==================== block 1
--- src/rtl/fb_mem_arbiter_if.sv ---
// Bus bundle for the framebuffer memory arbiter: display burst port,
// CPU/PRU store port and the single-port SRAM side.
// Handshakes: disp_req is held until the disp_ack pulse; a CPU request is
// accepted in any cycle where cpu_req=1 and cpu_stall=0, otherwise the CPU
// holds every request input unchanged. Read data returns one cycle after
// issue, qualified by the matching rvalid.
interface fb_mem_arbiter_if #(
  parameter int ADDR_W = 17,
  parameter int DATA_W = 32
);
  logic                  disp_req;
  logic [ADDR_W-1:0]     disp_addr;
  logic                  disp_ack;
  logic [DATA_W-1:0]     disp_rdata;
  logic                  disp_rvalid;
  logic                  disp_done;

  logic                  cpu_req;
  logic                  cpu_we;
  logic [ADDR_W-1:0]     cpu_addr;
  logic [DATA_W-1:0]     cpu_wdata;
  logic [DATA_W/8-1:0]   cpu_strobe;
  logic                  cpu_stall;
  logic [DATA_W-1:0]     cpu_rdata;
  logic                  cpu_rvalid;

  logic                  mem_en;
  logic                  mem_we;
  logic [DATA_W/8-1:0]   mem_be;
  logic [ADDR_W-1:0]     mem_addr;
  logic [DATA_W-1:0]     mem_wdata;
  logic [DATA_W-1:0]     mem_rdata;

  // Environment side: display fetcher, CPU and SRAM model.
  modport master (
    output disp_req, disp_addr,
    input  disp_ack, disp_rdata, disp_rvalid, disp_done,
    output cpu_req, cpu_we, cpu_addr, cpu_wdata, cpu_strobe,
    input  cpu_stall, cpu_rdata, cpu_rvalid,
    input  mem_en, mem_we, mem_be, mem_addr, mem_wdata,
    output mem_rdata
  );

  // Arbiter side.
  modport slave (
    input  disp_req, disp_addr,
    output disp_ack, disp_rdata, disp_rvalid, disp_done,
    input  cpu_req, cpu_we, cpu_addr, cpu_wdata, cpu_strobe,
    output cpu_stall, cpu_rdata, cpu_rvalid,
    output mem_en, mem_we, mem_be, mem_addr, mem_wdata,
    input  mem_rdata
  );
endinterface

--- src/rtl/fb_mem_arbiter.sv ---
// Framebuffer memory arbiter: fixed-length uninterruptible display read
// bursts interleaved with single-beat CPU accesses. Contention in IDLE is
// resolved by alternating grants (last_grant), so neither side starves.
module fb_mem_arbiter #(
  parameter int ADDR_W    = 17,
  parameter int DATA_W    = 32,
  parameter int BURST_LEN = 16
) (
  input  logic            clk,
  input  logic            rst,
  fb_mem_arbiter_if.slave bus,
  output logic            dbg_state
);
  localparam int BEAT_W = $clog2(BURST_LEN);
  localparam logic [BEAT_W-1:0] LAST_BEAT = BEAT_W'(BURST_LEN - 1);

  typedef enum logic {IDLE = 1'b0, BURST = 1'b1} state_t;

  state_t            state;
  logic [BEAT_W-1:0] beat;
  logic [ADDR_W-1:0] burst_addr;
  logic              last_grant_disp;   // 0 = CPU was granted last
  logic              disp_tag;
  logic              done_tag;
  logic              cpu_tag;

  logic              disp_grant;
  logic              cpu_grant;
  logic              burst_issue;

  assign dbg_state = state;

  // Arbitration: only in IDLE and never while reset is asserted.
  always_comb begin
    disp_grant  = 1'b0;
    cpu_grant   = 1'b0;
    burst_issue = 1'b0;
    if (!rst) begin
      if (state == IDLE) begin
        disp_grant = bus.disp_req & (~bus.cpu_req | ~last_grant_disp);
        cpu_grant  = bus.cpu_req  & (~bus.disp_req | last_grant_disp);
      end else begin
        burst_issue = 1'b1;
      end
    end
  end

  // Memory command mux: burst beat, display beat 0, or CPU single beat.
  always_comb begin
    bus.mem_en    = 1'b0;
    bus.mem_we    = 1'b0;
    bus.mem_be    = '1;
    bus.mem_addr  = burst_addr;
    bus.mem_wdata = bus.cpu_wdata;
    if (burst_issue) begin
      bus.mem_en   = 1'b1;
      bus.mem_addr = burst_addr;
    end else if (disp_grant) begin
      bus.mem_en   = 1'b1;
      bus.mem_addr = bus.disp_addr;
    end else if (cpu_grant) begin
      bus.mem_en   = 1'b1;
      bus.mem_we   = bus.cpu_we;
      bus.mem_be   = bus.cpu_we ? bus.cpu_strobe : '1;
      bus.mem_addr = bus.cpu_addr;
    end
  end

  assign bus.cpu_stall   = bus.cpu_req & ~cpu_grant;
  assign bus.disp_ack    = disp_grant;
  assign bus.disp_rdata  = bus.mem_rdata;
  assign bus.cpu_rdata   = bus.mem_rdata;
  assign bus.disp_rvalid = disp_tag;
  assign bus.disp_done   = done_tag;
  assign bus.cpu_rvalid  = cpu_tag;

  // Sequencer FSM plus read-return tags; reset drops any pending return.
  always_ff @(posedge clk) begin
    if (rst) begin
      state           <= IDLE;
      beat            <= '0;
      burst_addr      <= '0;
      last_grant_disp <= 1'b0;
      disp_tag        <= 1'b0;
      done_tag        <= 1'b0;
      cpu_tag         <= 1'b0;
    end else begin
      disp_tag <= disp_grant | burst_issue;
      done_tag <= burst_issue & (beat == LAST_BEAT);
      cpu_tag  <= cpu_grant & ~bus.cpu_we;
      case (state)
        IDLE: begin
          if (disp_grant) begin
            burst_addr      <= bus.disp_addr + 1'b1;
            beat            <= BEAT_W'(1);
            last_grant_disp <= 1'b1;
            state           <= BURST;
          end else if (cpu_grant) begin
            last_grant_disp <= 1'b0;
          end
        end
        BURST: begin
          burst_addr <= burst_addr + 1'b1;
          beat       <= beat + 1'b1;
          if (beat == LAST_BEAT) state <= IDLE;
        end
        default: state <= IDLE;
      endcase
    end
  end
endmodule

--- src/flat_wrapper.sv ---
// flat-port wrapper written by rule: the top's interface ports become plain ports
module fb_mem_arbiter_flat 
#(
  parameter int ADDR_W    = 17,
  parameter int DATA_W    = 32,
  parameter int BURST_LEN = 16
)
  (clk, rst, dbg_state, bus_disp_req, bus_disp_addr, bus_disp_ack, bus_disp_rdata, bus_disp_rvalid, bus_disp_done, bus_cpu_req, bus_cpu_we, bus_cpu_addr, bus_cpu_wdata, bus_cpu_strobe, bus_cpu_stall, bus_cpu_rdata, bus_cpu_rvalid, bus_mem_en, bus_mem_we, bus_mem_be, bus_mem_addr, bus_mem_wdata, bus_mem_rdata);
  fb_mem_arbiter_if #(.ADDR_W(ADDR_W), .DATA_W(DATA_W)) bus_i ();
  input  logic clk;
  input  logic rst;
  output logic dbg_state;
  input wire logic [$bits(bus_i.disp_req)-1:0] bus_disp_req;
  input wire logic [$bits(bus_i.disp_addr)-1:0] bus_disp_addr;
  output wire logic [$bits(bus_i.disp_ack)-1:0] bus_disp_ack;
  output wire logic [$bits(bus_i.disp_rdata)-1:0] bus_disp_rdata;
  output wire logic [$bits(bus_i.disp_rvalid)-1:0] bus_disp_rvalid;
  output wire logic [$bits(bus_i.disp_done)-1:0] bus_disp_done;
  input wire logic [$bits(bus_i.cpu_req)-1:0] bus_cpu_req;
  input wire logic [$bits(bus_i.cpu_we)-1:0] bus_cpu_we;
  input wire logic [$bits(bus_i.cpu_addr)-1:0] bus_cpu_addr;
  input wire logic [$bits(bus_i.cpu_wdata)-1:0] bus_cpu_wdata;
  input wire logic [$bits(bus_i.cpu_strobe)-1:0] bus_cpu_strobe;
  output wire logic [$bits(bus_i.cpu_stall)-1:0] bus_cpu_stall;
  output wire logic [$bits(bus_i.cpu_rdata)-1:0] bus_cpu_rdata;
  output wire logic [$bits(bus_i.cpu_rvalid)-1:0] bus_cpu_rvalid;
  output wire logic [$bits(bus_i.mem_en)-1:0] bus_mem_en;
  output wire logic [$bits(bus_i.mem_we)-1:0] bus_mem_we;
  output wire logic [$bits(bus_i.mem_be)-1:0] bus_mem_be;
  output wire logic [$bits(bus_i.mem_addr)-1:0] bus_mem_addr;
  output wire logic [$bits(bus_i.mem_wdata)-1:0] bus_mem_wdata;
  input wire logic [$bits(bus_i.mem_rdata)-1:0] bus_mem_rdata;
  assign bus_i.disp_req = bus_disp_req;
  assign bus_i.disp_addr = bus_disp_addr;
  assign bus_disp_ack = bus_i.disp_ack;
  assign bus_disp_rdata = bus_i.disp_rdata;
  assign bus_disp_rvalid = bus_i.disp_rvalid;
  assign bus_disp_done = bus_i.disp_done;
  assign bus_i.cpu_req = bus_cpu_req;
  assign bus_i.cpu_we = bus_cpu_we;
  assign bus_i.cpu_addr = bus_cpu_addr;
  assign bus_i.cpu_wdata = bus_cpu_wdata;
  assign bus_i.cpu_strobe = bus_cpu_strobe;
  assign bus_cpu_stall = bus_i.cpu_stall;
  assign bus_cpu_rdata = bus_i.cpu_rdata;
  assign bus_cpu_rvalid = bus_i.cpu_rvalid;
  assign bus_mem_en = bus_i.mem_en;
  assign bus_mem_we = bus_i.mem_we;
  assign bus_mem_be = bus_i.mem_be;
  assign bus_mem_addr = bus_i.mem_addr;
  assign bus_mem_wdata = bus_i.mem_wdata;
  assign bus_i.mem_rdata = bus_mem_rdata;
  fb_mem_arbiter #(.ADDR_W(ADDR_W), .DATA_W(DATA_W), .BURST_LEN(BURST_LEN)) u_core (.clk(clk), .rst(rst), .bus(bus_i), .dbg_state(dbg_state));
endmodule
--- config.mk ---
export PLATFORM = sky130hd
export DESIGN_NAME = fb_mem_arbiter_flat
export DESIGN_NICKNAME = d
export VERILOG_FILES = /design/src/rtl/fb_mem_arbiter_if.sv /design/src/rtl/fb_mem_arbiter.sv /design/src/flat_wrapper.sv
export SDC_FILE = /design/constraint.sdc
export NUM_CORES = 1
export LEC_CHECK = 0
export CAP_MARGIN = 20
export CORE_MARGIN = 5
export CORE_UTILIZATION = 34
export CTS_BUF_LIST = sky130_fd_sc_hd__clkbuf_8
export DETAILED_ROUTE_END_ITERATION = 8
export MAX_ROUTING_LAYER = met4
export PLACE_DENSITY = 0.93
export SYNTH_ARGS = -nofsm -noshare
export SYNTH_HDL_FRONTEND = slang
export SYNTH_SLANG_ARGS = --single-unit
--- constraint.sdc ---
create_clock -name clk -period 3.3 [get_ports clk]
set_input_delay 0.66 -clock clk [delete_from_list [all_inputs] [get_ports clk]]
set_output_delay 0.66 -clock clk [all_outputs]
set_load 0.01 [all_outputs]
==================== block 2
[config.mk]
export PLATFORM = sky130hd
export DESIGN_NAME = clockmon_rstgen
export DESIGN_NICKNAME = d
export VERILOG_FILES = /design/src/rtl/clockmon_rstgen_pkg.sv /design/src/rtl/clockmon_rstgen.sv
export SDC_FILE = /design/constraint.sdc
export NUM_CORES = 1
export LEC_CHECK = 0
export ABC_AREA = 1
export CORE_MARGIN = 1
export CORE_UTILIZATION = 40
export CTS_BUF_LIST = sky130_fd_sc_hd__clkbuf_16
export CTS_CLUSTER_DIAMETER = 80
export DETAILED_ROUTE_END_ITERATION = 8
export PLACE_DENSITY_LB_ADDON = 0.12
export SLEW_MARGIN = 20
export SYNTH_ARGS = -nofsm -noshare
export SYNTH_HDL_FRONTEND = slang
export SYNTH_SLANG_ARGS = --single-unit
[constraint.sdc]
create_clock -name clk -period 1.85 [get_ports clk]
set_input_delay 0.2775 -clock clk [delete_from_list [all_inputs] [get_ports clk]]
set_output_delay 0.2775 -clock clk [all_outputs]
set_load 0.01 [all_outputs]
[src/rtl/clockmon_rstgen_pkg.sv]
// Shared types for the clock-monitor driven staged reset generator.
package clockmon_rstgen_pkg;

  typedef enum logic [1:0] {
    HOLD    = 2'd0,
    QUALIFY = 2'd1,
    RELEASE = 2'd2,
    RUN     = 2'd3
  } state_t;

endpackage

[src/rtl/clockmon_rstgen.sv]
// Qualifies the clock-present flag and sequences staged active-high resets
// for the monitored clock domain; tracks loss events for status.
module clockmon_rstgen #(
  parameter int unsigned STABLE  = 16,
  parameter int unsigned NRST    = 2,
  parameter int unsigned GAP     = 4,
  parameter int unsigned LCWIDTH = 8
) (
  input  logic               clk,
  input  logic               reset,
  input  logic               detected,
  input  logic               clear,
  output logic [NRST-1:0]    rst_out,
  output logic               ready,
  output logic               lost,
  output logic [LCWIDTH-1:0] loss_cnt
);
  import clockmon_rstgen_pkg::*;

  localparam int unsigned QW = $clog2(STABLE + 1);
  localparam int unsigned GW = $clog2(GAP + 1);
  localparam int unsigned IW = $clog2(NRST + 1);

  state_t             state, state_nxt;
  logic [QW-1:0]      qcnt, qcnt_nxt;
  logic [GW-1:0]      gcnt, gcnt_nxt;
  logic [IW-1:0]      idx, idx_nxt;
  logic [NRST-1:0]    rst_out_nxt;
  logic               ready_nxt;
  logic               lost_nxt;
  logic [LCWIDTH-1:0] loss_cnt_nxt;
  logic               drop;
  logic               loss_ev;

  // State and output registers
  always_ff @(posedge clk or posedge reset) begin
    if (reset) begin
      state    <= HOLD;
      qcnt     <= '0;
      gcnt     <= '0;
      idx      <= '0;
      rst_out  <= '1;
      ready    <= 1'b0;
      lost     <= 1'b0;
      loss_cnt <= '0;
    end else begin
      state    <= state_nxt;
      qcnt     <= qcnt_nxt;
      gcnt     <= gcnt_nxt;
      idx      <= idx_nxt;
      rst_out  <= rst_out_nxt;
      ready    <= ready_nxt;
      lost     <= lost_nxt;
      loss_cnt <= loss_cnt_nxt;
    end
  end

  // Next-state, staged release sequencing and loss bookkeeping
  always_comb begin
    state_nxt    = state;
    qcnt_nxt     = qcnt;
    gcnt_nxt     = gcnt;
    idx_nxt      = idx;
    rst_out_nxt  = rst_out;
    ready_nxt    = ready;
    lost_nxt     = lost;
    loss_cnt_nxt = loss_cnt;

    drop    = !detected && (state != HOLD);
    loss_ev = drop && (state == RUN);

    case (state)
      HOLD: begin
        if (detected) begin
          state_nxt = QUALIFY;
          qcnt_nxt  = '0;
        end
      end
      QUALIFY: begin
        if (qcnt == QW'(STABLE - 1)) begin
          state_nxt   = RELEASE;
          rst_out_nxt = NRST'(rst_out << 1);
          idx_nxt     = IW'(1);
          gcnt_nxt    = '0;
        end else begin
          qcnt_nxt = qcnt + QW'(1);
        end
      end
      RELEASE: begin
        // Bits release low-first by shifting a zero in from the bottom
        if (idx == IW'(NRST)) begin
          state_nxt = RUN;
          ready_nxt = 1'b1;
        end else if (gcnt == GW'(GAP - 1)) begin
          rst_out_nxt = NRST'(rst_out << 1);
          idx_nxt     = idx + IW'(1);
          gcnt_nxt    = '0;
        end else begin
          gcnt_nxt = gcnt + GW'(1);
        end
      end
      RUN: begin
        ready_nxt = 1'b1;
      end
      default: state_nxt = HOLD;
    endcase

    // Losing the clock overrides any progress; no partial credit is kept
    if (drop) begin
      state_nxt   = HOLD;
      qcnt_nxt    = '0;
      gcnt_nxt    = '0;
      idx_nxt     = '0;
      rst_out_nxt = '1;
      ready_nxt   = 1'b0;
    end

    if (clear) begin
      lost_nxt     = 1'b0;
      loss_cnt_nxt = '0;
    end

    // A loss on the same edge as clear survives the clear
    if (loss_ev) begin
      lost_nxt = 1'b1;
      if (loss_cnt_nxt != '1) begin
        loss_cnt_nxt = loss_cnt_nxt + LCWIDTH'(1);
      end
    end
  end

endmodule

==> block_1/clock_wires.png <==
(4 px per um)
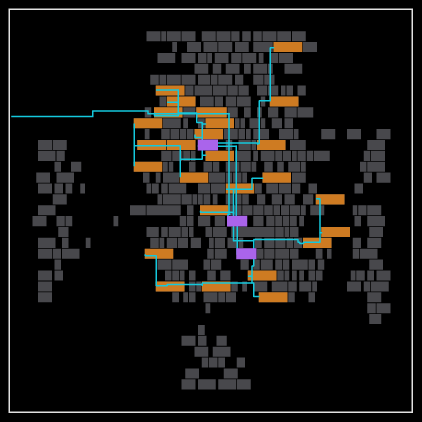
clock-net drivers -> purple  # count 3
clock wires -> cyan  # length 365 um
flip-flops -> orange  # count 26
routed clock nets = 4

==> flow_results.xml, block 1 <==
<?xml version="1.0" encoding="UTF-8"?>
<metrics>
  <group name="cells_and_area">
    <metric name="logic_area" unit="sq um">1379</metric>
    <metric name="layout_top_cells" unit="">54 x sky130_fd_sc_hd__clkdlybuf4s50_1, 36 x sky130_fd_sc_hd__a21oi_1, 25 x sky130_fd_sc_hd__dfxtp_1</metric>
    <metric name="dominant-cell-class" unit="">multi-input combinational cells</metric>
    <metric name="syn2layout_area_growth" unit="%">11.08</metric>
  </group>
  <group name="power">
    <metric name="pwr.group.clock" unit="uW">269</metric>
    <metric name="power.internal" unit="uW">691.5</metric>
  </group>
  <group name="global_routing">
    <metric name="grt_first_pass_wirelength" unit="um">12340</metric>
    <metric name="grt_antenna_before_repair" unit="">0</metric>
  </group>
  <group name="logic_synthesis">
    <metric name="post_synthesis_instance_area" unit="sq um">2778</metric>
    <metric name="synth.cellmix.compoundShare" unit="%">24.73</metric>
    <metric name="post_synth_xor_area_fraction" unit="%">0.3153</metric>
  </group>
  <group name="setup_path">
    <metric name="crit_path_max_incr_delay" unit="ps">550</metric>
    <metric name="crit-reg2reg-capture" unit="">u_core.burst_addr[10]</metric>
    <metric name="crit_cells" unit="">7</metric>
  </group>
  <group name="run_status">
    <metric name="run_status" unit="">finished clean</metric>
  </group>
</metrics>
==> block_2/floorplan.png <==
(8 px per um) Pins as bars on the die edge. Tap cells in gray.
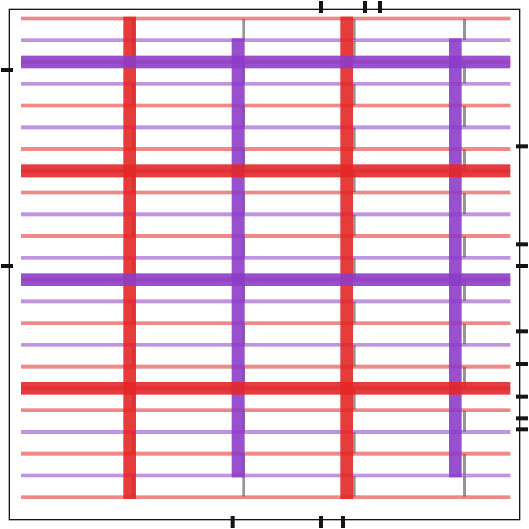
VSS -> red
VDD -> purple
signal pins = 16
met1 rails = 23

==> flow_results.xml, block 2 <==
<?xml version="1.0" encoding="UTF-8"?>
<metrics>
  <group name="clocking">
    <metric name="cts_tree" unit="">done</metric>
    <metric name="cts_htree_levels" unit="">1</metric>
    <metric name="cts_hold_buffers" unit="">0</metric>
    <metric name="cts.path.max_buffers" unit="">2</metric>
    <metric name="clock_pin_slew_reported_for_the_worst_setup_and_hold_paths_after_clock_tree_synthesis" unit="ps">60</metric>
  </group>
  <group name="final_timing">
    <metric name="postLayoutSetupSlackWorst" unit="ps">202.3</metric>
    <metric name="setup-violations-final" unit="">0</metric>
  </group>
  <group name="logic_synthesis">
    <metric name="ys_seq_elements" unit="">24</metric>
    <metric name="post_synth_fa_ha_maj_area_fraction" unit="%">6.590</metric>
    <metric name="netlist-cell-type-count" unit="">23</metric>
    <metric name="post_synth_xor_area_fraction" unit="%">0.5766</metric>
    <metric name="synth_area_per_cell" unit="sq um">7.303</metric>
    <metric name="ys_dominant_reg_cell" unit="">sky130_fd_sc_hd__dfrtp_1</metric>
  </group>
  <group name="placement">
    <metric name="half_perimeter_wire_length_of_the_detailed_placement_result" unit="um">2214</metric>
    <metric name="dpl.cell_count" unit="">272</metric>
  </group>
  <group name="route">
    <metric name="met2RoutedLength" unit="um">1255</metric>
    <metric name="vias_per_cell" unit="">4.645</metric>
    <metric name="detailedRoute.firstIterationViolations" unit="">42</metric>
  </group>
  <group name="cells_and_area">
    <metric name="dominant-cell-class" unit="">multi-input combinational cells</metric>
    <metric name="non_clock_buffer_count" unit="">17</metric>
    <metric name="largest_register_by_flop_count" unit="">loss_cnt</metric>
    <metric name="finalNonFillerCells" unit="">276</metric>
    <metric name="nets" unit="">241</metric>
    <metric name="clock_area_share" unit="%">4.351</metric>
    <metric name="post_route_cells_drive_above_1_share" unit="%">11.40</metric>
  </group>
  <group name="setup_path">
    <metric name="timing.critical_path.arrival" unit="ps">1790</metric>
  </group>
  <group name="die">
    <metric name="tapcell.inserted" unit="">48</metric>
    <metric name="die_w" unit="um">63.62</metric>
  </group>
  <group name="global_routing">
    <metric name="grt_pass1_vias" unit="">1182</metric>
    <metric name="globalRoute.totalOverflow" unit="">0</metric>
    <metric name="globalRouteMet2Util" unit="%">25.13</metric>
  </group>
  <group name="job">
    <metric name="max-cap-violations" unit="">0</metric>
  </group>
  <group name="power">
    <metric name="seq_cell_power" unit="uW">744</metric>
  </group>
  <group name="run_status">
    <metric name="run_status" unit="">finished clean</metric>
  </group>
</metrics>

==================== block 3
==> block_3/clock_wires.png <==
(3 px per um)
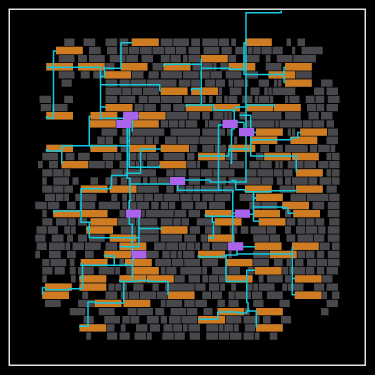

==> src/rtl/sram_rmw_controller.sv <==
// Purpose: sequences single-port SRAM accesses; byte-swaps bus<->SRAM words, turns partial writes into read-modify-write.
// Latency: read done N+2+L, full write N+2, partial write N+3+L, zero-enable write N+1 (N = accepting IDLE cycle).
// Backpressure: req_busy high outside IDLE; requests presented while busy are ignored and must be re-presented.
module sram_rmw_controller #(
  parameter int ADDR_WIDTH   = 12,
  parameter int SRAM_LATENCY = 1
) (
  input  logic                  CLK,
  input  logic                  nRST,
  input  logic [ADDR_WIDTH-1:0] req_addr,
  input  logic                  req_ren,
  input  logic                  req_wen,
  input  logic [31:0]           req_wdata,
  input  logic [3:0]            req_byte_en,
  output logic                  req_busy,
  output logic                  req_done,
  output logic [31:0]           req_rdata,
  output logic [ADDR_WIDTH-1:0] sram_addr,
  output logic                  sram_ren,
  output logic                  sram_wen,
  output logic [31:0]           sram_wdata,
  input  logic [31:0]           sram_rdata
);

  typedef enum logic [2:0] {IDLE, RD, RD_WAIT, CAPTURE, WR, DONE} state_t;

  // Cycles spent waiting after the read strobe before data is sampled.
  localparam logic [1:0] LAT_M1 = 2'(SRAM_LATENCY - 1);

  state_t                state;
  state_t                state_nxt;
  logic [1:0]            lat_cnt;
  logic [ADDR_WIDTH-1:0] lat_addr;
  logic [31:0]           lat_wdata;   // bus order; becomes the merged word during RMW
  logic [3:0]            lat_be;
  logic                  lat_wr;
  logic [31:0]           rdata_bus;
  logic [31:0]           merged;

  // Byte k of the result is byte 3-k of the input.
  function automatic logic [31:0] swap(input logic [31:0] x);
    return {x[7:0], x[15:8], x[23:16], x[31:24]};
  endfunction

  assign rdata_bus = swap(sram_rdata);

  // Merge: enabled bytes from the request, the rest from the SRAM word.
  always_comb begin
    merged = rdata_bus;
    for (int k = 0; k < 4; k++) begin
      if (lat_be[k]) merged[8*k +: 8] = lat_wdata[8*k +: 8];
    end
  end

  // State register.
  always_ff @(posedge CLK or negedge nRST) begin
    if (!nRST) state <= IDLE;
    else       state <= state_nxt;
  end

  // Next-state logic.
  always_comb begin
    state_nxt = state;
    case (state)
      IDLE: begin
        if (req_wen) begin
          if (req_byte_en == 4'hF)      state_nxt = WR;
          else if (req_byte_en == 4'h0) state_nxt = DONE;
          else                          state_nxt = RD;
        end else if (req_ren) begin
          state_nxt = RD;
        end
      end
      RD:      state_nxt = (LAT_M1 != 2'd0) ? RD_WAIT : CAPTURE;
      RD_WAIT: if (lat_cnt == 2'd1) state_nxt = CAPTURE;
      CAPTURE: state_nxt = lat_wr ? WR : DONE;
      WR:      state_nxt = DONE;
      DONE:    state_nxt = IDLE;
      default: state_nxt = IDLE;
    endcase
  end

  // Request latch, latency counter, merge and read-data registers.
  always_ff @(posedge CLK or negedge nRST) begin
    if (!nRST) begin
      lat_cnt   <= 2'd0;
      lat_addr  <= '0;
      lat_wdata <= 32'd0;
      lat_be    <= 4'd0;
      lat_wr    <= 1'b0;
      req_rdata <= 32'd0;
    end else begin
      case (state)
        IDLE: begin
          if (req_wen || req_ren) begin
            lat_addr  <= req_addr;
            lat_wdata <= req_wdata;
            lat_be    <= req_byte_en;
            lat_wr    <= req_wen;
          end
        end
        RD:      lat_cnt <= LAT_M1;
        RD_WAIT: lat_cnt <= lat_cnt - 2'd1;
        CAPTURE: begin
          if (lat_wr) lat_wdata <= merged;
          else        req_rdata <= rdata_bus;
        end
        default: ;
      endcase
    end
  end

  // Strobes and SRAM-side outputs decoded from the state.
  always_comb begin
    req_busy   = (state != IDLE);
    req_done   = (state == DONE);
    sram_ren   = (state == RD);
    sram_wen   = (state == WR);
    sram_addr  = (state == IDLE) ? '0 : lat_addr;
    sram_wdata = (state == WR) ? swap(lat_wdata) : 32'd0;
  end

endmodule
==> config.mk <==
export PLATFORM = sky130hd
export DESIGN_NAME = sram_rmw_controller
export DESIGN_NICKNAME = d
export VERILOG_FILES = /design/src/rtl/sram_rmw_controller.sv
export SDC_FILE = /design/constraint.sdc
export NUM_CORES = 1
export LEC_CHECK = 0
export CORE_MARGIN = 8
export CORE_UTILIZATION = 39
export DETAILED_ROUTE_END_ITERATION = 16
export PLACE_DENSITY = 0.76
export SETUP_SLACK_MARGIN = 0.5
export SLEW_MARGIN = 20
export SYNTH_ARGS = -nofsm -noshare
export SYNTH_HDL_FRONTEND = slang
export SYNTH_SLANG_ARGS = --single-unit
==> constraint.sdc <==
create_clock -name CLK -period 1.6 [get_ports CLK]
set_input_delay 0.32 -clock CLK [delete_from_list [all_inputs] [get_ports CLK]]
set_output_delay 0.32 -clock CLK [all_outputs]
set_load 0.01 [all_outputs]
==================== block 4
File: config.mk
export PLATFORM = sky130hd
export DESIGN_NAME = mcpu_ctrl
export DESIGN_NICKNAME = d
export VERILOG_FILES = /design/src/rtl/mcpu_ctrl.sv
export SDC_FILE = /design/constraint.sdc
export NUM_CORES = 1
export LEC_CHECK = 0
export ABC_AREA = 1
export CAP_MARGIN = 20
export CORE_MARGIN = 4
export CORE_UTILIZATION = 40
export DETAILED_ROUTE_END_ITERATION = 10
export GPL_TIMING_DRIVEN = 0
export PLACE_DENSITY = 0.63
export SKIP_LAST_GASP = 1
export SYNTH_ARGS = -nofsm -noshare
export SYNTH_HDL_FRONTEND = slang
export SYNTH_SLANG_ARGS = --single-unit
export TNS_END_PERCENT = 50
File: constraint.sdc
create_clock -name clk -period 2.2 [get_ports clk]
set_input_delay 0.55 -clock clk [delete_from_list [all_inputs] [get_ports clk]]
set_output_delay 0.55 -clock clk [all_outputs]
set_load 0.03 [all_outputs]
File: src/rtl/mcpu_ctrl.sv
// MCPU sequencing controller: instruction handshake, 4-entry register file,
// registered operand drive into MCPU_Alu and result/carry writeback.
module mcpu_ctrl #(
   parameter int CMD_SIZE  = 2,
   parameter int WORD_SIZE = 8,
   parameter int REG_AW    = 2
) (
   input  logic                 clk,
   input  logic                 resetn,
   input  logic                 instr_valid,
   output logic                 instr_ready,
   input  logic                 instr_op,
   input  logic [CMD_SIZE-1:0]  instr_cmd,
   input  logic [REG_AW-1:0]    instr_rd,
   input  logic [REG_AW-1:0]    instr_rs1,
   input  logic [REG_AW-1:0]    instr_rs2,
   input  logic [WORD_SIZE-1:0] instr_imm,
   output logic [CMD_SIZE-1:0]  alu_cmd,
   output logic [WORD_SIZE-1:0] alu_in1,
   output logic [WORD_SIZE-1:0] alu_in2,
   input  logic [WORD_SIZE-1:0] alu_out,
   input  logic                 alu_cf,
   output logic                 wb_valid,
   output logic [REG_AW-1:0]    wb_rd,
   output logic [WORD_SIZE-1:0] wb_data,
   output logic                 carry,
   input  logic [REG_AW-1:0]    dbg_addr,
   output logic [WORD_SIZE-1:0] dbg_data
);

   localparam int NREG = 2 ** REG_AW;
   localparam logic [CMD_SIZE-1:0] CMD_ADD = CMD_SIZE'(3);

   typedef enum logic {IDLE, EXEC} state_t;

   state_t                 state;
   state_t                 state_nx;
   logic                   accept;
   logic [REG_AW-1:0]      rd_q;
   logic [WORD_SIZE-1:0]   regs [NREG];

   assign accept   = instr_valid & instr_ready;
   assign dbg_data = regs[dbg_addr];

   always_ff @(posedge clk) begin
      if (!resetn) state <= IDLE;
      else         state <= state_nx;
   end

   always_comb begin
      state_nx = state;
      unique case (state)
         IDLE:    if (accept && !instr_op) state_nx = EXEC;
         EXEC:    state_nx = IDLE;
         default: state_nx = IDLE;
      endcase
   end

   always_comb begin
      instr_ready = (state == IDLE);
   end

   // Operands are read at accept, so aliasing rd with rs1/rs2 is safe.
   always_ff @(posedge clk) begin
      if (!resetn) begin
         for (int i = 0; i < NREG; i++) regs[i] <= '0;
         carry    <= 1'b0;
         alu_cmd  <= '0;
         alu_in1  <= '0;
         alu_in2  <= '0;
         rd_q     <= '0;
         wb_valid <= 1'b0;
         wb_rd    <= '0;
         wb_data  <= '0;
      end else begin
         wb_valid <= 1'b0;
         if (accept) begin
            if (instr_op) begin
               regs[instr_rd] <= instr_imm;
               wb_valid       <= 1'b1;
               wb_rd          <= instr_rd;
               wb_data        <= instr_imm;
            end else begin
               alu_cmd <= instr_cmd;
               alu_in1 <= regs[instr_rs1];
               alu_in2 <= regs[instr_rs2];
               rd_q    <= instr_rd;
            end
         end else if (state == EXEC) begin
            regs[rd_q] <= alu_out;
            wb_valid   <= 1'b1;
            wb_rd      <= rd_q;
            wb_data    <= alu_out;
            if (alu_cmd == CMD_ADD) carry <= alu_cf;
         end
      end
   end

endmodule

==> block_3/floorplan.png <==
(4 px per um) Pins as bars on the die edge. Tap cells in gray.
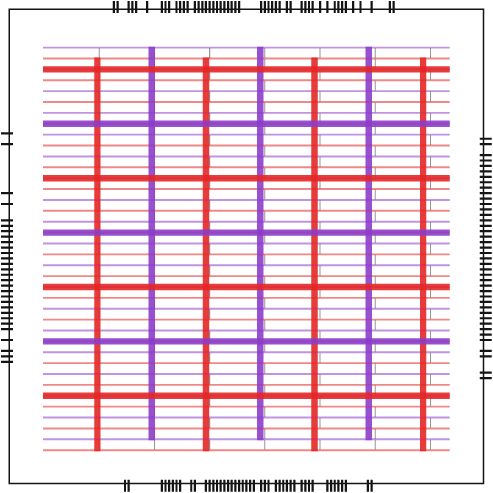
VDD -> purple
VSS -> red
met5 straps = 7
met1 rails = 38

## Picture notes: block_3/clock_wires.png
clock-net drivers -> purple  # count 9
flip-flops -> orange  # count 86
clock wires -> cyan  # length 1,090 um
routed clock nets = 10

==> flow_results.xml, block 3 <==
<?xml version="1.0" encoding="UTF-8"?>
<metrics>
  <group name="run_status">
    <metric name="run_status" unit="">finished, violations left</metric>
    <metric name="failing_checks" unit="">negative hold slack, negative setup slack</metric>
  </group>
  <group name="final_timing">
    <metric name="hold_violations" unit="">3</metric>
    <metric name="setup-violations-final" unit="">130</metric>
    <metric name="final_period_minus_worst_setup_slack" unit="ps">2043</metric>
    <metric name="timing.hold.ws" unit="ps">-4.020</metric>
    <metric name="postLayoutSetupSlackWorst" unit="ps">-443.1</metric>
  </group>
  <group name="logic_synthesis">
    <metric name="ys_dominant_reg_cell" unit="">sky130_fd_sc_hd__dfrtp_1</metric>
    <metric name="yosys-dominant-comb-family" unit="">simple AND/OR/NAND/NOR gates</metric>
  </group>
  <group name="global_routing">
    <metric name="grt_first_pass_wirelength" unit="um">24540</metric>
    <metric name="grt_antenna_before_repair" unit="">0</metric>
  </group>
  <group name="cells_and_area">
    <metric name="register_area" unit="sq um">2153</metric>
    <metric name="diodes" unit="">0</metric>
  </group>
  <group name="die">
    <metric name="tapcell.inserted" unit="">136</metric>
    <metric name="placement_rows" unit="">37</metric>
  </group>
  <group name="clocking">
    <metric name="numCtsBuffers" unit="">9</metric>
  </group>
  <group name="power">
    <metric name="power.static_leakage" unit="uW">0.003435</metric>
  </group>
</metrics>
==> block_4/clock_wires.png <==
(4 px per um)
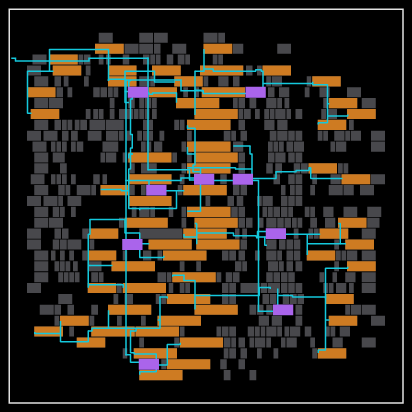
clock wires -> cyan  # length 907 um
flip-flops -> orange  # count 65
clock-net drivers -> purple  # count 9
routed clock nets = 10
flops lie = widely spread
clock latency on the worst-skew pair: 350 ps
worst clock skew: 5.810 ps

==> flow_results.xml, block 4 <==
<?xml version="1.0" encoding="UTF-8"?>
<metrics>
  <group name="global_routing">
    <metric name="grt_max_degree" unit="">13</metric>
    <metric name="grt_first_pass_wirelength" unit="um">13880</metric>
    <metric name="grt_pass1_vias" unit="">2934</metric>
    <metric name="groute.layer.met3.usage" unit="%">4.429</metric>
  </group>
  <group name="logic_synthesis">
    <metric name="yosys-dominant-comb-family" unit="">simple AND/OR/NAND/NOR gates</metric>
    <metric name="topCellsByArea" unit="">sky130_fd_sc_hd__edfxtp_1 30%, sky130_fd_sc_hd__dfxtp_1 20%, sky130_fd_sc_hd__nand2_1 10%</metric>
    <metric name="synth_chip_area" unit="sq um">3246</metric>
  </group>
  <group name="job">
    <metric name="max-cap-violations" unit="">0</metric>
  </group>
  <group name="power">
    <metric name="seq_cell_power" unit="uW">1390</metric>
    <metric name="combinationalPower" unit="uW">562</metric>
  </group>
  <group name="setup_path">
    <metric name="end_kind" unit="">output port</metric>
    <metric name="critical_path_class" unit="">in2out</metric>
    <metric name="crit_path_max_incr_delay" unit="ps">240</metric>
    <metric name="reg2regPathDepth" unit="">5</metric>
  </group>
  <group name="cells_and_area">
    <metric name="layout_top_cells" unit="">87 x sky130_fd_sc_hd__nand2_1, 56 x sky130_fd_sc_hd__clkdlybuf4s50_1, 45 x sky130_fd_sc_hd__inv_1</metric>
    <metric name="postLayoutCoreUtil" unit="%">53.91</metric>
  </group>
  <group name="worst_hold_path">
    <metric name="timing.hold.worst_endpoint" unit="">carry</metric>
  </group>
  <group name="final_timing">
    <metric name="grt_setup_unrepaired" unit="">yes</metric>
    <metric name="timing.hold.ws" unit="ps">454.7</metric>
    <metric name="setup-violations-final" unit="">1</metric>
    <metric name="postLayoutSetupSlackWorst" unit="ps">-7.687</metric>
  </group>
  <group name="route">
    <metric name="vias" unit="">3003</metric>
    <metric name="met3_length" unit="um">699</metric>
  </group>
  <group name="placement">
    <metric name="half_perimeter_wire_length_of_the_detailed_placement_result" unit="um">6557</metric>
  </group>
  <group name="run_status">
    <metric name="failing_checks" unit="">negative setup slack</metric>
    <metric name="run_status" unit="">finished, violations left</metric>
  </group>
</metrics>

==> gallery <==
Routing congestion map.
panel A
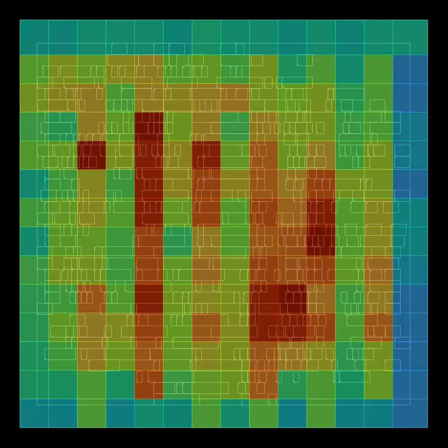
panel B
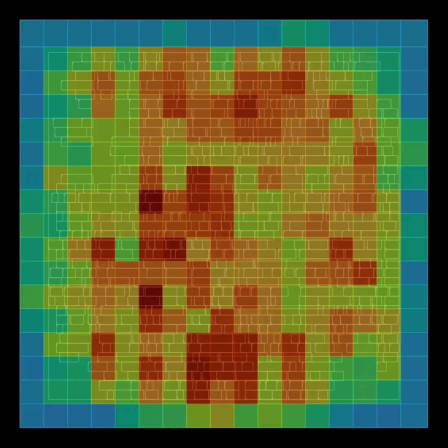
panel A -> block 4
panel B -> block 3
The one with the highest utilization is panel B.


==================== block 5
==> block_5/clock_wires.png <==
(6 px per um)
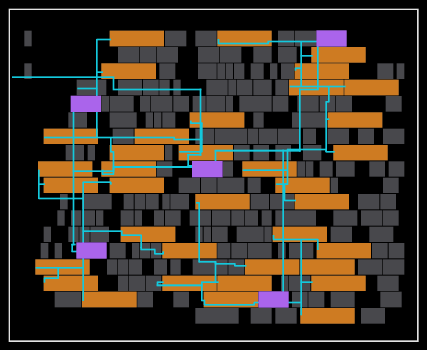

<file path="config.mk">
export PLATFORM = sky130hd
export DESIGN_NAME = tx_pkt_sched_flat
export DESIGN_NICKNAME = d
export VERILOG_FILES = /design/src/rtl/tx_pkt_sched_if.sv /design/src/rtl/tx_pkt_sched.sv /design/src/flat_wrapper.sv
export SDC_FILE = /design/constraint.sdc
export NUM_CORES = 1
export LEC_CHECK = 0
export CORE_ASPECT_RATIO = 0.8
export CORE_MARGIN = 2
export CORE_UTILIZATION = 56
export CTS_BUF_LIST = sky130_fd_sc_hd__clkbuf_2 sky130_fd_sc_hd__clkbuf_4 sky130_fd_sc_hd__clkbuf_8
export CTS_CLUSTER_DIAMETER = 150
export DETAILED_ROUTE_END_ITERATION = 16
export PLACE_DENSITY = 0.95
export SLEW_MARGIN = 20
export SYNTH_ARGS = -nofsm -noshare
export SYNTH_HDL_FRONTEND = slang
export SYNTH_SLANG_ARGS = --single-unit
</file>
<file path="constraint.sdc">
create_clock -name i_clk -period 3.15 [get_ports i_clk]
set_input_delay 0.63 -clock i_clk [delete_from_list [all_inputs] [get_ports i_clk]]
set_output_delay 0.63 -clock i_clk [all_outputs]
set_load 0.1 [all_outputs]
</file>
<file path="src/rtl/tx_pkt_sched_if.sv">
// Control, FIFO and DAC signals of the transmit packet scheduler.
// The master modport is the surrounding system; the slave modport is tx_pkt_sched.
interface tx_pkt_sched_if;
    logic       start;
    logic       abort;
    logic [7:0] fifo_length;
    logic       fifo_rd_en;
    logic [7:0] fifo_data;
    logic       dac_wr_en;
    logic [7:0] dac_data;
    logic       dac_busy;
    logic       busy;
    logic       done;
    logic [7:0] status;

    modport master (
        output start, abort, fifo_length, fifo_data, dac_busy,
        input  fifo_rd_en, dac_wr_en, dac_data, busy, done, status
    );

    modport slave (
        input  start, abort, fifo_length, fifo_data, dac_busy,
        output fifo_rd_en, dac_wr_en, dac_data, busy, done, status
    );
endinterface

</file>
<file path="src/rtl/tx_pkt_sched.sv">
// Transmit packet scheduler: pops packet bytes from the FIFO and hands them to the DAC path.
// Optional feature macro TX_PREAMBLE_EN prepends PREAMBLE_LEN 0xAA bytes and a 0xD5 SFD.
module tx_pkt_sched #(
    parameter int unsigned GAP_CYCLES     = 4,
    parameter int unsigned TIMEOUT_CYCLES = 1024
`ifdef TX_PREAMBLE_EN
    ,
    parameter int unsigned PREAMBLE_LEN   = 4
`endif
) (
    input  logic          i_clk,
    input  logic          i_reset,
    tx_pkt_sched_if.slave io_bus
);

    localparam logic [2:0] ST_IDLE     = 3'd0;
    localparam logic [2:0] ST_FETCH    = 3'd1;
    localparam logic [2:0] ST_CAPTURE  = 3'd2;
    localparam logic [2:0] ST_WAIT_DAC = 3'd3;
    localparam logic [2:0] ST_GAP      = 3'd4;
    localparam logic [2:0] ST_DONE     = 3'd5;
`ifdef TX_PREAMBLE_EN
    localparam logic [2:0] ST_PREAMBLE = 3'd6;
    localparam int unsigned PW = (PREAMBLE_LEN > 0) ? $clog2(PREAMBLE_LEN + 1) : 1;
    localparam logic [PW-1:0] PRE_LAST = PW'(PREAMBLE_LEN);
`endif

    localparam int unsigned TW = (TIMEOUT_CYCLES > 1) ? $clog2(TIMEOUT_CYCLES) : 1;
    localparam int unsigned GW = (GAP_CYCLES > 1) ? $clog2(GAP_CYCLES) : 1;
    localparam logic [TW-1:0] TMO_LAST = TW'((TIMEOUT_CYCLES > 0) ? TIMEOUT_CYCLES - 1 : 0);
    localparam logic [GW-1:0] GAP_LAST = GW'((GAP_CYCLES > 0) ? GAP_CYCLES - 1 : 0);

    logic [2:0]    r_state;
    logic [7:0]    r_remaining;
    logic [7:0]    r_dac_data;
    logic [3:0]    r_status;
    logic [TW-1:0] r_tmo;
    logic [GW-1:0] r_gap;
    logic          r_zl_done;
`ifdef TX_PREAMBLE_EN
    logic [PW-1:0] r_pre_cnt;
    logic          r_in_pre;
`endif

    logic       w_wr;
    logic       w_abort_hit;
    logic       w_timeout;
    logic       w_pre_more;
    logic [2:0] w_first;
    logic [2:0] w_post;
    logic [2:0] w_state_nxt;

    // Any pending write is dropped when abort lands in WAIT_DAC.
    assign w_wr        = (r_state == ST_WAIT_DAC) && !io_bus.dac_busy && !io_bus.abort;
    assign w_abort_hit = io_bus.abort && (r_state != ST_IDLE) && (r_state != ST_DONE);
    assign w_timeout   = (r_state == ST_WAIT_DAC) && io_bus.dac_busy && (r_tmo == TMO_LAST);

`ifdef TX_PREAMBLE_EN
    // In WAIT_DAC the SFD write itself ends the preamble phase.
    assign w_pre_more = r_in_pre && !((r_state == ST_WAIT_DAC) && (r_pre_cnt == PRE_LAST));
    assign w_first    = ST_PREAMBLE;
    assign w_post     = w_pre_more ? ST_PREAMBLE :
                        ((r_remaining != 8'd0) ? ST_FETCH : ST_DONE);
`else
    assign w_pre_more = 1'b0;
    assign w_first    = ST_FETCH;
    assign w_post     = (w_pre_more || (r_remaining != 8'd0)) ? ST_FETCH : ST_DONE;
`endif

    always_comb begin
        w_state_nxt = r_state;
        case (r_state)
            ST_IDLE: begin
                if (io_bus.start && (io_bus.fifo_length != 8'd0)) begin
                    w_state_nxt = w_first;
                end
            end
            ST_FETCH:   w_state_nxt = ST_CAPTURE;
            ST_CAPTURE: w_state_nxt = ST_WAIT_DAC;
`ifdef TX_PREAMBLE_EN
            ST_PREAMBLE: w_state_nxt = ST_WAIT_DAC;
`endif
            ST_WAIT_DAC: begin
                if (w_timeout) begin
                    w_state_nxt = ST_IDLE;
                end else if (!io_bus.dac_busy) begin
                    w_state_nxt = (GAP_CYCLES == 0) ? w_post : ST_GAP;
                end
            end
            ST_GAP: begin
                if (r_gap == GAP_LAST) begin
                    w_state_nxt = w_post;
                end
            end
            ST_DONE: w_state_nxt = ST_IDLE;
            default: w_state_nxt = ST_IDLE;
        endcase
        if (w_abort_hit) begin
            w_state_nxt = ST_IDLE;
        end
    end

    always_ff @(posedge i_clk or posedge i_reset) begin
        if (i_reset) begin
            r_state     <= ST_IDLE;
            r_remaining <= 8'd0;
            r_dac_data  <= 8'd0;
            r_status    <= 4'd0;
            r_tmo       <= '0;
            r_gap       <= '0;
            r_zl_done   <= 1'b0;
`ifdef TX_PREAMBLE_EN
            r_pre_cnt   <= '0;
            r_in_pre    <= 1'b0;
`endif
        end else begin
            r_state   <= w_state_nxt;
            r_zl_done <= 1'b0;
            if ((r_state == ST_IDLE) && io_bus.start) begin
                r_remaining <= io_bus.fifo_length;
                if (io_bus.fifo_length == 8'd0) begin
                    r_status  <= 4'b0101;
                    r_zl_done <= 1'b1;
                end else begin
                    r_status <= 4'b0000;
`ifdef TX_PREAMBLE_EN
                    r_in_pre  <= 1'b1;
                    r_pre_cnt <= '0;
`endif
                end
            end
            // Counting at the pop is equivalent to counting at the write for the loop decision.
            if (r_state == ST_FETCH) begin
                r_remaining <= r_remaining - 8'd1;
            end
            if (r_state == ST_CAPTURE) begin
                r_dac_data <= io_bus.fifo_data;
            end
`ifdef TX_PREAMBLE_EN
            if (r_state == ST_PREAMBLE) begin
                r_dac_data <= (r_pre_cnt == PRE_LAST) ? 8'hD5 : 8'hAA;
            end
            if (w_wr && r_in_pre) begin
                r_pre_cnt <= r_pre_cnt + 1'b1;
                if (r_pre_cnt == PRE_LAST) begin
                    r_in_pre <= 1'b0;
                end
            end
`endif
            r_tmo <= ((r_state == ST_WAIT_DAC) && (w_state_nxt == ST_WAIT_DAC)) ?
                     r_tmo + 1'b1 : '0;
            r_gap <= ((r_state == ST_GAP) && (w_state_nxt == ST_GAP)) ? r_gap + 1'b1 : '0;
            if (w_abort_hit) begin
                r_status[3] <= 1'b1;
            end else if (w_timeout) begin
                r_status[1] <= 1'b1;
            end
            if (r_state == ST_DONE) begin
                r_status[0] <= 1'b1;
            end
        end
    end

    assign io_bus.fifo_rd_en = (r_state == ST_FETCH);
    assign io_bus.dac_wr_en  = w_wr;
    assign io_bus.dac_data   = r_dac_data;
    assign io_bus.busy       = (r_state != ST_IDLE) && (r_state != ST_DONE);
    assign io_bus.done       = (r_state == ST_DONE) || r_zl_done;
    assign io_bus.status     = {4'b0000, r_status};

endmodule
</file>
<file path="src/flat_wrapper.sv">
// flat-port wrapper written by rule: the top's interface ports become plain ports
module tx_pkt_sched_flat 
#(
    parameter int unsigned GAP_CYCLES     = 4,
    parameter int unsigned TIMEOUT_CYCLES = 1024

)
  (i_clk, i_reset, io_bus_start, io_bus_abort, io_bus_fifo_length, io_bus_fifo_data, io_bus_dac_busy, io_bus_fifo_rd_en, io_bus_dac_wr_en, io_bus_dac_data, io_bus_busy, io_bus_done, io_bus_status);
  tx_pkt_sched_if io_bus_i ();
  input  logic i_clk;
  input  logic i_reset;
  input wire logic [$bits(io_bus_i.start)-1:0] io_bus_start;
  input wire logic [$bits(io_bus_i.abort)-1:0] io_bus_abort;
  input wire logic [$bits(io_bus_i.fifo_length)-1:0] io_bus_fifo_length;
  input wire logic [$bits(io_bus_i.fifo_data)-1:0] io_bus_fifo_data;
  input wire logic [$bits(io_bus_i.dac_busy)-1:0] io_bus_dac_busy;
  output wire logic [$bits(io_bus_i.fifo_rd_en)-1:0] io_bus_fifo_rd_en;
  output wire logic [$bits(io_bus_i.dac_wr_en)-1:0] io_bus_dac_wr_en;
  output wire logic [$bits(io_bus_i.dac_data)-1:0] io_bus_dac_data;
  output wire logic [$bits(io_bus_i.busy)-1:0] io_bus_busy;
  output wire logic [$bits(io_bus_i.done)-1:0] io_bus_done;
  output wire logic [$bits(io_bus_i.status)-1:0] io_bus_status;
  assign io_bus_i.start = io_bus_start;
  assign io_bus_i.abort = io_bus_abort;
  assign io_bus_i.fifo_length = io_bus_fifo_length;
  assign io_bus_i.fifo_data = io_bus_fifo_data;
  assign io_bus_i.dac_busy = io_bus_dac_busy;
  assign io_bus_fifo_rd_en = io_bus_i.fifo_rd_en;
  assign io_bus_dac_wr_en = io_bus_i.dac_wr_en;
  assign io_bus_dac_data = io_bus_i.dac_data;
  assign io_bus_busy = io_bus_i.busy;
  assign io_bus_done = io_bus_i.done;
  assign io_bus_status = io_bus_i.status;
  tx_pkt_sched #(.GAP_CYCLES(GAP_CYCLES), .TIMEOUT_CYCLES(TIMEOUT_CYCLES)) u_core (.i_clk(i_clk), .i_reset(i_reset), .io_bus(io_bus_i));
endmodule
</file>
==================== block 6
===== src/rtl/inst_fetch_responder_pkg.sv =====
// inst_fetch_responder_pkg: shared types and default sizes for the fetch responder
// Build option: ICACHE_EN adds a direct-mapped instruction cache.
package inst_fetch_responder_pkg;
  localparam int RAM_ADDR_W_DEF = 17;
  localparam int ICACHE_LINES_DEF = 64;
  typedef enum logic {IF_IDLE, IF_FETCH} if_state_e;
  typedef struct packed {
    logic        valid;
    logic [31:0] addr;
    logic [31:0] word;
  } result_buf_t;
endpackage


===== src/rtl/inst_fetch_responder_if.sv =====
// inst_fetch_responder_if: fetch request/done handshake plus byte-wide RAM port
// master: IF stage and RAM side (drives ram_request, pc_i, flush, mem_din)
// slave:  responder (drives ram_done, inst_i_o, mem_a, mem_wr)
interface inst_fetch_responder_if #(parameter int RAM_ADDR_W = 17) ();
  logic                  ram_request;
  logic [31:0]           pc_i;
  logic                  ram_done;
  logic [31:0]           inst_i_o;
  logic                  flush;
  logic [RAM_ADDR_W-1:0] mem_a;
  logic                  mem_wr;
  logic [7:0]            mem_din;
  modport master (output ram_request, pc_i, flush, mem_din, input ram_done, inst_i_o, mem_a, mem_wr);
  modport slave (input ram_request, pc_i, flush, mem_din, output ram_done, inst_i_o, mem_a, mem_wr);
endinterface


===== src/rtl/inst_fetch_responder_icache_dm.sv =====
// icache_dm: direct-mapped one-word-per-line instruction cache (exists only with ICACHE_EN)
// Ports: clk, rst (async active-low), rd_addr -> hit/rd_word, write port we/wr_addr/wr_word.
`ifdef ICACHE_EN
module icache_dm import inst_fetch_responder_pkg::*; #(parameter int LINES = ICACHE_LINES_DEF) (
  input  logic        clk,
  input  logic        rst,
  input  logic [31:0] rd_addr,
  output logic        hit,
  output logic [31:0] rd_word,
  input  logic        we,
  input  logic [31:0] wr_addr,
  input  logic [31:0] wr_word
);
  localparam int IW = $clog2(LINES);
  logic [LINES-1:0] vld;
  logic [31-IW:0] tags [LINES];
  logic [31:0] data [LINES];
  logic [IW-1:0] ri, wi;
  assign ri = rd_addr[2+:IW];
  assign wi = wr_addr[2+:IW];
  // tag keeps the byte-offset bits too so unaligned pcs never alias an aligned line
  assign hit = vld[ri] & (tags[ri] == {rd_addr[31:2+IW], rd_addr[1:0]});
  assign rd_word = data[ri];
  always_ff @(posedge clk or negedge rst)
    if (!rst) vld <= '0;
    else if (we) vld[wi] <= 1'b1;
  always_ff @(posedge clk)
    if (we) begin
      tags[wi] <= {wr_addr[31:2+IW], wr_addr[1:0]};
      data[wi] <= wr_word;
    end
endmodule
`endif


===== src/rtl/inst_fetch_responder.sv =====
// inst_fetch_responder: serves IF fetch requests by reading 4 RAM bytes into a little-endian word
// Ports: clk, rst (async active-low), bus (slave modport: request/done handshake + RAM port).
// Build option: ICACHE_EN enables the icache_dm hit path (done one cycle after request).
module inst_fetch_responder import inst_fetch_responder_pkg::*; #(
  parameter int RAM_ADDR_W = RAM_ADDR_W_DEF,
  parameter int ICACHE_LINES = ICACHE_LINES_DEF
) (
  input logic clk,
  input logic rst,
  inst_fetch_responder_if.slave bus
);
  if_state_e state, state_nx;
  result_buf_t rbuf;
  logic [31:0] p;
  logic [2:0] cnt;
  logic [23:0] bytes;
  logic [RAM_ADDR_W-1:0] ma;
  logic done_w, abort, start, last, hit;
  logic [31:0] hit_word;
  always_comb begin
    done_w = rbuf.valid & bus.ram_request & (rbuf.addr == bus.pc_i);
    abort = bus.flush | ~bus.ram_request | (bus.pc_i != p);
    start = (state == IF_IDLE) & bus.ram_request & ~done_w & ~bus.flush;
    last = (state == IF_FETCH) & ~abort & (cnt == 3'd4);
  end
`ifdef ICACHE_EN
  icache_dm #(.LINES(ICACHE_LINES)) u_icache (
    .clk(clk), .rst(rst), .rd_addr(bus.pc_i), .hit(hit), .rd_word(hit_word),
    .we(last), .wr_addr(p), .wr_word({bus.mem_din, bytes})
  );
`else
  assign hit = 1'b0;
  assign hit_word = '0;
`endif
  always_ff @(posedge clk or negedge rst)
    if (!rst) state <= IF_IDLE;
    else state <= state_nx;
  always_comb
    state_nx = (state == IF_IDLE) ? ((start & ~hit) ? IF_FETCH : IF_IDLE)
                                  : ((abort | cnt == 3'd4) ? IF_IDLE : IF_FETCH);
  always_comb begin
    bus.ram_done = done_w;
    bus.inst_i_o = done_w ? rbuf.word : '0;
    bus.mem_a = ma;
    bus.mem_wr = 1'b0;
  end
  // cnt counts FETCH cycles from 0: addresses go out for cnt 0..3, bytes arrive for cnt 1..4
  always_ff @(posedge clk or negedge rst)
    if (!rst) begin
      rbuf <= '0;
      p <= '0;
      cnt <= '0;
      bytes <= '0;
      ma <= '0;
    end else begin
      if (start) begin
        p <= bus.pc_i;
        cnt <= '0;
        if (!hit) ma <= bus.pc_i[RAM_ADDR_W-1:0];
      end
      if (state == IF_FETCH && !abort) begin
        cnt <= cnt + 3'd1;
        if (cnt < 3'd3) ma <= p[RAM_ADDR_W-1:0] + RAM_ADDR_W'(cnt + 3'd1);
        if (cnt != 3'd0) bytes <= {bus.mem_din, bytes[23:8]};
      end
      if (bus.flush) rbuf.valid <= 1'b0;
      else if (last) rbuf <= '{valid: 1'b1, addr: p, word: {bus.mem_din, bytes}};
      else if (start && hit) rbuf <= '{valid: 1'b1, addr: bus.pc_i, word: hit_word};
    end
endmodule

===== src/flat_wrapper.sv =====
// flat-port wrapper written by rule: the top's interface ports become plain ports
module inst_fetch_responder_flat import inst_fetch_responder_pkg::*;
#(
  parameter int RAM_ADDR_W = RAM_ADDR_W_DEF,
  parameter int ICACHE_LINES = ICACHE_LINES_DEF
)
  (clk, rst, bus_ram_request, bus_pc_i, bus_flush, bus_mem_din, bus_ram_done, bus_inst_i_o, bus_mem_a, bus_mem_wr);
  inst_fetch_responder_if #(.RAM_ADDR_W(RAM_ADDR_W)) bus_i ();
  input logic clk;
  input logic rst;
  input wire logic [$bits(bus_i.ram_request)-1:0] bus_ram_request;
  input wire logic [$bits(bus_i.pc_i)-1:0] bus_pc_i;
  input wire logic [$bits(bus_i.flush)-1:0] bus_flush;
  input wire logic [$bits(bus_i.mem_din)-1:0] bus_mem_din;
  output wire logic [$bits(bus_i.ram_done)-1:0] bus_ram_done;
  output wire logic [$bits(bus_i.inst_i_o)-1:0] bus_inst_i_o;
  output wire logic [$bits(bus_i.mem_a)-1:0] bus_mem_a;
  output wire logic [$bits(bus_i.mem_wr)-1:0] bus_mem_wr;
  assign bus_i.ram_request = bus_ram_request;
  assign bus_i.pc_i = bus_pc_i;
  assign bus_i.flush = bus_flush;
  assign bus_i.mem_din = bus_mem_din;
  assign bus_ram_done = bus_i.ram_done;
  assign bus_inst_i_o = bus_i.inst_i_o;
  assign bus_mem_a = bus_i.mem_a;
  assign bus_mem_wr = bus_i.mem_wr;
  inst_fetch_responder #(.RAM_ADDR_W(RAM_ADDR_W), .ICACHE_LINES(ICACHE_LINES)) u_core (.clk(clk), .rst(rst), .bus(bus_i));
endmodule

===== config.mk =====
export PLATFORM = sky130hd
export DESIGN_NAME = inst_fetch_responder_flat
export DESIGN_NICKNAME = d
export VERILOG_FILES = /design/src/rtl/inst_fetch_responder_pkg.sv /design/src/rtl/inst_fetch_responder_if.sv /design/src/rtl/inst_fetch_responder_icache_dm.sv /design/src/rtl/inst_fetch_responder.sv /design/src/flat_wrapper.sv
export SDC_FILE = /design/constraint.sdc
export NUM_CORES = 1
export LEC_CHECK = 0
export ABC_AREA = 1
export CORE_MARGIN = 8
export CORE_UTILIZATION = 55
export DETAILED_ROUTE_END_ITERATION = 12
export HOLD_SLACK_MARGIN = 0.06
export PLACE_DENSITY = 0.79
export SYNTH_ARGS = -nofsm -noshare
export SYNTH_HDL_FRONTEND = slang
export SYNTH_SLANG_ARGS = --single-unit

===== constraint.sdc =====
create_clock -name clk -period 6.06 [get_ports clk]
set_input_delay 1.212 -clock clk [delete_from_list [all_inputs] [get_ports clk]]
set_output_delay 1.212 -clock clk [all_outputs]
set_load 0.03 [all_outputs]

==================== block 7
File: config.mk
export PLATFORM = sky130hd
export DESIGN_NAME = dmem_store_buffer
export DESIGN_NICKNAME = d
export VERILOG_FILES = /design/src/rtl/dmem_store_buffer.sv
export SDC_FILE = /design/constraint.sdc
export NUM_CORES = 1
export LEC_CHECK = 0
export CAP_MARGIN = 20
export CORE_MARGIN = 2
export CORE_UTILIZATION = 62
export CTS_CLUSTER_SIZE = 28
export DETAILED_ROUTE_END_ITERATION = 12
export GPL_ROUTABILITY_DRIVEN = 1
export HOLD_SLACK_MARGIN = 0.03
export PLACE_DENSITY_LB_ADDON = 0.05
export SYNTH_ARGS = -nofsm -noshare
export SYNTH_HDL_FRONTEND = slang
export SYNTH_SLANG_ARGS = --single-unit
export TNS_END_PERCENT = 30
File: constraint.sdc
create_clock -name CLK -period 10.5 [get_ports CLK]
set_input_delay 3.15 -clock CLK [delete_from_list [all_inputs] [get_ports CLK]]
set_output_delay 3.15 -clock CLK [all_outputs]
set_load 0.1 [all_outputs]
File: src/rtl/dmem_store_buffer.sv
// Posted-write store buffer between the core MEM stage and a variable-latency data SRAM.
// Stores retire into a FIFO and drain in the background; loads forward from it or go to memory.
module dmem_store_buffer #(
    parameter int unsigned DEPTH  = 4,
    parameter int unsigned AWIDTH = 32
) (
    input  logic                     CLK,
    input  logic                     RST,
    input  logic                     CORE_CSN,
    input  logic                     CORE_WEN,
    input  logic [AWIDTH-1:0]        CORE_ADDR,
    input  logic [3:0]               CORE_BE,
    input  logic [31:0]              CORE_WDATA,
    output logic [31:0]              CORE_RDATA,
    output logic                     CORE_READY,
    output logic                     MEM_CSN,
    output logic                     MEM_WEN,
    output logic [AWIDTH-1:0]        MEM_ADDR,
    output logic [3:0]               MEM_BE,
    output logic [31:0]              MEM_WDATA,
    input  logic [31:0]              MEM_RDATA,
    input  logic                     MEM_READY,
    output logic                     EMPTY,
    output logic [$clog2(DEPTH):0]   COUNT
);
    localparam int unsigned PW  = $clog2(DEPTH);
    localparam int unsigned CW  = PW + 1;
    localparam int unsigned WAW = AWIDTH - 2;

    typedef struct packed {
        logic [WAW-1:0] waddr;
        logic [3:0]     be;
        logic [31:0]    data;
    } entry_t;

    typedef enum logic [1:0] {IDLE, DRAIN, LOAD} state_t;

    entry_t        fifo [DEPTH];
    logic [PW-1:0] head;
    logic [PW-1:0] tail;
    state_t        state;
    logic          load_wait;

    logic           is_store;
    logic           is_load;
    logic           full;
    logic           push;
    logic           pop;
    logic           hit;
    logic [3:0]     hit_be;
    logic [31:0]    hit_data;
    logic [PW-1:0]  idx;
    logic           fwd;
    logic           partial;
    logic           load_go;
    logic           load_done;
    logic           drain_go;
    logic           idle_nxt;
    logic [31:0]    be_mask;
    logic [CW-1:0]  count_nxt;
    logic [WAW-1:0] core_waddr;
    entry_t         core_entry;
    entry_t         head_entry;
    logic           unused_addr_lsb;

    assign unused_addr_lsb = &{1'b0, CORE_ADDR[1:0]};

    // Youngest matching entry wins: scan oldest to youngest and keep the last hit.
    always_comb begin
        hit      = 1'b0;
        hit_be   = '0;
        hit_data = '0;
        idx      = '0;
        for (int unsigned i = 0; i < DEPTH; i++) begin
            idx = head + PW'(i);
            if ((CW'(i) < COUNT) && (fifo[idx].waddr == core_waddr)) begin
                hit      = 1'b1;
                hit_be   = fifo[idx].be;
                hit_data = fifo[idx].data;
            end
        end
    end

    // Request decode, forwarding and the combinational core response.
    always_comb begin
        core_waddr       = CORE_ADDR[AWIDTH-1:2];
        core_entry.waddr = core_waddr;
        core_entry.be    = CORE_BE;
        core_entry.data  = CORE_WDATA;

        is_store  = !CORE_CSN && !CORE_WEN;
        is_load   = !CORE_CSN && CORE_WEN;
        full      = (COUNT == CW'(DEPTH));
        pop       = (state == DRAIN) && MEM_READY;
        push      = !RST && is_store && (!full || pop);
        fwd       = is_load && hit && ((hit_be & CORE_BE) == CORE_BE);
        partial   = is_load && hit && !fwd;
        load_done = (state == LOAD) && MEM_READY;
        // A load that once saw a partial hit waits for a fully drained buffer.
        load_go   = !RST && (state == IDLE) && is_load && !hit &&
                    !(load_wait && (COUNT != '0));

        // With an empty buffer the incoming store is the head and drains straight away.
        head_entry = (COUNT == '0) ? core_entry : fifo[head];
        drain_go   = (state == IDLE) && !load_go && ((COUNT != '0) || push);
        idle_nxt   = (state == IDLE) ? !(load_go || drain_go) : (pop || load_done);
        count_nxt  = COUNT + CW'(push) - CW'(pop);

        be_mask = '0;
        for (int b = 0; b < 4; b++) begin
            be_mask[8*b +: 8] = {8{CORE_BE[b]}};
        end

        CORE_READY = push || (!RST && (fwd || load_done));
        CORE_RDATA = '0;
        if (!RST) begin
            if (load_done) begin
                CORE_RDATA = MEM_RDATA;
            end else if (fwd) begin
                CORE_RDATA = hit_data & be_mask;
            end
        end
    end

    // Entry storage; contents are qualified by COUNT so they need no reset.
    always_ff @(posedge CLK) begin
        if (push) begin
            fifo[tail] <= core_entry;
        end
    end

    // Pointers, occupancy and the memory-side FSM with registered MEM outputs.
    always_ff @(posedge CLK) begin
        if (RST) begin
            state     <= IDLE;
            head      <= '0;
            tail      <= '0;
            COUNT     <= '0;
            EMPTY     <= 1'b1;
            load_wait <= 1'b0;
            MEM_CSN   <= 1'b1;
            MEM_WEN   <= 1'b1;
            MEM_ADDR  <= '0;
            MEM_BE    <= '0;
            MEM_WDATA <= '0;
        end else begin
            if (push) begin
                tail <= tail + PW'(1);
            end
            if (pop) begin
                head <= head + PW'(1);
            end
            COUNT     <= count_nxt;
            EMPTY     <= (count_nxt == '0) && idle_nxt;
            load_wait <= is_load && !load_done && (load_wait || partial);

            case (state)
                IDLE: begin
                    if (load_go) begin
                        state     <= LOAD;
                        MEM_CSN   <= 1'b0;
                        MEM_WEN   <= 1'b1;
                        MEM_ADDR  <= {core_waddr, 2'b00};
                        MEM_BE    <= CORE_BE;
                        MEM_WDATA <= '0;
                    end else if (drain_go) begin
                        state     <= DRAIN;
                        MEM_CSN   <= 1'b0;
                        MEM_WEN   <= 1'b0;
                        MEM_ADDR  <= {head_entry.waddr, 2'b00};
                        MEM_BE    <= head_entry.be;
                        MEM_WDATA <= head_entry.data;
                    end
                end
                DRAIN, LOAD: begin
                    if (MEM_READY) begin
                        state   <= IDLE;
                        MEM_CSN <= 1'b1;
                        MEM_WEN <= 1'b1;
                    end
                end
                default: begin
                    state   <= IDLE;
                    MEM_CSN <= 1'b1;
                    MEM_WEN <= 1'b1;
                end
            endcase
        end
    end
endmodule

==================== block 8
==> src/rtl/commit_scoreboard.sv <==
// commit_scoreboard: in-order retirement checker. Expected commit records are
// queued by a reference model and compared against the commits the DUT
// actually retires. The first mismatch, unexpected commit or timeout is
// latched, and matched commits are counted.
module commit_scoreboard #(
    parameter int unsigned DATA_W  = 16,
    parameter int unsigned RIDX_W  = 4,
    parameter int unsigned PC_W    = 16,
    parameter int unsigned DEPTH   = 8,
    parameter int unsigned TIMEOUT = 32,
    parameter int unsigned CNT_W   = 16
) (
    input  logic                     clk,
    input  logic                     rst,
    input  logic                     enable,
    input  logic                     flush,
    input  logic                     exp_valid,
    output logic                     exp_ready,
    input  logic [PC_W-1:0]          exp_pc,
    input  logic                     exp_we,
    input  logic [RIDX_W-1:0]        exp_rd,
    input  logic [DATA_W-1:0]        exp_data,
    input  logic                     dut_valid,
    input  logic [PC_W-1:0]          dut_pc,
    input  logic                     dut_we,
    input  logic [RIDX_W-1:0]        dut_rd,
    input  logic [DATA_W-1:0]        dut_data,
    output logic                     error,
    output logic [2:0]               err_code,
    output logic [PC_W-1:0]          err_pc,
    output logic [CNT_W-1:0]         commit_cnt,
    output logic [$clog2(DEPTH):0]   occupancy
);

    localparam int unsigned PTR_W = $clog2(DEPTH);
    localparam int unsigned OCC_W = PTR_W + 1;
    localparam int unsigned AGE_W = $clog2(TIMEOUT + 1);

    localparam logic [2:0] CODE_NONE    = 3'd0;
    localparam logic [2:0] CODE_PC      = 3'd1;
    localparam logic [2:0] CODE_WE      = 3'd2;
    localparam logic [2:0] CODE_RD      = 3'd3;
    localparam logic [2:0] CODE_DATA    = 3'd4;
    localparam logic [2:0] CODE_UNEXP   = 3'd5;
    localparam logic [2:0] CODE_TIMEOUT = 3'd6;

    typedef struct packed {
        logic [PC_W-1:0]   pc;
        logic              we;
        logic [RIDX_W-1:0] rd;
        logic [DATA_W-1:0] data;
    } rec_t;

    typedef enum logic [1:0] {
        S_IDLE  = 2'd0,
        S_CHECK = 2'd1,
        S_FAIL  = 2'd2
    } state_t;

    state_t            state;
    state_t            state_nxt;
    rec_t              mem [DEPTH];
    logic [PTR_W-1:0]  wr_ptr;
    logic [PTR_W-1:0]  rd_ptr;
    logic [AGE_W-1:0]  age;

    rec_t              in_rec;
    rec_t              dut_rec;
    rec_t              head;
    rec_t              cmp_ref;
    logic              is_fail;
    logic              full;
    logic              empty;
    logic              flush_act;
    logic              push;
    logic              consume;
    logic              pop;
    logic              bypass;
    logic              unexpected;
    logic              store;
    logic              age_tick;
    logic              timeout;
    logic              checked;
    logic [2:0]        cmp_code;
    logic              match;
    logic              fail_evt;
    logic [2:0]        fail_code;
    logic [PC_W-1:0]   fail_pc;
    logic [OCC_W-1:0]  occ_next;

    // Field-by-field compare; lowest failing code wins, R0 data never checked.
    function automatic logic [2:0] compare_rec(input rec_t e, input rec_t d);
        logic [2:0] code;
        code = CODE_NONE;
        if (e.pc != d.pc) begin
            code = CODE_PC;
        end else if (e.we != d.we) begin
            code = CODE_WE;
        end else if (e.we && (e.rd != d.rd)) begin
            code = CODE_RD;
        end else if (e.we && (e.rd != '0) && (e.data != d.data)) begin
            code = CODE_DATA;
        end
        return code;
    endfunction

    // Next-state and queue/compare control.
    always_comb begin
        state_nxt  = state;
        in_rec     = {exp_pc, exp_we, exp_rd, exp_data};
        dut_rec    = {dut_pc, dut_we, dut_rd, dut_data};
        head       = mem[rd_ptr];
        is_fail    = (state == S_FAIL);
        full       = (occupancy == OCC_W'(DEPTH));
        empty      = (occupancy == '0);
        exp_ready  = !full && !is_fail;
        flush_act  = flush && !is_fail;
        push       = exp_valid && exp_ready && !flush_act;
        consume    = dut_valid && enable && !is_fail && !flush_act;
        pop        = consume && !empty;
        bypass     = consume && empty && push;
        unexpected = consume && empty && !push;
        store      = push && !bypass;
        cmp_ref    = empty ? in_rec : head;
        cmp_code   = compare_rec(cmp_ref, dut_rec);
        checked    = pop || bypass;
        match      = checked && (cmp_code == CODE_NONE);
        age_tick   = !empty && enable && !consume && !is_fail && !flush_act;
        timeout    = age_tick && (age == AGE_W'(TIMEOUT - 1));
        fail_evt   = unexpected || timeout || (checked && (cmp_code != CODE_NONE));
        fail_code  = CODE_NONE;
        fail_pc    = dut_pc;
        if (unexpected) begin
            fail_code = CODE_UNEXP;
        end else if (timeout) begin
            fail_code = CODE_TIMEOUT;
            fail_pc   = head.pc;
        end else begin
            fail_code = cmp_code;
        end
        if (flush_act) begin
            occ_next = '0;
        end else begin
            occ_next = occupancy + OCC_W'(store) - OCC_W'(pop);
        end

        case (state)
            S_IDLE: begin
                if (fail_evt) begin
                    state_nxt = S_FAIL;
                end else if (store && !flush_act) begin
                    state_nxt = S_CHECK;
                end
            end
            S_CHECK: begin
                if (fail_evt) begin
                    state_nxt = S_FAIL;
                end else if (flush_act || (occ_next == '0)) begin
                    state_nxt = S_IDLE;
                end
            end
            S_FAIL: begin
                state_nxt = S_FAIL;
            end
            default: begin
                state_nxt = S_IDLE;
            end
        endcase
    end

    // State register.
    always_ff @(posedge clk or posedge rst) begin
        if (rst) begin
            state <= S_IDLE;
        end else begin
            state <= state_nxt;
        end
    end

    // Queue pointers and occupancy; flush rewinds both pointers.
    always_ff @(posedge clk or posedge rst) begin
        if (rst) begin
            wr_ptr    <= '0;
            rd_ptr    <= '0;
            occupancy <= '0;
        end else begin
            occupancy <= occ_next;
            if (flush_act) begin
                wr_ptr <= '0;
                rd_ptr <= '0;
            end else begin
                if (store) begin
                    wr_ptr <= wr_ptr + PTR_W'(1);
                end
                if (pop) begin
                    rd_ptr <= rd_ptr + PTR_W'(1);
                end
            end
        end
    end

    // Queue storage; contents are only meaningful below occupancy.
    always_ff @(posedge clk) begin
        if (store) begin
            mem[wr_ptr] <= in_rec;
        end
    end

    // Head age: cleared on pop/empty/flush, frozen while enable is low.
    always_ff @(posedge clk or posedge rst) begin
        if (rst) begin
            age <= '0;
        end else if (flush_act || pop || empty) begin
            age <= '0;
        end else if (age_tick) begin
            age <= age + AGE_W'(1);
        end
    end

    // Sticky first-failure capture.
    always_ff @(posedge clk or posedge rst) begin
        if (rst) begin
            error    <= 1'b0;
            err_code <= CODE_NONE;
            err_pc   <= '0;
        end else if (fail_evt) begin
            error    <= 1'b1;
            err_code <= fail_code;
            err_pc   <= fail_pc;
        end
    end

    // Saturating matched-commit counter.
    always_ff @(posedge clk or posedge rst) begin
        if (rst) begin
            commit_cnt <= '0;
        end else if (match && (commit_cnt != '1)) begin
            commit_cnt <= commit_cnt + CNT_W'(1);
        end
    end

endmodule
==> config.mk <==
export PLATFORM = sky130hd
export DESIGN_NAME = commit_scoreboard
export DESIGN_NICKNAME = d
export VERILOG_FILES = /design/src/rtl/commit_scoreboard.sv
export SDC_FILE = /design/constraint.sdc
export NUM_CORES = 1
export LEC_CHECK = 0
export CAP_MARGIN = 20
export CORE_AREA = 2 2 177 179
export DETAILED_ROUTE_END_ITERATION = 10
export DIE_AREA = 0 0 179 181
export PLACE_DENSITY = 0.69
export SYNTH_ARGS = -nofsm -noshare
export SYNTH_HDL_FRONTEND = slang
export SYNTH_SLANG_ARGS = --single-unit
==> constraint.sdc <==
create_clock -name clk -period 9.2 [get_ports clk]
set_clock_uncertainty 0.2 [all_clocks]
set_input_delay 0.92 -clock clk [delete_from_list [all_inputs] [get_ports clk]]
set_output_delay 0.92 -clock clk [all_outputs]
set_load 0.1 [all_outputs]
==> block_5/class_map.png <==
(6 px per um) Fill, decap, tap and diode cells in gray.
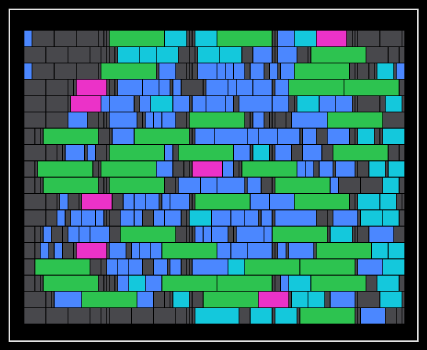
clock drivers and dummy loads -> magenta  # cells 7, share of their area 4.3%
remaining logic cells -> blue  # cells 123, share of their area 39%
remaining buffers and delay cells -> cyan  # cells 38, share of their area 16%
registers -> green  # cells 36, share of their area 41%

==> block_5/layers.png <==
(6 px per um)
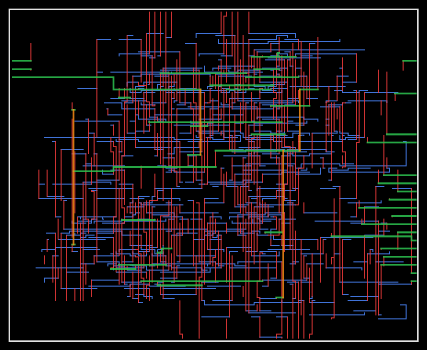
M4 -> orange  # wire length 68.0 um
M1 -> blue  # wire length 1,650 um
M2 -> red  # wire length 2,040 um
M3 -> green  # wire length 323 um
vias after detailed routing: 1,501
average wire per standard cell: 16.74 um
routed wire length: 4084 um

About block_5/clock_wires.png:
clock-net drivers -> purple  # count 5
flip-flops -> orange  # count 36
clock wires -> cyan  # length 467 um
flops lie = widely spread
routed clock nets = 6
share of total power in the clock network: 15.9%
Clk power: 357 uW
worst clock skew: 4.572 ps

==> flow_results.xml, block 5 <==
<?xml version="1.0" encoding="UTF-8"?>
<metrics>
  <group name="placement">
    <metric name="placement.cell_area" unit="sq um">2171</metric>
    <metric name="place_worst_setup_slack" unit="ps">495.0</metric>
  </group>
  <group name="final_timing">
    <metric name="timing.slew.headroom" unit="%">49.39</metric>
    <metric name="final_period_minus_worst_setup_slack" unit="ps">2678</metric>
    <metric name="timing_worst_slew_pin_value" unit="ps">758.3</metric>
    <metric name="postLayoutSetupSlackWorst" unit="ps">471.9</metric>
    <metric name="finalClockPeriodUsage" unit="%">85.02</metric>
    <metric name="hold_violations" unit="">0</metric>
    <metric name="grt_setup_unrepaired" unit="">no</metric>
  </group>
  <group name="logic_synthesis">
    <metric name="post_synth_xor_area_fraction" unit="%">1.919</metric>
    <metric name="ys_seq_elements" unit="">36</metric>
    <metric name="synth_area_per_cell" unit="sq um">10.93</metric>
    <metric name="synth_top_cell_by_area" unit="">sky130_fd_sc_hd__dfrtp_1</metric>
  </group>
  <group name="global_routing">
    <metric name="groute.usage.overall" unit="%">24.38</metric>
    <metric name="grt_first_pass_wirelength" unit="um">6410</metric>
    <metric name="grt_max_degree" unit="">21</metric>
  </group>
  <group name="cells_and_area">
    <metric name="layout_top_cells" unit="">36 x sky130_fd_sc_hd__dfrtp_1, 20 x sky130_fd_sc_hd__clkdlybuf4s50_1, 17 x sky130_fd_sc_hd__buf_4</metric>
    <metric name="register_area" unit="sq um">900.9</metric>
    <metric name="nets" unit="">228</metric>
  </group>
  <group name="die">
    <metric name="io_pins" unit="">41</metric>
    <metric name="core_util_floorplan" unit="%">58.74</metric>
    <metric name="placement_rows" unit="">18</metric>
    <metric name="chipHeight" unit="um">55.07</metric>
  </group>
  <group name="route">
    <metric name="detailedRoute.firstPassIterationCount" unit="">4</metric>
    <metric name="detailedRoute.firstIterationViolations" unit="">102</metric>
    <metric name="drt.antenna.violating_nets" unit="">0</metric>
  </group>
  <group name="clocking">
    <metric name="cts_tree" unit="">done</metric>
  </group>
  <group name="setup_path">
    <metric name="critical_path_class" unit="">in2out</metric>
    <metric name="path_buffers" unit="">2</metric>
    <metric name="timing.critical_path.from" unit="">io_bus_abort</metric>
  </group>
  <group name="power">
    <metric name="p_comb_share" unit="%">51.8</metric>
  </group>
  <group name="worst_hold_path">
    <metric name="timing.hold.worst_endpoint" unit="">u_core.r_gap[0]</metric>
  </group>
  <group name="run_status">
    <metric name="run_status" unit="">finished clean</metric>
  </group>
</metrics>
==> block_6/class_map.png <==
(4 px per um) Fill, decap, tap and diode cells in gray.
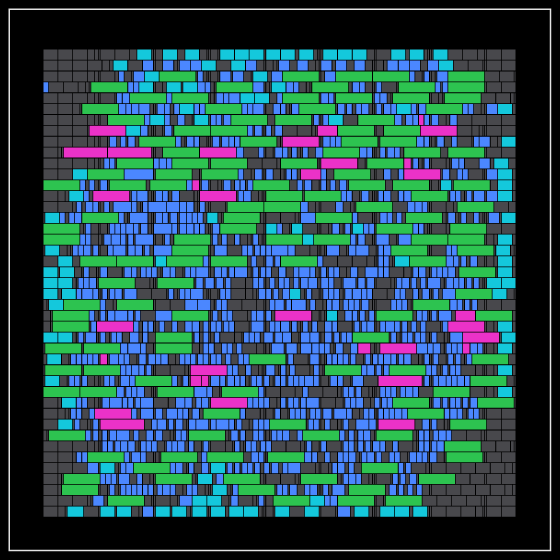
remaining buffers and delay cells -> cyan  # cells 102, share of their area 11%
clock drivers and dummy loads -> magenta  # cells 32, share of their area 6.9%
remaining logic cells -> blue  # cells 867, share of their area 43%
registers -> green  # cells 142, share of their area 39%
Core Region: 13,830 sq um
final design utilization: 67.98%
fraction of area in registers: 37.81%
number of placement rows: 43
post-route cell area: 9399 sq um

==> block_6/layers.png <==
(4 px per um)
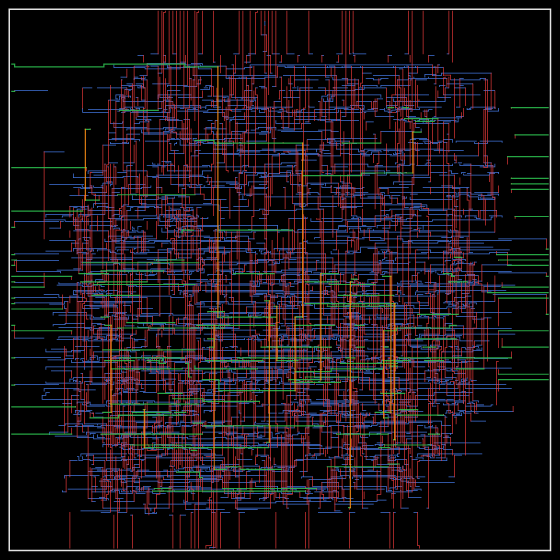
M3 -> green  # wire length 1,520 um
M4 -> orange  # wire length 441 um
M1 -> blue  # wire length 9,630 um
M2 -> red  # wire length 9,500 um
average wire per standard cell: 15.94 um
vias after detailed routing: 7,134
routed wire length: 21,090 um

==> flow_results.xml, block 6 <==
<?xml version="1.0" encoding="UTF-8"?>
<metrics>
  <group name="logic_synthesis">
    <metric name="syn-instance-count" unit="">1051</metric>
    <metric name="synthMuxAreaShare" unit="%">0</metric>
    <metric name="synth_area_per_cell" unit="sq um">7.401</metric>
    <metric name="synth.cellmix.compoundShare" unit="%">8.235</metric>
    <metric name="yosysMostFrequentCell" unit="">sky130_fd_sc_hd__nand2_1</metric>
    <metric name="synth_top_cell_by_area" unit="">sky130_fd_sc_hd__dfrtp_1</metric>
  </group>
  <group name="die">
    <metric name="chipHeight" unit="um">134.9</metric>
    <metric name="core_util_floorplan" unit="%">56.26</metric>
    <metric name="io_pins" unit="">95</metric>
  </group>
  <group name="setup_path">
    <metric name="end_kind" unit="">output port</metric>
    <metric name="reg2regPathDepth" unit="">9</metric>
    <metric name="crit_path_max_incr_delay" unit="ps">730</metric>
    <metric name="crit-reg2reg-capture" unit="">u_core.rbuf[45]</metric>
    <metric name="crit_cells" unit="">8</metric>
  </group>
  <group name="placement">
    <metric name="port_buffers" unit="">93</metric>
  </group>
  <group name="route">
    <metric name="highest_layer" unit="">met4</metric>
  </group>
  <group name="cells_and_area">
    <metric name="comb_area_share" unit="%">37.25</metric>
    <metric name="non_clock_buffer_count" unit="">102</metric>
  </group>
  <group name="power">
    <metric name="seq_cell_power" unit="uW">1050</metric>
    <metric name="power.static_leakage" unit="uW">0.004577</metric>
    <metric name="power.internal" unit="uW">1855</metric>
    <metric name="sequentialPowerShare" unit="%">41.5</metric>
  </group>
  <group name="clocking">
    <metric name="numCtsBuffers" unit="">17</metric>
    <metric name="numClockSinks" unit="">142</metric>
    <metric name="ctsRootBufferMaster" unit="">sky130_fd_sc_hd__clkbuf_16</metric>
    <metric name="cts.repair.resized" unit="">0</metric>
  </group>
  <group name="run_status">
    <metric name="run_status" unit="">finished clean</metric>
  </group>
</metrics>
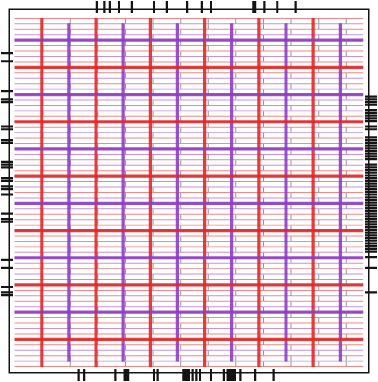
(block_8/floorplan.png)
(2 px per um) Pins as bars on the die edge. Tap cells in gray.
VDD -> purple
VSS -> red
signal pins = 121
met5 straps = 12

==> block_8/congestion_map.png <==
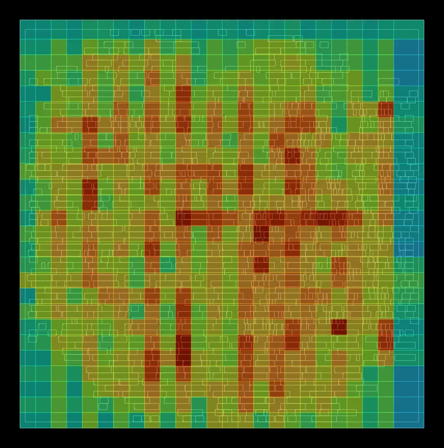
final design utilization: 58.85%
overall fraction of global-route tracks in use: 20.67%

==> flow_results.xml, block 8 <==
<?xml version="1.0" encoding="UTF-8"?>
<metrics>
  <group name="logic_synthesis">
    <metric name="topCellsByArea" unit="">sky130_fd_sc_hd__edfxtp_1 59%, sky130_fd_sc_hd__dfrtp_1 9.0%, sky130_fd_sc_hd__mux4_2 6.6%</metric>
    <metric name="synthMuxAreaShare" unit="%">12.76</metric>
    <metric name="async_flop_share" unit="%">15.43</metric>
    <metric name="post_synthesis_instance_area" unit="sq um">15020</metric>
    <metric name="synth_top_cell_by_area" unit="">sky130_fd_sc_hd__edfxtp_1</metric>
    <metric name="edf_count" unit="">296</metric>
  </group>
  <group name="global_routing">
    <metric name="gr-max-usage-layer" unit="">met2</metric>
  </group>
  <group name="cells_and_area">
    <metric name="layout.nonclk_buf_share" unit="%">7.398</metric>
    <metric name="dominant-cell-class" unit="">registers</metric>
    <metric name="post_route_cells_drive_above_1_share" unit="%">14.90</metric>
    <metric name="most_common_library_cell_in_the_layout_ignoring_fill_and_taps" unit="">sky130_fd_sc_hd__edfxtp_1</metric>
  </group>
  <group name="route">
    <metric name="met3_length" unit="um">2512</metric>
    <metric name="wire_per_inst" unit="um">22.34</metric>
  </group>
  <group name="setup_path">
    <metric name="r2r_start" unit="">rd_ptr[0]</metric>
    <metric name="cpLargestDelayFamily" unit="">simple AND/OR/NAND/NOR gates</metric>
  </group>
  <group name="run_status">
    <metric name="run_status" unit="">finished clean</metric>
  </group>
  <group name="clocking">
    <metric name="cts_htree_levels" unit="">2</metric>
  </group>
  <group name="final_timing">
    <metric name="timing.hold.ws" unit="ps">281.6</metric>
  </group>
</metrics>
==> block_7/clock_wires.png <==
(2 px per um)
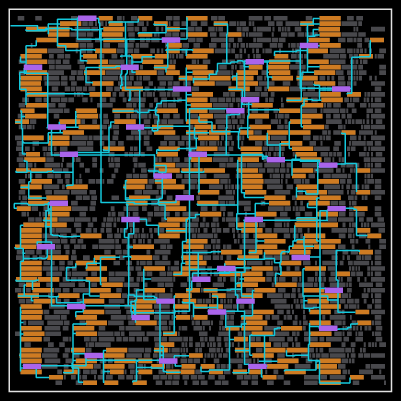
flip-flops -> orange  # count 345
clock wires -> cyan  # length 4,400 um
clock-net drivers -> purple  # count 37
routed clock nets = 38
flops lie = widely spread

==> flow_results.xml, block 7 <==
<?xml version="1.0" encoding="UTF-8"?>
<metrics>
  <group name="run_status">
    <metric name="run_status" unit="">finished clean</metric>
  </group>
  <group name="job">
    <metric name="max-cap-violations" unit="">0</metric>
    <metric name="openroad.warnings" unit="">37</metric>
  </group>
  <group name="logic_synthesis">
    <metric name="ys_cells" unit="">1762</metric>
    <metric name="synth_chip_area" unit="sq um">21550</metric>
    <metric name="synth_area_per_cell" unit="sq um">12.23</metric>
    <metric name="synthDominantCellAreaShare" unit="%">36.79</metric>
    <metric name="synth.cellmix.compoundShare" unit="%">11.61</metric>
    <metric name="yosysWarningCount" unit="">0</metric>
    <metric name="ys_seq_elements" unit="">345</metric>
    <metric name="post_synth_xor_area_fraction" unit="%">4.877</metric>
  </group>
  <group name="die">
    <metric name="fp.coreArea" unit="sq um">34370</metric>
    <metric name="core_util_floorplan" unit="%">62.69</metric>
    <metric name="die_w" unit="um">190.4</metric>
    <metric name="placement_rows" unit="">68</metric>
    <metric name="io_pins" unit="">212</metric>
  </group>
  <group name="power">
    <metric name="pwr.group.clock" unit="uW">1330</metric>
    <metric name="power.internal" unit="uW">3249</metric>
    <metric name="p_comb_share" unit="%">45.7</metric>
  </group>
  <group name="setup_path">
    <metric name="timing.critical_path.from" unit="">CORE_ADDR[13]</metric>
    <metric name="crit_required" unit="ps">7350</metric>
    <metric name="startpoint_type" unit="">input port</metric>
  </group>
  <group name="worst_hold_path">
    <metric name="timing.hold.worst_path_depth" unit="">1</metric>
    <metric name="worst_min_path_start" unit="">MEM_CSN</metric>
    <metric name="worst_min_path_class" unit="">reg2reg</metric>
  </group>
  <group name="final_timing">
    <metric name="fmax" unit="MHz">96.28</metric>
    <metric name="final.setup.tns" unit="ps">0</metric>
    <metric name="final_period_minus_worst_setup_slack" unit="ps">10390</metric>
  </group>
  <group name="route">
    <metric name="highest_layer" unit="">met5</metric>
    <metric name="wl" unit="um">60160</metric>
    <metric name="route.detailed.drc" unit="">0</metric>
    <metric name="vias_per_cell" unit="">6.717</metric>
    <metric name="met2RoutedLength" unit="um">30410</metric>
  </group>
  <group name="cells_and_area">
    <metric name="register_area" unit="sq um">9564</metric>
    <metric name="post_route_cell_area" unit="sq um">25460</metric>
    <metric name="syn2layout_area_growth" unit="%">18.13</metric>
    <metric name="comb_area_share" unit="%">43.70</metric>
    <metric name="postLayoutCoreUtil" unit="%">74.06</metric>
  </group>
  <group name="global_routing">
    <metric name="gr-max-usage-layer" unit="">met2</metric>
    <metric name="grt_pass1_vias" unit="">15746</metric>
  </group>
  <group name="clocking">
    <metric name="cts_tree" unit="">done</metric>
    <metric name="numCtsBuffers" unit="">37</metric>
  </group>
  <group name="placement">
    <metric name="dpl.cell_count" unit="">2315</metric>
  </group>
</metrics>


==> notes/layouts.md <==
Pictures saved along the way, in no particular order.

Cells colored by class.
(a)
(4 px per um) Fill, decap, tap and diode cells in gray.
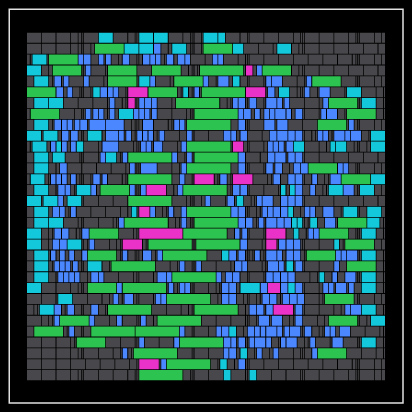
(b)
(4 px per um) Fill, decap, tap and diode cells in gray.
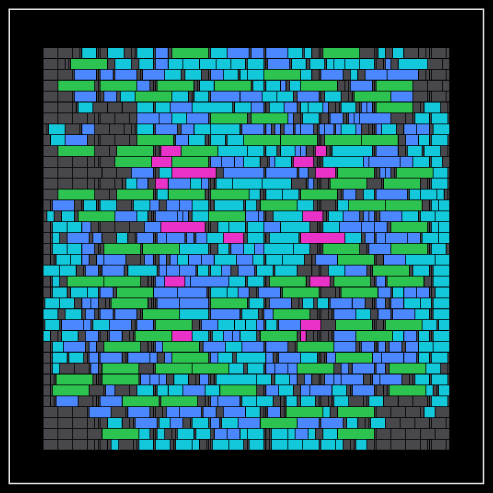
(c)
(4 px per um) Fill, decap, tap and diode cells in gray.
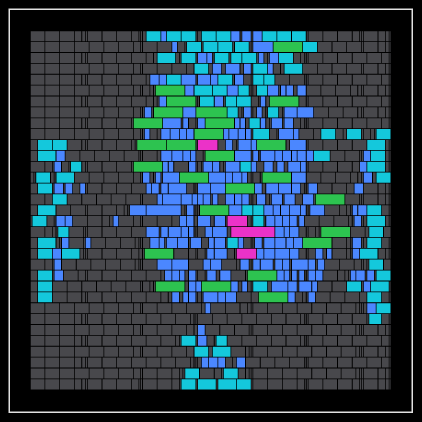
(d)
(2 px per um) Fill, decap, tap and diode cells in gray.
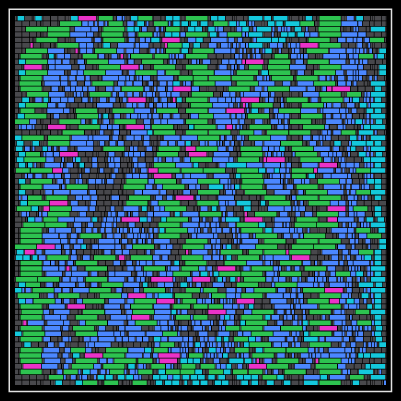
(e)
(8 px per um) Fill, decap, tap and diode cells in gray.
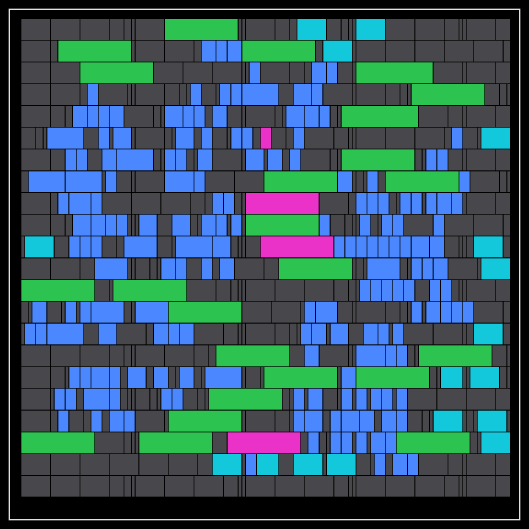
(f)
(2 px per um) Fill, decap, tap and diode cells in gray.
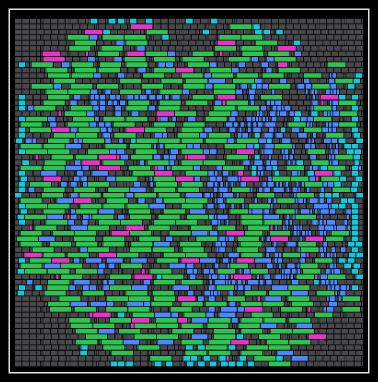
The one with the lowest utilization is (c).
block 1 -> (c)
block 3 -> (b)
block 2 -> (e)
block 4 -> (a)
block 7 -> (d)
block 8 -> (f)

Key to (c):
clock drivers and dummy loads -> magenta  # cells 4, share of their area 2.4%
remaining buffers and delay cells -> cyan  # cells 90, share of their area 30%
registers -> green  # cells 26, share of their area 18%
remaining logic cells -> blue  # cells 238, share of their area 49%


==> gallery <==
Clock distribution.
image #1
(3 px per um)
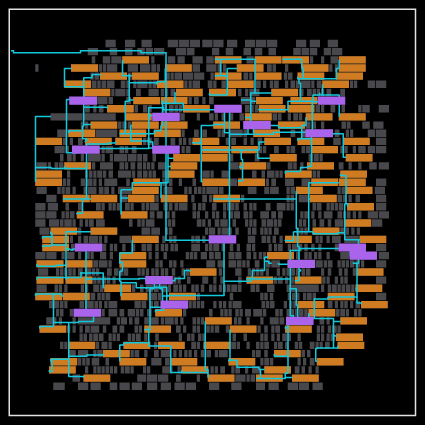
image #2
(6 px per um)
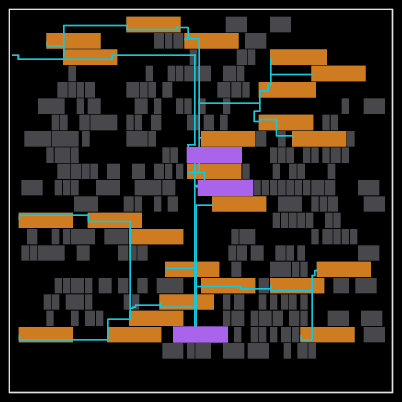
image #3
(2 px per um)
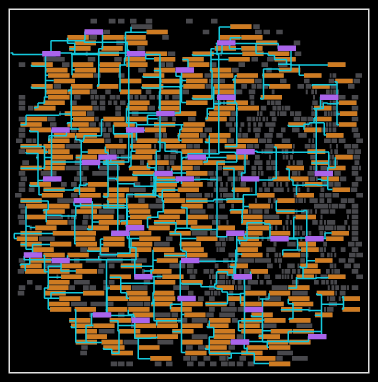
- block 6 = image #1
- block 8 = image #3
- block 2 = image #2
Of these, smallest die: image #2
Of these, fewest sequential cells: image #2

No activity file was given, so power comes from the tool's default toggle rates.
